# ---- block 1 ----
### Cell placement, block 1

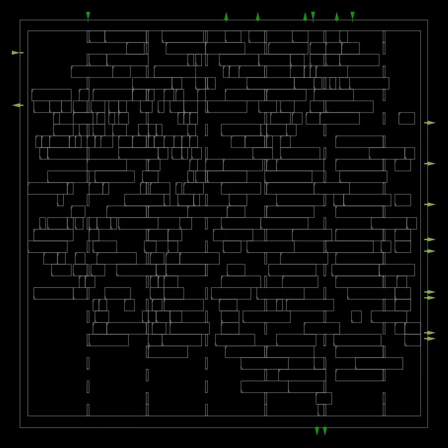

[config.mk]
export PLATFORM = sky130hd
export DESIGN_NAME = uart_rx_os16
export DESIGN_NICKNAME = d
export VERILOG_FILES = /design/src/rtl/uart_rx_os16.sv
export SDC_FILE = /design/constraint.sdc
export NUM_CORES = 1
export LEC_CHECK = 0
export CAP_MARGIN = 20
export CORE_MARGIN = 1.5
export CORE_UTILIZATION = 42
export CTS_BUF_LIST = sky130_fd_sc_hd__clkbuf_16
export DETAILED_ROUTE_END_ITERATION = 12
export PLACE_DENSITY = 0.59
export SLEW_MARGIN = 5
export SYNTH_ARGS = -nofsm -noshare
export SYNTH_HDL_FRONTEND = slang
export SYNTH_SLANG_ARGS = --single-unit
[constraint.sdc]
create_clock -name clk -period 3.46 [get_ports clk]
set_clock_uncertainty 0.05 [all_clocks]
set_input_delay 0.692 -clock clk [delete_from_list [all_inputs] [get_ports clk]]
set_output_delay 0.692 -clock clk [all_outputs]
set_load 0.01 [all_outputs]
[src/rtl/uart_rx_os16.sv]
// rtl/uart_rx_os16.sv - 16x-oversampling UART receiver with majority vote and output FIFO
// Optional even-parity bit enabled by defining UART_RX_PARITY_EN (default build is 8N1).
module uart_rx_os16 #(
  parameter int CLK_FREQ   = 50_000_000,
  parameter int BAUD_RATE  = 115200,
  parameter int FIFO_DEPTH = 4
) (
  input  logic                          clk,
  input  logic                          reset,
  input  logic                          rx_serial,
  output logic [7:0]                    rx_data,
  output logic                          rx_valid,
  input  logic                          rx_ready,
  output logic                          rx_busy,
  output logic                          frame_err,
  output logic                          parity_err,
  output logic                          overrun,
  output logic [$clog2(FIFO_DEPTH):0]   fifo_count
);

  localparam int              DIV      = CLK_FREQ / (BAUD_RATE * 16);
  localparam int              AW       = $clog2(FIFO_DEPTH);
  localparam logic [15:0]     DIV_LAST = 16'(DIV - 1);
  localparam logic [AW:0]     FULL_CNT = (AW+1)'(FIFO_DEPTH);

`ifdef UART_RX_PARITY_EN
  typedef enum logic [2:0] {S_IDLE, S_START, S_DATA, S_PARITY, S_STOP} state_t;
`else
  typedef enum logic [2:0] {S_IDLE, S_START, S_DATA, S_STOP} state_t;
`endif

  state_t        r_state, w_state_next;
  logic          r_sync1, r_sync2, r_rx_d;
  logic [15:0]   r_div;
  logic [3:0]    r_scnt, w_scnt_next;
  logic [2:0]    r_bit, w_bit_next;
  logic [7:0]    r_shift, w_shift_next;
  logic          r_s7, r_s8;
  logic          r_frame_err, r_parity_err, r_overrun;
  logic [7:0]    r_mem [FIFO_DEPTH];
  logic [AW-1:0] r_wr_ptr, r_rd_ptr;
  logic [AW:0]   r_count;

  logic w_tick, w_fall, w_maj, w_stop_eval, w_par_ok;
  logic w_full, w_pop, w_push_req, w_push;

  assign w_tick = (r_div == DIV_LAST);
  assign w_fall = r_rx_d & ~r_sync2;
  assign w_maj  = (r_s7 & r_s8) | (r_s7 & r_sync2) | (r_s8 & r_sync2);

`ifdef UART_RX_PARITY_EN
  logic r_par_bit, w_par_next;
  assign w_par_ok   = ~(r_par_bit ^ (^r_shift));
  assign parity_err = r_parity_err;
`else
  assign w_par_ok   = 1'b1;
  assign parity_err = 1'b0;
`endif

  always_ff @(posedge clk or negedge reset) begin
    if (!reset) r_state <= S_IDLE;
    else        r_state <= w_state_next;
  end

  always_comb begin
    w_state_next = r_state;
    w_scnt_next  = r_scnt;
    w_bit_next   = r_bit;
    w_shift_next = r_shift;
    w_stop_eval  = 1'b0;
`ifdef UART_RX_PARITY_EN
    w_par_next   = r_par_bit;
`endif
    case (r_state)
      S_IDLE: begin
        w_scnt_next = 4'd0;
        if (w_fall) w_state_next = S_START;
      end
      S_START: begin
        if (w_tick) begin
          w_scnt_next = r_scnt + 4'd1;
          if (r_scnt == 4'd9 && w_maj) begin
            w_state_next = S_IDLE;
            w_scnt_next  = 4'd0;
          end else if (r_scnt == 4'd15) begin
            w_state_next = S_DATA;
            w_scnt_next  = 4'd0;
            w_bit_next   = 3'd0;
          end
        end
      end
      S_DATA: begin
        if (w_tick) begin
          w_scnt_next = r_scnt + 4'd1;
          if (r_scnt == 4'd9) w_shift_next = {w_maj, r_shift[7:1]};
          if (r_scnt == 4'd15) begin
            w_scnt_next = 4'd0;
            if (r_bit == 3'd7) begin
`ifdef UART_RX_PARITY_EN
              w_state_next = S_PARITY;
`else
              w_state_next = S_STOP;
`endif
            end else begin
              w_bit_next = r_bit + 3'd1;
            end
          end
        end
      end
`ifdef UART_RX_PARITY_EN
      S_PARITY: begin
        if (w_tick) begin
          w_scnt_next = r_scnt + 4'd1;
          if (r_scnt == 4'd9) w_par_next = w_maj;
          if (r_scnt == 4'd15) begin
            w_state_next = S_STOP;
            w_scnt_next  = 4'd0;
          end
        end
      end
`endif
      S_STOP: begin
        // Leave mid-stop-bit so the next start edge is never missed.
        if (w_tick) begin
          w_scnt_next = r_scnt + 4'd1;
          if (r_scnt == 4'd9) begin
            w_stop_eval  = 1'b1;
            w_state_next = S_IDLE;
            w_scnt_next  = 4'd0;
          end
        end
      end
      default: begin
        w_state_next = S_IDLE;
        w_scnt_next  = 4'd0;
      end
    endcase
  end

  assign w_full     = (r_count == FULL_CNT);
  assign w_pop      = (r_count != '0) & rx_ready;
  assign w_push_req = w_stop_eval & w_maj & w_par_ok;
  assign w_push     = w_push_req & (~w_full | w_pop);

  always_ff @(posedge clk or negedge reset) begin
    if (!reset) begin
      r_sync1      <= 1'b1;
      r_sync2      <= 1'b1;
      r_rx_d       <= 1'b1;
      r_div        <= 16'd0;
      r_scnt       <= 4'd0;
      r_bit        <= 3'd0;
      r_shift      <= 8'd0;
      r_s7         <= 1'b1;
      r_s8         <= 1'b1;
      r_frame_err  <= 1'b0;
      r_parity_err <= 1'b0;
      r_overrun    <= 1'b0;
      r_wr_ptr     <= '0;
      r_rd_ptr     <= '0;
      r_count      <= '0;
`ifdef UART_RX_PARITY_EN
      r_par_bit    <= 1'b0;
`endif
    end else begin
      r_sync1      <= rx_serial;
      r_sync2      <= r_sync1;
      r_rx_d       <= r_sync2;
      r_div        <= w_tick ? 16'd0 : r_div + 16'd1;
      r_scnt       <= w_scnt_next;
      r_bit        <= w_bit_next;
      r_shift      <= w_shift_next;
      if (w_tick && r_scnt == 4'd7) r_s7 <= r_sync2;
      if (w_tick && r_scnt == 4'd8) r_s8 <= r_sync2;
      r_frame_err  <= w_stop_eval & ~w_maj;
      r_parity_err <= w_stop_eval & ~w_par_ok;
      r_overrun    <= w_push_req & w_full & ~w_pop;
      if (w_push) r_wr_ptr <= r_wr_ptr + 1'b1;
      if (w_pop)  r_rd_ptr <= r_rd_ptr + 1'b1;
      if (w_push && !w_pop)      r_count <= r_count + 1'b1;
      else if (w_pop && !w_push) r_count <= r_count - 1'b1;
`ifdef UART_RX_PARITY_EN
      r_par_bit    <= w_par_next;
`endif
    end
  end

  always_ff @(posedge clk) begin
    if (w_push) r_mem[r_wr_ptr] <= r_shift;
  end

  assign rx_valid   = (r_count != '0);
  assign rx_data    = rx_valid ? r_mem[r_rd_ptr] : 8'h00;
  assign rx_busy    = (r_state != S_IDLE);
  assign frame_err  = r_frame_err;
  assign overrun    = r_overrun;
  assign fifo_count = r_count;

endmodule
# ---- block 2 ----
[config.mk]
export PLATFORM = sky130hd
export DESIGN_NAME = bcd_convert_ctrl
export DESIGN_NICKNAME = d
export VERILOG_FILES = /design/src/rtl/bcd_convert_ctrl.sv
export SDC_FILE = /design/constraint.sdc
export NUM_CORES = 1
export LEC_CHECK = 0
export ABC_AREA = 1
export CORE_ASPECT_RATIO = 1.5
export CORE_MARGIN = 1
export CORE_UTILIZATION = 30
export DETAILED_ROUTE_END_ITERATION = 8
export GPL_TIMING_DRIVEN = 0
export SLEW_MARGIN = 25
export SYNTH_ARGS = -nofsm -noshare
export SYNTH_HDL_FRONTEND = slang
export SYNTH_SLANG_ARGS = --single-unit
[constraint.sdc]
create_clock -name clk -period 2.15 [get_ports clk]
set_input_delay 0.43 -clock clk [delete_from_list [all_inputs] [get_ports clk]]
set_output_delay 0.43 -clock clk [all_outputs]
set_load 0.01 [all_outputs]
[src/rtl/bcd_convert_ctrl.sv]
// Handshaked 14-bit binary to 4-digit packed BCD converter using shift-and-add-3.
// Out-of-range inputs either saturate to 9999 or wrap to the low four decimal digits.
module bcd_convert_ctrl #(
    parameter bit SATURATE = 1'b1
) (
    input  logic        clk,
    input  logic        rst,
    input  logic        InValid,
    output logic        InReady,
    input  logic [13:0] Binary,
    output logic        OutValid,
    input  logic        OutReady,
    output logic [15:0] BCD,
    output logic        Overflow,
    output logic        Busy
);

    typedef enum logic [1:0] {IDLE, SHIFT, DONE} state_t;

    state_t      state_q, state_d;
    logic [13:0] sreg_q, sreg_d;
    logic [19:0] acc_q, acc_d;
    logic [3:0]  cnt_q, cnt_d;
    logic [15:0] bcd_q, bcd_d;
    logic        ovf_q, ovf_d;
    logic        ovf_pend_q, ovf_pend_d;
    logic [19:0] acc_step;

    // One double-dabble step: correct every digit >= 5, then shift in the next binary bit.
    function automatic logic [19:0] dabble_step(input logic [19:0] acc, input logic bit_in);
        logic [19:0] adj;
        for (int i = 0; i < 5; i++) begin
            adj[4*i +: 4] = (acc[4*i +: 4] >= 4'd5) ? acc[4*i +: 4] + 4'd3 : acc[4*i +: 4];
        end
        return {adj[18:0], bit_in};
    endfunction

    always_comb begin
        state_d    = state_q;
        sreg_d     = sreg_q;
        acc_d      = acc_q;
        cnt_d      = cnt_q;
        bcd_d      = bcd_q;
        ovf_d      = ovf_q;
        ovf_pend_d = ovf_pend_q;
        acc_step   = dabble_step(acc_q, sreg_q[13]);

        case (state_q)
            IDLE: begin
                if (InValid) begin
                    if (SATURATE && (Binary > 14'd9999)) begin
                        bcd_d   = 16'h9999;
                        ovf_d   = 1'b1;
                        state_d = DONE;
                    end else begin
                        sreg_d     = Binary;
                        acc_d      = '0;
                        cnt_d      = '0;
                        ovf_pend_d = (Binary > 14'd9999);
                        state_d    = SHIFT;
                    end
                end
            end
            SHIFT: begin
                acc_d  = acc_step;
                sreg_d = {sreg_q[12:0], 1'b0};
                cnt_d  = cnt_q + 4'd1;
                // The 14th shift completes here, so the result is taken from this step's output.
                if (cnt_q == 4'd13) begin
                    bcd_d   = acc_step[15:0];
                    ovf_d   = ovf_pend_q;
                    state_d = DONE;
                end
            end
            DONE: begin
                if (OutReady) begin
                    state_d = IDLE;
                end
            end
            default: state_d = IDLE;
        endcase
    end

    always_ff @(posedge clk or posedge rst) begin
        if (rst) begin
            state_q    <= IDLE;
            sreg_q     <= '0;
            acc_q      <= '0;
            cnt_q      <= '0;
            bcd_q      <= '0;
            ovf_q      <= 1'b0;
            ovf_pend_q <= 1'b0;
        end else begin
            state_q    <= state_d;
            sreg_q     <= sreg_d;
            acc_q      <= acc_d;
            cnt_q      <= cnt_d;
            bcd_q      <= bcd_d;
            ovf_q      <= ovf_d;
            ovf_pend_q <= ovf_pend_d;
        end
    end

    assign InReady  = (state_q == IDLE);
    assign Busy     = (state_q == SHIFT);
    assign OutValid = (state_q == DONE);
    assign BCD      = bcd_q;
    assign Overflow = ovf_q;

endmodule

### Cell placement, block 2

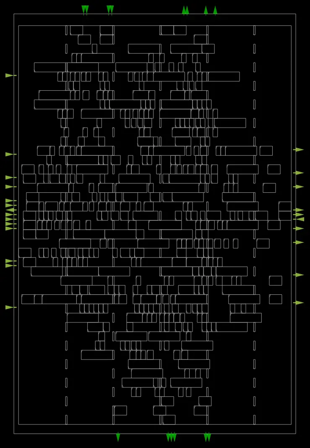
core occupancy in the finished layout: 0.389
post-route non-filler standard cell count: 563
FF+latch count: 53
tap cells: 112
number of cell rows: 43

==> results.py, block 2 <==
# Flow results
metrics = {
    "status": {
        "outcome": "completed",
    },
    "synth": {
        "synthMostInstantiatedCell": "sky130_fd_sc_hd__nand2_1",
        "cell_total_in_the_yosys_stat_output": 405,
        "syn-instance-count": 405,
        "post-synth-top-area-fraction": 0.452,
        "enable_flop_cells": 0,
    },
    "final_layout": {
        "comb-cell-share": 0.375,
        "layout_top_cells": "sky130_fd_sc_hd__nand2_1 (186), sky130_fd_sc_hd__dfrtp_1 (52), sky130_fd_sc_hd__nand3_1 (44)",
        "num-multi-input-gates": 301,
        "logic_area_mm2": 0.00137,
    },
    "grt": {
        "gr-usage-all-layers": 0.152,
        "grt_pass1_wl_mm": 11.6,
    },
    "power": {
        "p_clk_uw": 804,
        "power.share.switching": 0.418,
        "clock_power_share": 0.155,
        "power_per_cell_area_mw_per_mm2": 1420,
        "p_seq_mw": 1.76,
    },
    "worst_setup_path": {
        "endpoint_of_the_lowest_slack_register_to_register_path": "BCD[10]",
        "worstSetupEndpoint": "Busy",
        "cpPeakStageDelay_ns": 0.54,
        "reg2reg_setup_slack_ns": 0.57,
    },
    "hold_path": {
        "worst_hold_path_type": "in2async",
    },
    "sta": {
        "achievable-frequency_mhz": 485,
        "setup_viol": 0,
    },
    "routing": {
        "detailroute.wirelength.met3_um": 292,
    },
    "clock_tree": {
        "htreeDepth": 2,
    },
    "floorplanning": {
        "io_pins": 38,
    },
    "placed_design": {
        "port_buffers": 37,
    },
}
### Ports around the boundary, block 1

(4 px per µm) Pins as bars across the die edge, other pins in gray.
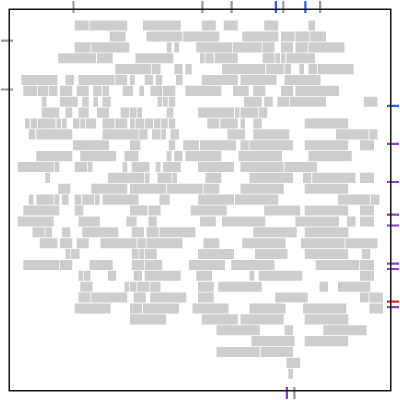
Red marks `rx_valid`, pins 1, direction output, edge east. Blue marks `fifo_count`, pins 3, direction output, edge 2 north, 1 east. Purple marks `rx_data`, pins 8, direction output, edge 7 east, 1 south.
All pins by edge: 9 east, 7 north, 2 west, 2 south.

About 'Cell placement' of block 1:
core footprint: 0.00822 mm²
post-route non-filler standard cell count: 391

==> results.py, block 1 <==
# Flow results
metrics = {
    "status": {
        "outcome": "completed",
    },
    "routing": {
        "post_drt_via_cell_ratio": 5.21,
    },
    "power": {
        "power.total_mw": 2.24,
    },
    "synth": {
        "yosys.area.top_type": "sky130_fd_sc_hd__dfrtp_1",
        "syn-instance-count": 260,
        "post-synth-top-area-fraction": 0.296,
    },
    "clock_tree": {
        "htreeDepth": 3,
        "cts_tree": "done",
    },
    "worst_setup_path": {
        "crit_start": "r_rd_ptr[0]",
    },
    "sta": {
        "final_period_minus_worst_setup_slack_ns": 3.02,
    },
    "final_layout": {
        "logic_area_mm2": 0.00132,
        "clock_buffer_count": 9,
        "num-multi-input-gates": 159,
        "final_std_cell_area_no_fill_mm2": 0.00414,
    },
    "floorplanning": {
        "initCoreUtil": 0.433,
    },
    "grt": {
        "antenna_found_initial": 0,
    },
    "hold_path": {
        "worst_hold_path_type": "in2async",
    },
}

# ---- block 3 ----
### Cell placement, block 3

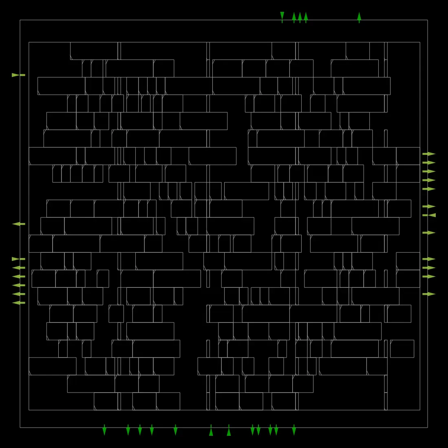

## config.mk

```make
export PLATFORM = sky130hd
export DESIGN_NAME = mem_load_sequencer
export DESIGN_NICKNAME = d
export VERILOG_FILES = /design/src/rtl/mem_load_sequencer_pkg.sv /design/src/rtl/mem_load_sequencer_wrap_counter.sv /design/src/rtl/mem_load_sequencer.sv
export SDC_FILE = /design/constraint.sdc
export NUM_CORES = 1
export LEC_CHECK = 0
export CORE_UTILIZATION = 45
export CTS_CLUSTER_SIZE = 16
export DETAILED_ROUTE_END_ITERATION = 8
export HOLD_SLACK_MARGIN = 0.12
export MAX_ROUTING_LAYER = met4
export PLACE_DENSITY_LB_ADDON = 0.08
export SYNTH_ARGS = -nofsm -noshare
export SYNTH_HDL_FRONTEND = slang
export SYNTH_SLANG_ARGS = --single-unit
export TNS_END_PERCENT = 100
```

## constraint.sdc

```tcl
create_clock -name clk -period 2.6 [get_ports clk]
set_input_delay 0.52 -clock clk [delete_from_list [all_inputs] [get_ports clk]]
set_output_delay 0.52 -clock clk [all_outputs]
set_load 0.02 [all_outputs]
```

## src/rtl/mem_load_sequencer_pkg.sv

```systemverilog
// rtl/mem_load_sequencer_pkg.sv - shared types and default sizes for the memory load sequencer
package loader_pkg;

   typedef enum logic [2:0] {
      IDLE   = 3'd0,
      LOAD_A = 3'd1,
      LOAD_B = 3'd2,
      SETTLE = 3'd3,
      DONE   = 3'd4
   } load_state_t;

   localparam int DEF_A_DEPTH       = 16384;
   localparam int DEF_B_DEPTH       = 1152;
   localparam int DEF_A_ADDR_W      = 14;
   localparam int DEF_B_ADDR_W      = 11;
   localparam int DEF_SETTLE_CYCLES = 34;

endpackage

```

## src/rtl/mem_load_sequencer_wrap_counter.sv

```systemverilog
// rtl/mem_load_sequencer_wrap_counter.sv - address counter that wraps at an arbitrary depth
module wrap_counter #(
   parameter int WIDTH = 4,
   parameter int DEPTH = 16
) (
   input  logic             clk,
   input  logic             rst_in,
   input  logic             clr,
   input  logic             inc,
   output logic [WIDTH-1:0] count,
   output logic             last
);

   localparam logic [WIDTH-1:0] LAST_VAL = WIDTH'(DEPTH - 1);

   assign last = (count == LAST_VAL);

   // Wrap on the terminal value so non-power-of-2 depths never overrun.
   always_ff @(posedge clk) begin
      if (rst_in || clr) begin
         count <= '0;
      end else if (inc) begin
         count <= last ? '0 : count + 1'b1;
      end
   end

endmodule

```

## src/rtl/mem_load_sequencer.sv

```systemverilog
// rtl/mem_load_sequencer.sv - preloads activation/weight SRAMs from valid/ready streams
module mem_load_sequencer
   import loader_pkg::*;
#(
   parameter int A_DEPTH       = DEF_A_DEPTH,
   parameter int B_DEPTH       = DEF_B_DEPTH,
   parameter int A_ADDR_W      = DEF_A_ADDR_W,
   parameter int B_ADDR_W      = DEF_B_ADDR_W,
   parameter int SETTLE_CYCLES = DEF_SETTLE_CYCLES
) (
   input  logic                clk,
   input  logic                rst_in,
   input  logic                start,
   input  logic                reload_b,
   input  logic                a_valid,
   output logic                a_ready,
   input  logic                b_valid,
   output logic                b_ready,
   output logic [A_ADDR_W-1:0] amem_addr,
   output logic                amem_write_en,
   output logic [B_ADDR_W-1:0] bmem_addr,
   output logic                bmem_write_en,
   output logic                busy,
   output logic                load_done
);

   localparam int SETTLE_W = (SETTLE_CYCLES < 2) ? 1 : $clog2(SETTLE_CYCLES);
   localparam logic [SETTLE_W-1:0] SETTLE_LAST = SETTLE_W'(SETTLE_CYCLES - 1);

   load_state_t         state;
   logic [SETTLE_W-1:0] settle_cnt;
   logic                a_last;
   logic                b_last;
   logic                in_idle;

   assign in_idle       = (state == IDLE);
   assign a_ready       = (state == LOAD_A);
   assign b_ready       = (state == LOAD_B);
   assign amem_write_en = a_valid && a_ready;
   assign bmem_write_en = b_valid && b_ready;
   assign busy          = !in_idle;
   assign load_done     = (state == DONE);

   // Clearing in IDLE guarantees a fresh load always starts at address 0.
   wrap_counter #(
      .WIDTH (A_ADDR_W),
      .DEPTH (A_DEPTH)
   ) u_a_addr (
      .clk    (clk),
      .rst_in (rst_in),
      .clr    (in_idle),
      .inc    (amem_write_en),
      .count  (amem_addr),
      .last   (a_last)
   );

   wrap_counter #(
      .WIDTH (B_ADDR_W),
      .DEPTH (B_DEPTH)
   ) u_b_addr (
      .clk    (clk),
      .rst_in (rst_in),
      .clr    (in_idle),
      .inc    (bmem_write_en),
      .count  (bmem_addr),
      .last   (b_last)
   );

   always_ff @(posedge clk) begin
      if (rst_in) begin
         state      <= IDLE;
         settle_cnt <= '0;
      end else begin
         case (state)
            IDLE: begin
               settle_cnt <= '0;
               if (start) begin
                  state <= LOAD_A;
               end else if (reload_b) begin
                  state <= LOAD_B;
               end
            end
            LOAD_A: begin
               if (amem_write_en && a_last) begin
                  state <= LOAD_B;
               end
            end
            LOAD_B: begin
               if (bmem_write_en && b_last) begin
                  state <= SETTLE;
               end
            end
            SETTLE: begin
               if (settle_cnt == SETTLE_LAST) begin
                  state      <= DONE;
                  settle_cnt <= '0;
               end else begin
                  settle_cnt <= settle_cnt + 1'b1;
               end
            end
            DONE: begin
               state <= IDLE;
            end
            default: begin
               state <= IDLE;
            end
         endcase
      end
   end

endmodule
```

# ---- block 4 ----
File: src/rtl/cpu_mem_pkg.sv
// rtl/cpu_mem_pkg.sv - shared types and widths for the CPU memory port arbiter
//
// Purpose: FSM state and requester id enums plus default bus widths used by
//          mem_port_arbiter and rr_pick2.
// Ports:   none (package).

package cpu_mem_pkg;

  localparam int ADDR_W = 32;
  localparam int DATA_W = 32;

  typedef enum logic [1:0] {
    IDLE  = 2'd0,
    ISSUE = 2'd1,
    WAIT  = 2'd2,
    RESP  = 2'd3
  } arb_state_t;

  typedef enum logic {
    REQ_IF = 1'b0,
    REQ_LS = 1'b1
  } req_id_t;

endpackage

File: src/rtl/mem_port_arbiter_rr_pick2.sv
// rtl/mem_port_arbiter_rr_pick2.sv - two-way round-robin selector
//
// Purpose: combinational pick between IF (req[0]) and LS (req[1]); a lone
//          requester always wins, on a tie the one not granted last wins.
// Ports:
//   req    in  2  request vector, bit 0 = IF, bit 1 = LS
//   last   in  1  requester granted most recently
//   valid  out 1  at least one request present
//   winner out 1  selected requester (meaningful when valid)

module rr_pick2
  import cpu_mem_pkg::*;
(
  input  logic [1:0] req,
  input  req_id_t    last,
  output logic       valid,
  output req_id_t    winner
);

  always_comb begin
    valid  = |req;
    winner = REQ_IF;
    if (req == 2'b10) begin
      winner = REQ_LS;
    end else if (req == 2'b11) begin
      winner = (last == REQ_IF) ? REQ_LS : REQ_IF;
    end
  end

endmodule

File: src/rtl/mem_port_arbiter.sv
// rtl/mem_port_arbiter.sv - round-robin arbiter for the CPU unified memory port
//
// Purpose: shares one fixed-latency memory port between instruction fetch (IF)
//          and load/store (LS). All outputs are registered.
// Ports:
//   clk, rst                          clock, synchronous active-high reset
//   if_req/if_addr                    IF read request, held until if_gnt
//   if_gnt/if_rvalid/if_rdata         IF grant pulse, response pulse, data
//   ls_req/ls_we/ls_addr/ls_wdata     LS request, held until ls_gnt
//   ls_gnt/ls_rvalid/ls_rdata         LS grant pulse, read response, data
//   mem_en/mem_we/mem_addr/mem_wdata  memory command (mem_en one cycle)
//   mem_rdata                         read data, valid MEM_LAT cycles after mem_en

module mem_port_arbiter
  import cpu_mem_pkg::*;
#(
  parameter int ADDR_W  = cpu_mem_pkg::ADDR_W,
  parameter int DATA_W  = cpu_mem_pkg::DATA_W,
  parameter int MEM_LAT = 2
) (
  input  logic              clk,
  input  logic              rst,
  input  logic              if_req,
  input  logic [ADDR_W-1:0] if_addr,
  output logic              if_gnt,
  output logic              if_rvalid,
  output logic [DATA_W-1:0] if_rdata,
  input  logic              ls_req,
  input  logic              ls_we,
  input  logic [ADDR_W-1:0] ls_addr,
  input  logic [DATA_W-1:0] ls_wdata,
  output logic              ls_gnt,
  output logic              ls_rvalid,
  output logic [DATA_W-1:0] ls_rdata,
  output logic              mem_en,
  output logic              mem_we,
  output logic [ADDR_W-1:0] mem_addr,
  output logic [DATA_W-1:0] mem_wdata,
  input  logic [DATA_W-1:0] mem_rdata
);

  localparam int LAT_W = (MEM_LAT < 2) ? 1 : $clog2(MEM_LAT);

  arb_state_t       r_state;
  req_id_t          r_last;
  req_id_t          r_owner;
  logic             r_we;
  logic [LAT_W-1:0] r_lat_cnt;

  logic             w_pick_valid;
  req_id_t          w_winner;

  rr_pick2 u_pick (
    .req    ({ls_req, if_req}),
    .last   (r_last),
    .valid  (w_pick_valid),
    .winner (w_winner)
  );

  // Outputs are registered, so the command and grant are loaded on the edge
  // that enters ISSUE and appear during the ISSUE cycle itself.
  always_ff @(posedge clk) begin
    if (rst) begin
      r_state   <= IDLE;
      r_last    <= REQ_LS;
      r_owner   <= REQ_IF;
      r_we      <= 1'b0;
      r_lat_cnt <= '0;
      if_gnt    <= 1'b0;
      if_rvalid <= 1'b0;
      if_rdata  <= '0;
      ls_gnt    <= 1'b0;
      ls_rvalid <= 1'b0;
      ls_rdata  <= '0;
      mem_en    <= 1'b0;
      mem_we    <= 1'b0;
      mem_addr  <= '0;
      mem_wdata <= '0;
    end else begin
      if_gnt    <= 1'b0;
      ls_gnt    <= 1'b0;
      if_rvalid <= 1'b0;
      ls_rvalid <= 1'b0;
      mem_en    <= 1'b0;
      mem_we    <= 1'b0;

      unique case (r_state)
        IDLE, RESP: begin
          if (w_pick_valid) begin
            r_state <= ISSUE;
            r_owner <= w_winner;
            r_last  <= w_winner;
            mem_en  <= 1'b1;
            if (w_winner == REQ_IF) begin
              if_gnt    <= 1'b1;
              r_we      <= 1'b0;
              mem_we    <= 1'b0;
              mem_addr  <= if_addr;
              mem_wdata <= '0;
            end else begin
              ls_gnt    <= 1'b1;
              r_we      <= ls_we;
              mem_we    <= ls_we;
              mem_addr  <= ls_addr;
              mem_wdata <= ls_wdata;
            end
          end else begin
            r_state <= IDLE;
          end
        end

        ISSUE: begin
          if (r_we) begin
            r_state <= IDLE;
          end else begin
            // WAIT lasts MEM_LAT cycles; the last one (count 0) is the cycle
            // in which mem_rdata is valid.
            r_lat_cnt <= LAT_W'(MEM_LAT - 1);
            r_state   <= WAIT;
          end
        end

        WAIT: begin
          if (r_lat_cnt == '0) begin
            r_state <= RESP;
            if (r_owner == REQ_IF) begin
              if_rvalid <= 1'b1;
              if_rdata  <= mem_rdata;
            end else begin
              ls_rvalid <= 1'b1;
              ls_rdata  <= mem_rdata;
            end
          end else begin
            r_lat_cnt <= r_lat_cnt - 1'b1;
          end
        end

        default: r_state <= IDLE;
      endcase
    end
  end

endmodule

File: config.mk
export PLATFORM = sky130hd
export DESIGN_NAME = mem_port_arbiter
export DESIGN_NICKNAME = d
export VERILOG_FILES = /design/src/rtl/cpu_mem_pkg.sv /design/src/rtl/mem_port_arbiter_rr_pick2.sv /design/src/rtl/mem_port_arbiter.sv
export SDC_FILE = /design/constraint.sdc
export NUM_CORES = 1
export LEC_CHECK = 0
export ABC_AREA = 1
export CAP_MARGIN = 40
export CORE_MARGIN = 3
export CORE_UTILIZATION = 37
export DETAILED_ROUTE_END_ITERATION = 10
export PLACE_DENSITY = 0.75
export SLEW_MARGIN = 20
export SYNTH_ARGS = -nofsm -noshare
export SYNTH_HDL_FRONTEND = slang
export SYNTH_SLANG_ARGS = --single-unit
File: constraint.sdc
create_clock -name clk -period 1.43 [get_ports clk]
set_input_delay 0.429 -clock clk [delete_from_list [all_inputs] [get_ports clk]]
set_output_delay 0.429 -clock clk [all_outputs]
set_load 0.01 [all_outputs]

==> screenshots <==
Cells by drive strength.
(a)
(4 px per µm)
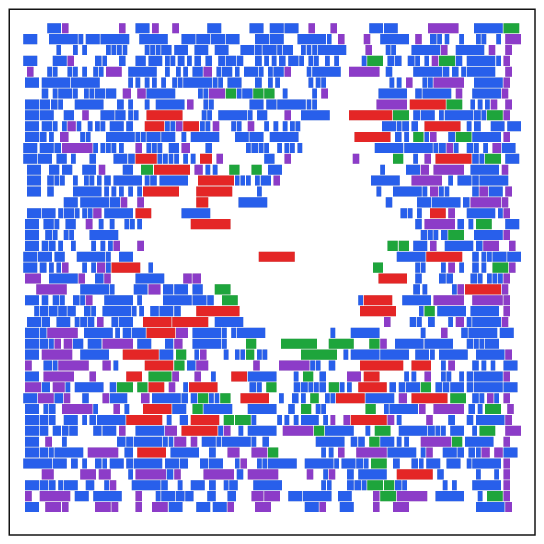
(b)
(8 px per µm)
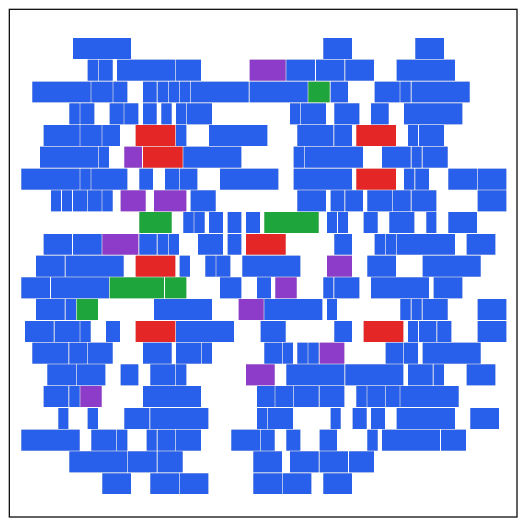
| from | picture |
|---|---|
| block 3 | (b) |
| block 4 | (a) |
- largest die: (a)
- most cells: (a)

### Port wiring, block 3

(4 px per µm)
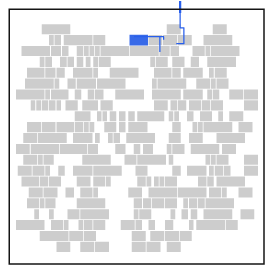
Blue marks `bmem_write_en`, direction output, end cells 1, buffers 1, wire 22.5 µm.
number of ports placed on the die boundary: 37
number of buffers inserted by port buffering: 36

Notes on 'Cell placement' of block 3 above:
core occupancy in the finished layout: 0.634
tap cells: 46

==> results.py, block 3 <==
# Flow results
metrics = {
    "status": {
        "outcome": "completed",
    },
    "final_layout": {
        "filler_cell_count": 318,
        "layout.cells.non_filler": 280,
        "layout.area.seq_um2": 681,
        "largest_reg_flops": 14,
    },
    "synth": {
        "xor_area_frac": 0.109,
        "yosys.area_share.adder": 0.0296,
        "yosys.area.top_type": "sky130_fd_sc_hd__dfxtp_1",
        "enable_flop_cells": 0,
        "syn_area_per_cell_um2": 8.76,
        "synth_cell_types": 37,
    },
    "worst_setup_path": {
        "crit_fanout": 3,
        "cp.arrival_ns": 1.89,
        "crit_start": "a_valid",
        "crit_buf_inv": 2,
        "worst_setup_path_end_kind": "output pin",
        "worstSetupEndpoint": "amem_write_en",
    },
    "clock_tree": {
        "cts_tree": "done",
        "cts.repair.resized": 0,
        "cts-root-buf": "sky130_fd_sc_hd__clkbuf_8",
    },
    "flow_run": {
        "warning_count": 27,
    },
    "routing": {
        "wirelength_per_cell_um": 13.0,
        "final_antenna_net_count": 0,
        "initialDrtViolationCount": 52,
    },
    "sta": {
        "timing.hold.ws_ns": 0.515,
        "final_period_minus_worst_setup_slack_ns": 2.41,
        "setup_viol": 0,
    },
    "hold_path": {
        "worstHoldPathCells": 2,
    },
}
### Port wiring, block 4

(2 px per µm)
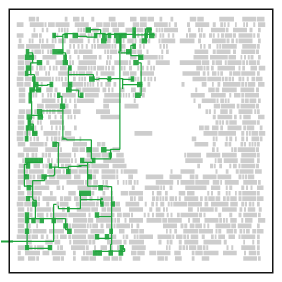
Green marks `ls_req`, direction input, end cells 101, buffers 6, wire 793 µm.

==> results.py, block 4 <==
# Flow results
metrics = {
    "placed_design": {
        "detailed_place_hpwl_mm": 13.4,
        "placed_cell_area_mm2": 0.00888,
        "placed_instances": 1260,
    },
    "synth": {
        "yosys-top-cells-area": "sky130_fd_sc_hd__dfxtp_1 (48%), sky130_fd_sc_hd__nor2_1 (13%), sky130_fd_sc_hd__nand2_1 (9.3%), sky130_fd_sc_hd__o21ai_0 (5.6%), sky130_fd_sc_hd__a21boi_1 (3.8%)",
        "simple_gate_share": 0.295,
        "synthesis.area_mm2": 0.00579,
    },
    "clock_tree": {
        "cts-hold-fix-buffers": 0,
        "clock_path_buffers": 2,
    },
    "final_layout": {
        "layout-area-overhead-vs-synth_pct": 63.4,
        "fin_util": 0.620,
        "layout.cells.non_filler": 1301,
    },
    "status": {
        "failing_checks": "setup timing",
        "outcome": "complete, but fails checks",
    },
    "sta": {
        "grt_setup_unrepaired": "true",
        "setup_ws_ns": -0.0372,
        "final.setup.tns_ns": -0.468,
        "setup_viol": 30,
        "fin_max_slew_vios": 0,
    },
    "worst_setup_path": {
        "regToRegStartpoint": "r_state[0]",
    },
    "grt": {
        "met3_demand_to_capacity_share_in_global_routing": 0.0886,
    },
    "flow_run": {
        "warning_count": 31,
    },
    "routing": {
        "routedLengthMet1_mm": 7.59,
    },
    "hold_path": {
        "worst_hold_path.endpoint": "r_owner",
    },
}

# ---- block 5 ----
--- src/rtl/vload_pkg.sv ---
// Shared types and constants for the vector load unit: FSM state encoding,
// default lane geometry and the lane slice helper.
package vload_pkg;

    localparam int VLOAD_LANES  = 8;
    localparam int VLOAD_LANE_W = 16;

    typedef enum logic [1:0] {
        IDLE,
        ISSUE,
        DRAIN,
        DONE
    } vload_state_t;

    // Bit offset of lane n inside the packed vector.
    function automatic int vload_lane_lsb(input int lane, input int width);
        return lane * width;
    endfunction

endpackage

--- src/rtl/vload_mem_if.sv ---
// RAM vector read port seen by the load unit; the unit is the master and
// drives address/enable, the RAM returns mem_q READ_LATENCY clocks later.
interface vload_mem_if #(
    parameter int ADDR_WIDTH = 8,
    parameter int LANE_WIDTH = 16
);
    logic [ADDR_WIDTH-1:0] mem_address;
    logic                  mem_rden;
    logic [LANE_WIDTH-1:0] mem_q;

    modport master (output mem_address, output mem_rden, input mem_q);
    modport slave  (input mem_address, input mem_rden, output mem_q);
endinterface

--- src/rtl/vload_return_tracker.sv ---
// READ_LATENCY-deep shift register of {valid, lane, read} that turns each
// issue slot into the lane capture enable for the matching RAM return.
module vload_return_tracker
    import vload_pkg::*;
#(
    parameter int READ_LATENCY = 1,
    parameter int IDX_W        = 3
) (
    input  logic             clk,
    input  logic             reset,
    input  logic             issue_valid,
    input  logic [IDX_W-1:0] issue_lane,
    input  logic             issue_read,
    output logic             cap_valid,
    output logic [IDX_W-1:0] cap_lane,
    output logic             cap_read
);

    logic [READ_LATENCY-1:0] vld_q, vld_d;
    logic [READ_LATENCY-1:0] read_q, read_d;
    logic [IDX_W-1:0]        lane_q [READ_LATENCY];
    logic [IDX_W-1:0]        lane_d [READ_LATENCY];

    always_comb begin
        vld_d  = '0;
        read_d = '0;
        for (int i = 0; i < READ_LATENCY; i++) begin
            lane_d[i] = '0;
        end
        vld_d[0]  = issue_valid;
        read_d[0] = issue_read;
        lane_d[0] = issue_lane;
        for (int i = 1; i < READ_LATENCY; i++) begin
            vld_d[i]  = vld_q[i-1];
            read_d[i] = read_q[i-1];
            lane_d[i] = lane_q[i-1];
        end
    end

    always_ff @(posedge clk) begin
        if (reset) begin
            vld_q  <= '0;
            read_q <= '0;
            for (int i = 0; i < READ_LATENCY; i++) begin
                lane_q[i] <= '0;
            end
        end else begin
            vld_q  <= vld_d;
            read_q <= read_d;
            for (int i = 0; i < READ_LATENCY; i++) begin
                lane_q[i] <= lane_d[i];
            end
        end
    end

    assign cap_valid = vld_q[READ_LATENCY-1];
    assign cap_lane  = lane_q[READ_LATENCY-1];
    assign cap_read  = read_q[READ_LATENCY-1];

endmodule

--- src/rtl/vector_load_unit.sv ---
// Reads LANES sequential RAM words from base_address and presents them as one
// vector with a single-cycle valid pulse. Optional lane mask: VLOAD_LANE_MASK_EN.
module vector_load_unit
    import vload_pkg::*;
#(
    parameter int LANES        = VLOAD_LANES,
    parameter int LANE_WIDTH   = VLOAD_LANE_W,
    parameter int ADDR_WIDTH   = 8,
    parameter int READ_LATENCY = 1
) (
    input  logic                        clk,
    input  logic                        reset,
    input  logic                        start,
    input  logic [ADDR_WIDTH-1:0]       base_address,
    input  logic [3:0]                  rd_tag,
`ifdef VLOAD_LANE_MASK_EN
    input  logic [LANES-1:0]            lane_mask,
`endif
    vload_mem_if.master                 mem,
    output logic                        busy,
    output logic                        vector_valid,
    output logic [LANES*LANE_WIDTH-1:0] vector_data,
    output logic [3:0]                  vector_rd,
    output vload_state_t                dbg_state
);

    localparam int IDX_W = (LANES > 1) ? $clog2(LANES) : 1;
    localparam logic [IDX_W-1:0] LAST_LANE = IDX_W'(LANES - 1);

    // start is a one-cycle request honoured only in IDLE (dropped while busy);
    // vector_valid is a one-cycle pulse with no back-pressure from the consumer.
    vload_state_t                state_q, state_d;
    logic [ADDR_WIDTH-1:0]       base_q, base_d;
    logic [3:0]                  tag_q, tag_d;
    logic [LANES-1:0]            mask_q, mask_d;
    logic [IDX_W-1:0]            issue_cnt_q, issue_cnt_d;
    logic [IDX_W-1:0]            ret_cnt_q, ret_cnt_d;
    logic [LANES*LANE_WIDTH-1:0] lanes_q, lanes_d;
    logic [ADDR_WIDTH-1:0]       addr_q, addr_d;
    logic                        rden_q, rden_d;
    logic                        busy_q, busy_d;
    logic                        valid_q, valid_d;
    logic [LANES*LANE_WIDTH-1:0] data_q, data_d;
    logic [3:0]                  rd_q, rd_d;
    logic [LANES-1:0]            start_mask;

    logic                        cap_valid;
    logic [IDX_W-1:0]            cap_lane;
    logic                        cap_read;

`ifdef VLOAD_LANE_MASK_EN
    assign start_mask = lane_mask;
`else
    assign start_mask = '1;
`endif

    vload_return_tracker #(
        .READ_LATENCY (READ_LATENCY),
        .IDX_W        (IDX_W)
    ) u_tracker (
        .clk         (clk),
        .reset       (reset),
        .issue_valid (state_q == ISSUE),
        .issue_lane  (issue_cnt_q),
        .issue_read  (rden_q),
        .cap_valid   (cap_valid),
        .cap_lane    (cap_lane),
        .cap_read    (cap_read)
    );

    always_comb begin
        state_d     = state_q;
        base_d      = base_q;
        tag_d       = tag_q;
        mask_d      = mask_q;
        issue_cnt_d = issue_cnt_q;
        ret_cnt_d   = ret_cnt_q;
        lanes_d     = lanes_q;
        addr_d      = addr_q;
        rden_d      = 1'b0;
        data_d      = data_q;
        rd_d        = rd_q;

        // Masked slots return no read, so their lane is written with zero.
        if (cap_valid) begin
            ret_cnt_d = ret_cnt_q + 1'b1;
            for (int n = 0; n < LANES; n++) begin
                if (cap_lane == IDX_W'(n)) begin
                    lanes_d[vload_lane_lsb(n, LANE_WIDTH) +: LANE_WIDTH] =
                        cap_read ? mem.mem_q : '0;
                end
            end
        end

        case (state_q)
            IDLE: begin
                if (start) begin
                    state_d     = ISSUE;
                    base_d      = base_address;
                    tag_d       = rd_tag;
                    mask_d      = start_mask;
                    issue_cnt_d = '0;
                    ret_cnt_d   = '0;
                    addr_d      = base_address;
                    rden_d      = start_mask[0];
                end
            end
            ISSUE: begin
                if (issue_cnt_q == LAST_LANE) begin
                    state_d = DRAIN;
                end else begin
                    issue_cnt_d = issue_cnt_q + 1'b1;
                    addr_d      = base_q + ADDR_WIDTH'(issue_cnt_d);
                    rden_d      = mask_q[issue_cnt_d];
                end
            end
            DRAIN: begin
                if (cap_valid && ret_cnt_q == LAST_LANE) begin
                    state_d = DONE;
                    data_d  = lanes_d;
                    rd_d    = tag_q;
                end
            end
            DONE: begin
                state_d = IDLE;
            end
            default: begin
                state_d = IDLE;
            end
        endcase

        busy_d  = (state_d != IDLE);
        valid_d = (state_d == DONE);
    end

    always_ff @(posedge clk) begin
        if (reset) begin
            state_q     <= IDLE;
            base_q      <= '0;
            tag_q       <= '0;
            mask_q      <= '0;
            issue_cnt_q <= '0;
            ret_cnt_q   <= '0;
            lanes_q     <= '0;
            addr_q      <= '0;
            rden_q      <= 1'b0;
            busy_q      <= 1'b0;
            valid_q     <= 1'b0;
            data_q      <= '0;
            rd_q        <= '0;
        end else begin
            state_q     <= state_d;
            base_q      <= base_d;
            tag_q       <= tag_d;
            mask_q      <= mask_d;
            issue_cnt_q <= issue_cnt_d;
            ret_cnt_q   <= ret_cnt_d;
            lanes_q     <= lanes_d;
            addr_q      <= addr_d;
            rden_q      <= rden_d;
            busy_q      <= busy_d;
            valid_q     <= valid_d;
            data_q      <= data_d;
            rd_q        <= rd_d;
        end
    end

    assign mem.mem_address = addr_q;
    assign mem.mem_rden    = rden_q;
    assign busy            = busy_q;
    assign vector_valid    = valid_q;
    assign vector_data     = data_q;
    assign vector_rd       = rd_q;
    assign dbg_state       = state_q;

endmodule

--- src/flat_wrapper.sv ---
// flat-port wrapper written by rule: the top's interface ports become plain ports
module vector_load_unit_flat import vload_pkg::*;
#(
    parameter int LANES        = VLOAD_LANES,
    parameter int LANE_WIDTH   = VLOAD_LANE_W,
    parameter int ADDR_WIDTH   = 8,
    parameter int READ_LATENCY = 1
)
  (clk, reset, start, base_address, rd_tag, busy, vector_valid, vector_data, vector_rd, dbg_state, mem_mem_address, mem_mem_rden, mem_mem_q);
  vload_mem_if #(.ADDR_WIDTH(ADDR_WIDTH), .LANE_WIDTH(LANE_WIDTH)) mem_i ();
  input  logic clk;
  input  logic reset;
  input  logic start;
  input  logic [ADDR_WIDTH-1:0] base_address;
  input  logic [3:0] rd_tag;
  output logic busy;
  output logic vector_valid;
  output logic [LANES*LANE_WIDTH-1:0] vector_data;
  output logic [3:0] vector_rd;
  output vload_state_t dbg_state;
  output wire logic [$bits(mem_i.mem_address)-1:0] mem_mem_address;
  output wire logic [$bits(mem_i.mem_rden)-1:0] mem_mem_rden;
  input wire logic [$bits(mem_i.mem_q)-1:0] mem_mem_q;
  assign mem_mem_address = mem_i.mem_address;
  assign mem_mem_rden = mem_i.mem_rden;
  assign mem_i.mem_q = mem_mem_q;
  vector_load_unit #(.LANES(LANES), .LANE_WIDTH(LANE_WIDTH), .ADDR_WIDTH(ADDR_WIDTH), .READ_LATENCY(READ_LATENCY)) u_core (.clk(clk), .reset(reset), .start(start), .base_address(base_address), .rd_tag(rd_tag), .mem(mem_i), .busy(busy), .vector_valid(vector_valid), .vector_data(vector_data), .vector_rd(vector_rd), .dbg_state(dbg_state));
endmodule
--- config.mk ---
export PLATFORM = sky130hd
export DESIGN_NAME = vector_load_unit_flat
export DESIGN_NICKNAME = d
export VERILOG_FILES = /design/src/rtl/vload_pkg.sv /design/src/rtl/vload_mem_if.sv /design/src/rtl/vload_return_tracker.sv /design/src/rtl/vector_load_unit.sv /design/src/flat_wrapper.sv
export SDC_FILE = /design/constraint.sdc
export NUM_CORES = 1
export LEC_CHECK = 0
export CELL_PAD_IN_SITES_DETAIL_PLACEMENT = 1
export CELL_PAD_IN_SITES_GLOBAL_PLACEMENT = 1
export CORE_MARGIN = 4
export CORE_UTILIZATION = 43
export DETAILED_ROUTE_END_ITERATION = 8
export GPL_TIMING_DRIVEN = 1
export PLACE_DENSITY = 0.94
export SLEW_MARGIN = 20
export SYNTH_ARGS = -nofsm -noshare
export SYNTH_HDL_FRONTEND = slang
export SYNTH_SLANG_ARGS = --single-unit
--- constraint.sdc ---
create_clock -name clk -period 3.3 [get_ports clk]
set_input_delay 0.66 -clock clk [delete_from_list [all_inputs] [get_ports clk]]
set_output_delay 0.66 -clock clk [all_outputs]
set_load 0.01 [all_outputs]
# ---- block 6 ----
[src/rtl/alu_seq_unit_if.sv]
// rtl/alu_seq_unit_if.sv - operand/select/result bundle between control FSM and alu_seq_unit
// The control side is the master; the ALU is the slave.
interface alu_seq_unit_if #(
  parameter int WIDTH = 16
);
  logic [WIDTH-1:0] pc;
  logic [WIDTH-1:0] acc;
  logic [WIDTH-1:0] sp;
  logic [WIDTH-1:0] mdr;
  logic [WIDTH-1:0] se;
  logic [WIDTH-1:0] ze;
  logic [WIDTH-1:0] sl1;
  logic [1:0]       src_a;
  logic [2:0]       src_b;
  logic [2:0]       alu_op;
  logic             start;
  logic [WIDTH-1:0] out;
  logic [WIDTH-1:0] alu_out;
  logic             busy;
  logic             done;
  logic             zero;
  logic             carry;
  logic             ovf;

  modport master (
    output pc, acc, sp, mdr, se, ze, sl1, src_a, src_b, alu_op, start,
    input  out, alu_out, busy, done, zero, carry, ovf
  );

  modport slave (
    input  pc, acc, sp, mdr, se, ze, sl1, src_a, src_b, alu_op, start,
    output out, alu_out, busy, done, zero, carry, ovf
  );
endinterface

[src/rtl/alu_seq_unit.sv]
// rtl/alu_seq_unit.sv - operand muxes, single-cycle ALU, iterative SLL/MUL, registered result and flags
// Define ALU_MUL_EN to build the iterative multiplier; otherwise op 7 completes in one cycle with result 0.
module alu_seq_unit #(
  parameter int WIDTH = 16,
  parameter int INC   = 2
) (
  input  logic          i_clk,
  input  logic          i_reset,
  alu_seq_unit_if.slave io_alu
);
  localparam int SW = $clog2(WIDTH);
  localparam int CW = SW + 1;
  localparam logic [2:0] OP_ADD = 3'd0;
  localparam logic [2:0] OP_SUB = 3'd1;
  localparam logic [2:0] OP_AND = 3'd2;
  localparam logic [2:0] OP_OR  = 3'd3;
  localparam logic [2:0] OP_XOR = 3'd4;
  localparam logic [2:0] OP_SLT = 3'd5;
  localparam logic [2:0] OP_SLL = 3'd6;
  localparam logic [2:0] OP_MUL = 3'd7;

  typedef enum logic {S_IDLE, S_BUSY} state_t;

  state_t           r_state;
  state_t           w_next;
  logic [WIDTH-1:0] r_alu_out;
  logic             r_done;
  logic             r_zero;
  logic             r_carry;
  logic             r_ovf;
  logic [CW-1:0]    r_cnt;
  logic [WIDTH-1:0] r_sh;

  logic [WIDTH-1:0] w_a;
  logic [WIDTH-1:0] w_b;
  logic [SW-1:0]    w_n;
  logic [WIDTH:0]   w_sum;
  logic [WIDTH:0]   w_diff;
  logic [WIDTH-1:0] w_out;
  logic             w_carry;
  logic             w_ovf;
  logic [WIDTH-1:0] w_single_res;
  logic             w_iter;
  logic             w_last;
  logic [WIDTH-1:0] w_iter_res;
  logic             w_iter_ovf;

  always_comb begin
    w_a = '0;
    case (io_alu.src_a)
      2'd0:    w_a = io_alu.pc;
      2'd1:    w_a = io_alu.acc;
      2'd2:    w_a = io_alu.sp;
      default: w_a = '0;
    endcase
  end

  always_comb begin
    w_b = '0;
    case (io_alu.src_b)
      3'd0:    w_b = WIDTH'(INC);
      3'd1:    w_b = io_alu.se;
      3'd2:    w_b = io_alu.mdr;
      3'd3:    w_b = io_alu.ze;
      3'd4:    w_b = io_alu.sl1;
      default: w_b = '0;
    endcase
  end

  assign w_n    = w_b[SW-1:0];
  assign w_sum  = {1'b0, w_a} + {1'b0, w_b};
  // SUB carry out is the inverted borrow.
  assign w_diff = {1'b0, w_a} + {1'b0, ~w_b} + (WIDTH+1)'(1);

  always_comb begin
    w_out   = '0;
    w_carry = 1'b0;
    w_ovf   = 1'b0;
    case (io_alu.alu_op)
      OP_ADD: begin
        w_out   = w_sum[WIDTH-1:0];
        w_carry = w_sum[WIDTH];
        w_ovf   = (w_a[WIDTH-1] == w_b[WIDTH-1]) && (w_sum[WIDTH-1] != w_a[WIDTH-1]);
      end
      OP_SUB: begin
        w_out   = w_diff[WIDTH-1:0];
        w_carry = w_diff[WIDTH];
        w_ovf   = (w_a[WIDTH-1] != w_b[WIDTH-1]) && (w_diff[WIDTH-1] != w_a[WIDTH-1]);
      end
      OP_AND:  w_out = w_a & w_b;
      OP_OR:   w_out = w_a | w_b;
      OP_XOR:  w_out = w_a ^ w_b;
      OP_SLT:  w_out = {{(WIDTH-1){1'b0}}, ($signed(w_a) < $signed(w_b))};
      default: w_out = '0;
    endcase
  end

  // A zero-length shift completes in one cycle and passes A through.
  assign w_single_res = (io_alu.alu_op == OP_SLL) ? w_a : w_out;
  assign w_last       = (r_cnt == CW'(1));

`ifdef ALU_MUL_EN
  logic               r_is_mul;
  logic [2*WIDTH-1:0] r_prod;
  logic [WIDTH:0]     w_mul_sum;
  logic [2*WIDTH-1:0] w_prod_next;

  assign w_iter = io_alu.start &&
                  (((io_alu.alu_op == OP_SLL) && (|w_n)) || (io_alu.alu_op == OP_MUL));
  // Right-shifting shift-add: high half accumulates, low half holds the remaining multiplier bits.
  assign w_mul_sum   = {1'b0, r_prod[2*WIDTH-1:WIDTH]} + (r_prod[0] ? {1'b0, r_sh} : '0);
  assign w_prod_next = {w_mul_sum, r_prod[WIDTH-1:1]};
  assign w_iter_res  = r_is_mul ? w_prod_next[WIDTH-1:0] : {r_sh[WIDTH-2:0], 1'b0};
  assign w_iter_ovf  = r_is_mul && (|w_prod_next[2*WIDTH-1:WIDTH]);

  always_ff @(posedge i_clk) begin
    if (i_reset) begin
      r_is_mul <= 1'b0;
      r_prod   <= '0;
    end else if (r_state == S_IDLE && w_iter) begin
      r_is_mul <= (io_alu.alu_op == OP_MUL);
      r_prod   <= {{WIDTH{1'b0}}, w_b};
    end else if (r_state == S_BUSY && r_is_mul) begin
      r_prod   <= w_prod_next;
    end
  end
`else
  logic r_is_mul;

  assign r_is_mul   = 1'b0;
  assign w_iter     = io_alu.start && (io_alu.alu_op == OP_SLL) && (|w_n);
  assign w_iter_res = {r_sh[WIDTH-2:0], 1'b0};
  assign w_iter_ovf = 1'b0;
`endif

  always_ff @(posedge i_clk) begin
    if (i_reset) begin
      r_state <= S_IDLE;
    end else begin
      r_state <= w_next;
    end
  end

  always_comb begin
    w_next = r_state;
    case (r_state)
      S_IDLE:  if (w_iter) w_next = S_BUSY;
      S_BUSY:  if (w_last) w_next = S_IDLE;
      default: w_next = S_IDLE;
    endcase
  end

  always_comb begin
    io_alu.busy    = (r_state == S_BUSY);
    io_alu.out     = w_out;
    io_alu.alu_out = r_alu_out;
    io_alu.done    = r_done;
    io_alu.zero    = r_zero;
    io_alu.carry   = r_carry;
    io_alu.ovf     = r_ovf;
  end

  always_ff @(posedge i_clk) begin
    if (i_reset) begin
      r_alu_out <= '0;
      r_done    <= 1'b0;
      r_zero    <= 1'b0;
      r_carry   <= 1'b0;
      r_ovf     <= 1'b0;
      r_cnt     <= '0;
      r_sh      <= '0;
    end else begin
      r_done <= 1'b0;
      if (r_state == S_IDLE) begin
        if (w_iter) begin
          r_sh  <= w_a;
          r_cnt <= (io_alu.alu_op == OP_SLL) ? {1'b0, w_n} : CW'(WIDTH);
        end else if (io_alu.start) begin
          r_alu_out <= w_single_res;
          r_zero    <= (w_single_res == '0);
          r_carry   <= (io_alu.alu_op == OP_SLL) ? 1'b0 : w_carry;
          r_ovf     <= (io_alu.alu_op == OP_SLL) ? 1'b0 : w_ovf;
          r_done    <= 1'b1;
        end
      end else begin
        r_cnt <= r_cnt - CW'(1);
        if (!r_is_mul) r_sh <= {r_sh[WIDTH-2:0], 1'b0};
        if (w_last) begin
          r_alu_out <= w_iter_res;
          r_zero    <= (w_iter_res == '0);
          r_carry   <= 1'b0;
          r_ovf     <= w_iter_ovf;
          r_done    <= 1'b1;
        end
      end
    end
  end
endmodule
[src/flat_wrapper.sv]
// flat-port wrapper written by rule: the top's interface ports become plain ports
module alu_seq_unit_flat 
#(
  parameter int WIDTH = 16,
  parameter int INC   = 2
)
  (i_clk, i_reset, io_alu_pc, io_alu_acc, io_alu_sp, io_alu_mdr, io_alu_se, io_alu_ze, io_alu_sl1, io_alu_src_a, io_alu_src_b, io_alu_alu_op, io_alu_start, io_alu_out, io_alu_alu_out, io_alu_busy, io_alu_done, io_alu_zero, io_alu_carry, io_alu_ovf);
  alu_seq_unit_if #(.WIDTH(WIDTH)) io_alu_i ();
  input  logic i_clk;
  input  logic i_reset;
  input wire logic [$bits(io_alu_i.pc)-1:0] io_alu_pc;
  input wire logic [$bits(io_alu_i.acc)-1:0] io_alu_acc;
  input wire logic [$bits(io_alu_i.sp)-1:0] io_alu_sp;
  input wire logic [$bits(io_alu_i.mdr)-1:0] io_alu_mdr;
  input wire logic [$bits(io_alu_i.se)-1:0] io_alu_se;
  input wire logic [$bits(io_alu_i.ze)-1:0] io_alu_ze;
  input wire logic [$bits(io_alu_i.sl1)-1:0] io_alu_sl1;
  input wire logic [$bits(io_alu_i.src_a)-1:0] io_alu_src_a;
  input wire logic [$bits(io_alu_i.src_b)-1:0] io_alu_src_b;
  input wire logic [$bits(io_alu_i.alu_op)-1:0] io_alu_alu_op;
  input wire logic [$bits(io_alu_i.start)-1:0] io_alu_start;
  output wire logic [$bits(io_alu_i.out)-1:0] io_alu_out;
  output wire logic [$bits(io_alu_i.alu_out)-1:0] io_alu_alu_out;
  output wire logic [$bits(io_alu_i.busy)-1:0] io_alu_busy;
  output wire logic [$bits(io_alu_i.done)-1:0] io_alu_done;
  output wire logic [$bits(io_alu_i.zero)-1:0] io_alu_zero;
  output wire logic [$bits(io_alu_i.carry)-1:0] io_alu_carry;
  output wire logic [$bits(io_alu_i.ovf)-1:0] io_alu_ovf;
  assign io_alu_i.pc = io_alu_pc;
  assign io_alu_i.acc = io_alu_acc;
  assign io_alu_i.sp = io_alu_sp;
  assign io_alu_i.mdr = io_alu_mdr;
  assign io_alu_i.se = io_alu_se;
  assign io_alu_i.ze = io_alu_ze;
  assign io_alu_i.sl1 = io_alu_sl1;
  assign io_alu_i.src_a = io_alu_src_a;
  assign io_alu_i.src_b = io_alu_src_b;
  assign io_alu_i.alu_op = io_alu_alu_op;
  assign io_alu_i.start = io_alu_start;
  assign io_alu_out = io_alu_i.out;
  assign io_alu_alu_out = io_alu_i.alu_out;
  assign io_alu_busy = io_alu_i.busy;
  assign io_alu_done = io_alu_i.done;
  assign io_alu_zero = io_alu_i.zero;
  assign io_alu_carry = io_alu_i.carry;
  assign io_alu_ovf = io_alu_i.ovf;
  alu_seq_unit #(.WIDTH(WIDTH), .INC(INC)) u_core (.i_clk(i_clk), .i_reset(i_reset), .io_alu(io_alu_i));
endmodule
[config.mk]
export PLATFORM = sky130hd
export DESIGN_NAME = alu_seq_unit_flat
export DESIGN_NICKNAME = d
export VERILOG_FILES = /design/src/rtl/alu_seq_unit_if.sv /design/src/rtl/alu_seq_unit.sv /design/src/flat_wrapper.sv
export SDC_FILE = /design/constraint.sdc
export NUM_CORES = 1
export LEC_CHECK = 0
export CORE_MARGIN = 1.5
export CORE_UTILIZATION = 50
export DETAILED_ROUTE_END_ITERATION = 16
export PLACE_DENSITY = 0.82
export SYNTH_ARGS = -nofsm -noshare
export SYNTH_HDL_FRONTEND = slang
export SYNTH_SLANG_ARGS = --single-unit
[constraint.sdc]
create_clock -name i_clk -period 14.99 [get_ports i_clk]
set_clock_uncertainty 0.1 [all_clocks]
set_input_delay 2.2485 -clock i_clk [delete_from_list [all_inputs] [get_ports i_clk]]
set_output_delay 2.2485 -clock i_clk [all_outputs]
set_load 0.03 [all_outputs]
# ---- block 7 ----
## src/rtl/cla_addsub_pipe_pkg.sv

```systemverilog
// Shared opcodes and saturation limits for the pipelined CLA add/sub unit.
package cla_pkg;

    localparam logic [1:0] OP_ADD  = 2'b00;
    localparam logic [1:0] OP_SUB  = 2'b01;
    localparam logic [1:0] OP_ADDS = 2'b10;
    localparam logic [1:0] OP_SUBS = 2'b11;

    // Largest positive two's complement value of a w-bit word (0 then all ones).
    function automatic logic [63:0] sat_max(input int w);
        return (64'd1 << (w - 1)) - 64'd1;
    endfunction

    // Most negative two's complement value of a w-bit word (1 then all zeros).
    function automatic logic [63:0] sat_min(input int w);
        return 64'd1 << (w - 1);
    endfunction

endpackage

```

## src/rtl/cla_addsub_pipe_group.sv

```systemverilog
// Combinational BLK-bit carry-lookahead group: every internal carry is formed
// directly from the bit generate/propagate terms and the group carry-in.
module cla_group #(
    parameter int BLK = 3
) (
    input  logic [BLK-1:0] x,
    input  logic [BLK-1:0] y,
    input  logic           cin,
    output logic [BLK-1:0] sum,
    output logic           cout,
    output logic           p,
    output logic           g
);

    logic [BLK-1:0] pbit;
    logic [BLK-1:0] gbit;
    logic [BLK:0]   c;

    assign pbit = x ^ y;
    assign gbit = x & y;
    assign c[0] = cin;

    // Carry into bit gi+1: OR of each lower generate propagated up to gi,
    // plus the carry-in propagated through every bit 0..gi.
    for (genvar gi = 0; gi < BLK; gi++) begin : cbit
        logic [gi:0] term;
        for (genvar gj = 0; gj <= gi; gj++) begin : t
            if (gj == gi) begin : own
                assign term[gj] = gbit[gj];
            end else begin : prop
                assign term[gj] = gbit[gj] & (&pbit[gi:gj+1]);
            end
        end
        assign c[gi+1] = (|term) | ((&pbit[gi:0]) & cin);
    end

    assign sum  = pbit ^ c[BLK-1:0];
    assign cout = c[BLK];
    assign p    = &pbit;
    assign g    = |cbit[BLK-1].term;

endmodule

```

## src/rtl/cla_addsub_pipe.sv

```systemverilog
// Pipelined carry-lookahead adder/subtractor with one stage per lookahead
// group, valid/ready streaming, optional signed saturation and a zero flag.
module cla_addsub_pipe
    import cla_pkg::*;
#(
    parameter int WIDTH  = 15,
    parameter int BLK    = 3,
    parameter int SAT_EN = 1
) (
    input  logic             clk,
    input  logic             rst,
    input  logic             in_valid,
    output logic             in_ready,
    input  logic [WIDTH-1:0] a,
    input  logic [WIDTH-1:0] b,
    input  logic [1:0]       op,
    output logic             out_valid,
    input  logic             out_ready,
    output logic [WIDTH-1:0] res,
    output logic             cout,
    output logic             ovf,
    output logic             zero
);

    localparam int NGRP = WIDTH / BLK;
    localparam int LAST = NGRP - 1;
    localparam logic [WIDTH-1:0] RES_MAX = WIDTH'(sat_max(WIDTH));
    localparam logic [WIDTH-1:0] RES_MIN = WIDTH'(sat_min(WIDTH));

    logic             adv;
    logic [WIDTH-1:0] bx_in;

    // Whole pipe moves together whenever the output slot is free or draining.
    assign adv      = !out_valid || out_ready;
    assign in_ready = adv;

    // Subtract becomes A + ~B + 1; the +1 enters as the group-0 carry-in.
    assign bx_in = op[0] ? ~b : b;

    for (genvar gi = 0; gi < NGRP; gi++) begin : stg
        // Operand bits above this stage's group still waiting to be summed.
        localparam int UPW = WIDTH - (gi + 1) * BLK;

        logic [BLK-1:0]         gx;
        logic [BLK-1:0]         gy;
        logic [BLK-1:0]         gsum;
        logic                   gcin;
        logic                   gcout;
        logic                   gp;
        logic                   gg;
        logic [1:0]             src_op;
        logic                   src_v;
        logic [(gi+1)*BLK-1:0]  r_next;
        logic [(gi+1)*BLK-1:0]  r_reg;
        logic                   c_reg;
        logic [1:0]             op_reg;
        logic                   v_reg;
        logic                   unused_pg;

        if (gi == 0) begin : src
            assign gx     = a[BLK-1:0];
            assign gy     = bx_in[BLK-1:0];
            assign gcin   = op[0];
            assign src_op = op;
            assign src_v  = in_valid;
            assign r_next = gsum;
        end else begin : src
            assign gx     = stg[gi-1].up.ahi_reg[BLK-1:0];
            assign gy     = stg[gi-1].up.bhi_reg[BLK-1:0];
            assign gcin   = stg[gi-1].c_reg;
            assign src_op = stg[gi-1].op_reg;
            assign src_v  = stg[gi-1].v_reg;
            assign r_next = {gsum, stg[gi-1].r_reg};
        end

        cla_group #(
            .BLK (BLK)
        ) u_grp (
            .x    (gx),
            .y    (gy),
            .cin  (gcin),
            .sum  (gsum),
            .cout (gcout),
            .p    (gp),
            .g    (gg)
        );

        // Block P/G are spare: the stage carry is the group's own lookahead cout.
        assign unused_pg = gp ^ gg;

        // Stage register: accumulated low result bits, carry into the next
        // group, opcode and valid; bubbles shift exactly like data.
        always_ff @(posedge clk) begin
            if (rst) begin
                r_reg  <= '0;
                c_reg  <= 1'b0;
                op_reg <= 2'b00;
                v_reg  <= 1'b0;
            end else if (adv) begin
                r_reg  <= r_next;
                c_reg  <= gcout;
                op_reg <= src_op;
                v_reg  <= src_v;
            end
        end

        if (UPW > 0) begin : up
            logic [UPW-1:0] ahi_src;
            logic [UPW-1:0] bhi_src;
            logic [UPW-1:0] ahi_reg;
            logic [UPW-1:0] bhi_reg;

            if (gi == 0) begin : hsrc
                assign ahi_src = a[WIDTH-1:BLK];
                assign bhi_src = bx_in[WIDTH-1:BLK];
            end else begin : hsrc
                assign ahi_src = stg[gi-1].up.ahi_reg[UPW+BLK-1:BLK];
                assign bhi_src = stg[gi-1].up.bhi_reg[UPW+BLK-1:BLK];
            end

            // Carry the not-yet-summed operand bits forward to later groups.
            always_ff @(posedge clk) begin
                if (rst) begin
                    ahi_reg <= '0;
                    bhi_reg <= '0;
                end else if (adv) begin
                    ahi_reg <= ahi_src;
                    bhi_reg <= bhi_src;
                end
            end
        end

        if (gi == LAST) begin : tail
            logic sa_reg;
            logic sb_reg;

            // Keep the operand signs (B un-inverted) for the overflow decision.
            always_ff @(posedge clk) begin
                if (rst) begin
                    sa_reg <= 1'b0;
                    sb_reg <= 1'b0;
                end else if (adv) begin
                    sa_reg <= gx[BLK-1];
                    sb_reg <= gy[BLK-1] ^ src_op[0];
                end
            end
        end
    end

    logic [WIDTH-1:0] raw_res;
    logic [1:0]       last_op;
    logic             sa;
    logic             sb;
    logic             ovf_raw;
    logic             sat_hit;

    assign raw_res   = stg[LAST].r_reg;
    assign last_op   = stg[LAST].op_reg;
    assign sa        = stg[LAST].tail.sa_reg;
    assign sb        = stg[LAST].tail.sb_reg;
    assign out_valid = stg[LAST].v_reg;
    assign cout      = stg[LAST].c_reg;

    // Signed overflow of the unsaturated result.
    assign ovf_raw = last_op[0] ? ((sa != sb) && (raw_res[WIDTH-1] != sa))
                                : ((sa == sb) && (raw_res[WIDTH-1] != sa));
    assign ovf     = ovf_raw;
    assign sat_hit = (SAT_EN != 0) && ((last_op == OP_ADDS) || (last_op == OP_SUBS)) && ovf_raw;

    // Clamp toward the sign of A on saturating overflow, else pass the raw sum.
    always_comb begin
        res = raw_res;
        if (sat_hit) begin
            res = sa ? RES_MIN : RES_MAX;
        end
    end

    // Zero is only meaningful for a valid beat, so it stays low out of reset.
    assign zero = out_valid && (res == '0);

endmodule
```

## config.mk

```make
export PLATFORM = sky130hd
export DESIGN_NAME = cla_addsub_pipe
export DESIGN_NICKNAME = d
export VERILOG_FILES = /design/src/rtl/cla_addsub_pipe_pkg.sv /design/src/rtl/cla_addsub_pipe_group.sv /design/src/rtl/cla_addsub_pipe.sv
export SDC_FILE = /design/constraint.sdc
export NUM_CORES = 1
export LEC_CHECK = 0
export ABC_AREA = 1
export CORE_ASPECT_RATIO = 1.5
export CORE_MARGIN = 4
export CORE_UTILIZATION = 56
export DETAILED_ROUTE_END_ITERATION = 7
export GPL_TIMING_DRIVEN = 0
export MAX_ROUTING_LAYER = met4
export PLACE_DENSITY = 0.79
export REMOVE_ABC_BUFFERS = 1
export SYNTH_ARGS = -nofsm -noshare
export SYNTH_HDL_FRONTEND = slang
export SYNTH_SLANG_ARGS = --single-unit
```

## constraint.sdc

```tcl
create_clock -name clk -period 2.5 [get_ports clk]
set_clock_uncertainty 0.2 [all_clocks]
set_input_delay 0.25 -clock clk [delete_from_list [all_inputs] [get_ports clk]]
set_output_delay 0.25 -clock clk [all_outputs]
set_load 0.02 [all_outputs]
```

### Ports around the boundary, block 6

(4 px per µm) Pins as bars across the die edge, other pins in gray.
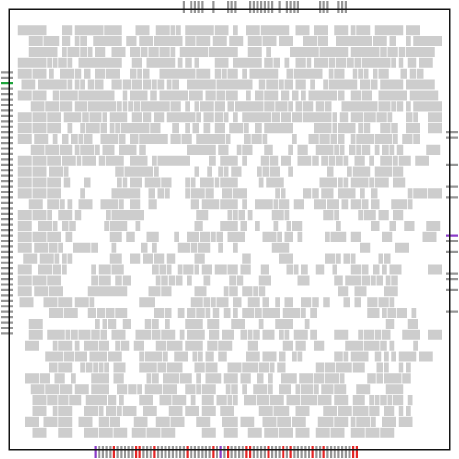
Purple marks `io_alu_alu_op`, pins 3, direction input, edge 2 south, 1 east. Red marks `io_alu_sl1`, pins 16, direction input, edge south. Green marks `io_alu_busy`, pins 1, direction output, edge west.
All pins by edge: 72 south, 49 west, 27 north, 12 east.
Die Y: 110 µm
floorplan die width: 110 µm

### Routed metal, one color a layer, block 6

(4 px per µm) Two of the layers only.
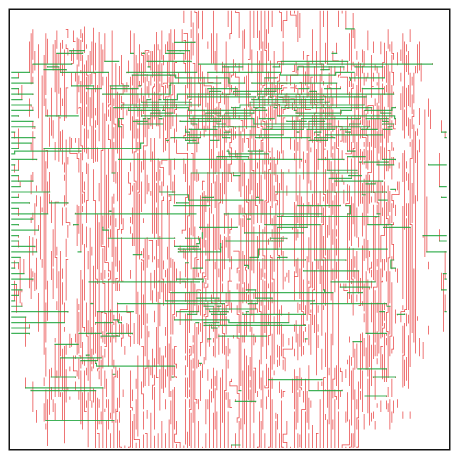
Green marks M3, wire length 2360 µm. Red marks M2, wire length 10700 µm.
total routing resource utilization after global routing: 0.381
Wirelength per Cell: 21.8 µm
total number of vias: 7050

==> results.py, block 6 <==
# Flow results
metrics = {
    "routing": {
        "detail_route.drc_violations": 0,
        "routedLengthMet1_mm": 9.22,
        "detailroute.wirelength.met3_mm": 2.36,
    },
    "power": {
        "peakVddDrop_v": 0.0000855,
        "p_clk_uw": 120,
    },
    "synth": {
        "cell_total_in_the_yosys_stat_output": 802,
        "postSynthSeqShare": 0.144,
        "yosys.area.top_type": "sky130_fd_sc_hd__dfxtp_1",
        "synth_nets": 977,
        "syn-instance-count": 802,
    },
    "final_layout": {
        "comb-cell-share": 0.586,
        "clock_tree_area_fraction": 0.0214,
    },
    "grt": {
        "met3_demand_to_capacity_share_in_global_routing": 0.0705,
        "first_global_vias": 6508,
    },
    "hold_path": {
        "hold_path.startpoint": "u_core.io_alu.carry",
        "worst_hold_path_type": "reg2reg",
        "worst_hold_path.endpoint": "u_core.io_alu.carry",
    },
    "clock_tree": {
        "cts-root-buf": "sky130_fd_sc_hd__clkbuf_16",
    },
    "flow_run": {
        "warning_count": 59,
    },
    "status": {
        "outcome": "completed",
    },
}
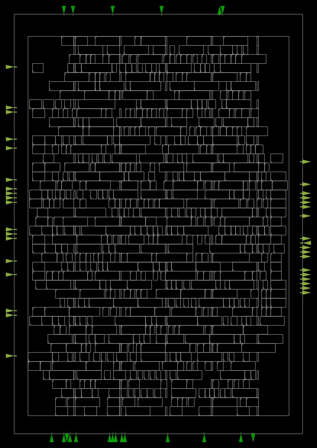
*Cell placement, block 7*
core occupancy in the finished layout: 0.715
filler cell count: 725

==> results.py, block 7 <==
# Flow results
metrics = {
    "status": {
        "outcome": "completed",
    },
    "synth": {
        "synth-compound-area-share": 0.191,
        "yosys.area_share.adder": 0.0512,
        "syn_area_per_cell_um2": 7.97,
        "mux_share": 0,
        "simple_gate_share": 0.166,
    },
    "final_layout": {
        "num-multi-input-gates": 449,
        "layout.area.seq_mm2": 0.00254,
        "layout_top_cells": "sky130_fd_sc_hd__nor2_1 (167), sky130_fd_sc_hd__o21ai_0 (133), sky130_fd_sc_hd__dfxtp_1 (127)",
        "layout-area-overhead-vs-synth_pct": 22.8,
    },
    "worst_setup_path": {
        "worst_setup_path_end_kind": "output pin",
        "regToRegStartpoint": "out_valid",
        "worstSetupPathDepth": 9,
    },
    "floorplanning": {
        "io_pins": 56,
        "dieArea_mm2": 0.0110,
    },
    "routing": {
        "wirelength_per_cell_um": 12.3,
        "post_drt_via_cell_ratio": 5.26,
    },
    "power": {
        "switchingPower_mw": 1.07,
        "p_seq_mw": 2.22,
        "dominant_power_group": "the clock network",
    },
    "grt": {
        "groute.layer.met2.usage": 0.341,
        "antenna_found_initial": 0,
        "busiest_layer": "met2",
    },
    "sta": {
        "achievable-frequency_mhz": 417,
    },
    "clock_tree": {
        "cts.clk_slew.worst_paths_ns": 0.05,
    },
}
### Cells by drive strength, block 5

(3 px per µm)
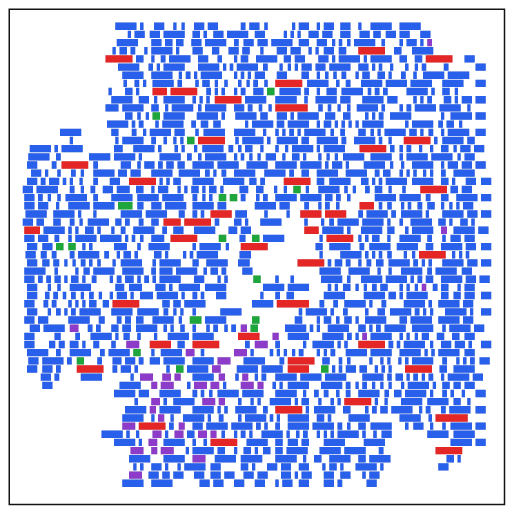
Purple marks x2, cells 41, share 3.0%, most used a211oi_2. Blue marks x1 and smaller, cells 1252, share 92%, most used nor2_1. Red marks x6 and larger, cells 44, share 3.2%, most used clkbuf_16. Green marks x3 and x4, cells 19, share 1.4%, most used buf_4.
final std cell area, no fill: 0.0135 mm²
synthesis-to-layout area growth: 27.8%
buffers outside the clock class: 197
final worst slack: 0.826 ns

### Routed metal, one color a layer, block 5

(3 px per µm) Two of the layers only.
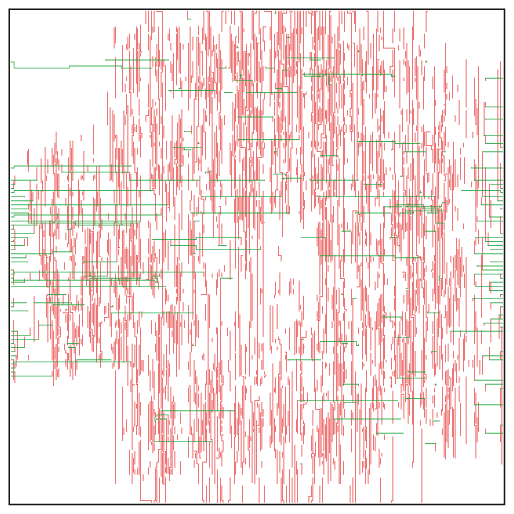
Red marks M2, wire length 16600 µm. Green marks M3, wire length 1890 µm.

==> results.py, block 5 <==
# Flow results
metrics = {
    "floorplanning": {
        "die_width_um": 165,
        "core_footprint_mm2": 0.0242,
        "io_pins": 176,
        "std_cell_rows": 57,
        "die_height_um": 165,
    },
    "routing": {
        "routedLengthMet1_mm": 13.2,
        "post_drt_via_cell_ratio": 5.46,
    },
    "synth": {
        "simple_gate_share": 0.188,
        "top_logic_kind": "AND-OR/OR-AND gates",
        "yosys.area_share.adder": 0.0102,
        "mux_share": 0.00190,
        "cell_total_in_the_yosys_stat_output": 1207,
    },
    "worst_setup_path": {
        "start_kind": "flip-flop",
        "cpPeakStageDelay_ns": 0.64,
        "reg2reg_setup_slack_ns": 0.88,
    },
    "power": {
        "p_int_mw": 5.68,
    },
    "sta": {
        "setup_viol": 0,
        "final_period_minus_worst_setup_slack_ns": 2.47,
    },
    "final_layout": {
        "layout-drive-gt1-share": 0.0767,
    },
    "status": {
        "outcome": "completed",
    },
}

## Gallery

Port wiring.
panel A
(2 px per µm)
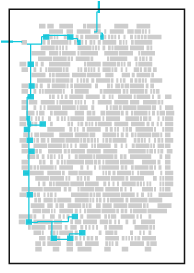
panel B
(2 px per µm)
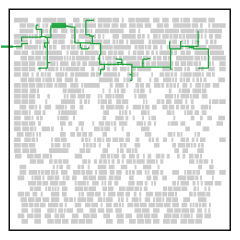
panel C
(1.5 px per µm)
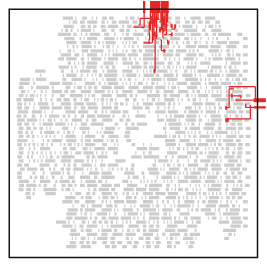
- most cells: panel C
- largest die: panel C
| from | picture |
|---|---|
| block 6 | panel B |
| block 5 | panel C |
| block 7 | panel A |



==> layout pictures side by side <==
Routed metal, one color a layer.
shot_01.png
(4 px per µm) Two of the layers only.
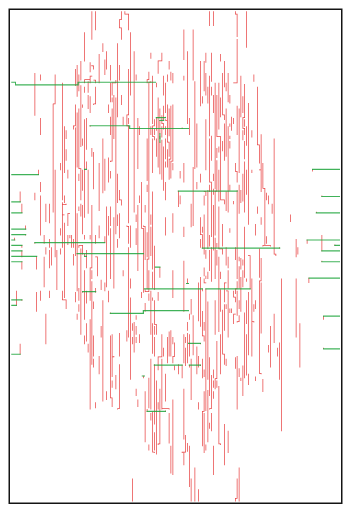
shot_02.png
(8 px per µm) Two of the layers only.
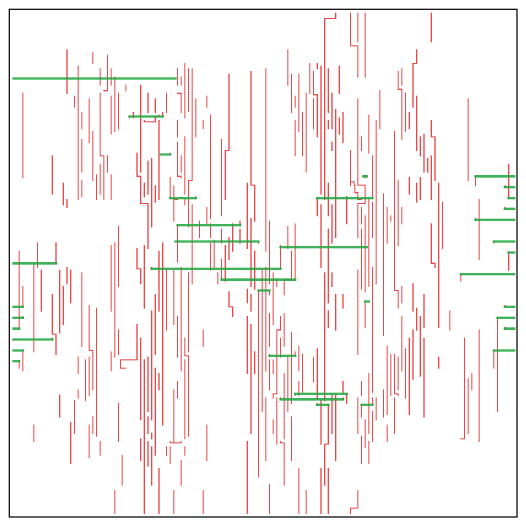
shot_03.png
(4 px per µm) Two of the layers only.
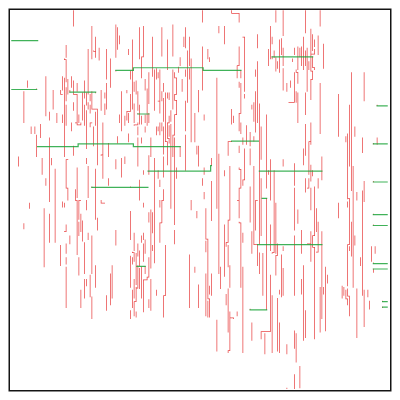
shot_04.png
(4 px per µm) Two of the layers only.
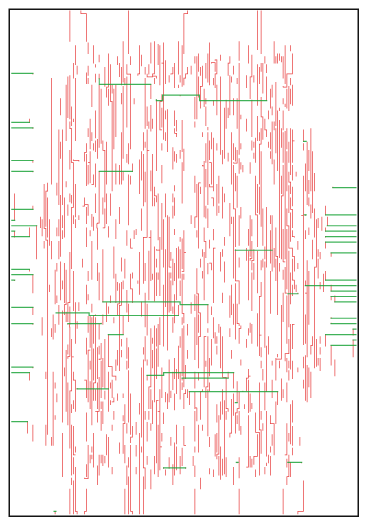
shot_05.png
(4 px per µm) Two of the layers only.
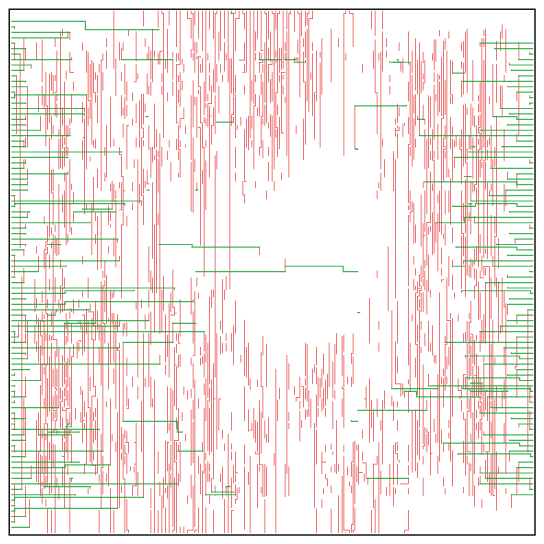
- shot_01.png = block 2
- shot_04.png = block 7
- shot_05.png = block 4
- shot_03.png = block 1
- shot_02.png = block 3

Key to shot_03.png:
Red marks M2, wire length 2630 µm. Green marks M3, wire length 204 µm.


## Gallery

Cell placement.
image #1
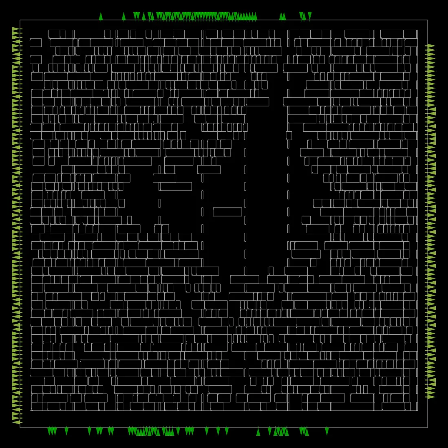
image #2
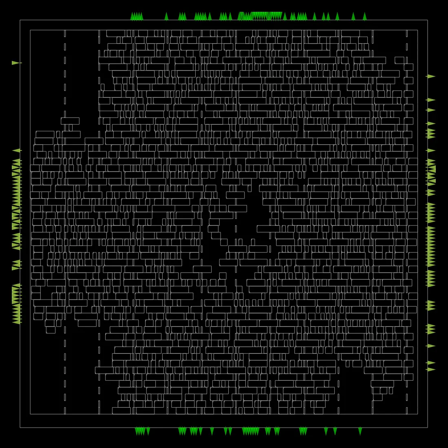
image #3
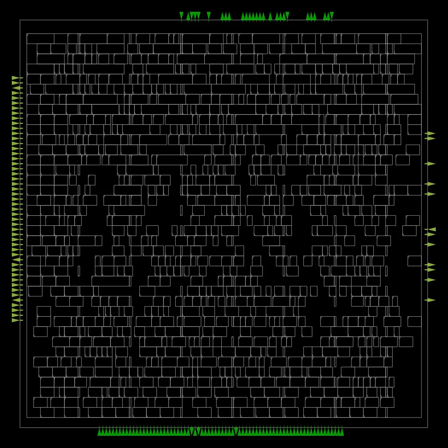
image #1 -> block 4
image #2 -> block 5
image #3 -> block 6
The one with the fewest cells is image #3.
The one with the most cells is image #2.

Power and IR drop assume default switching activity.
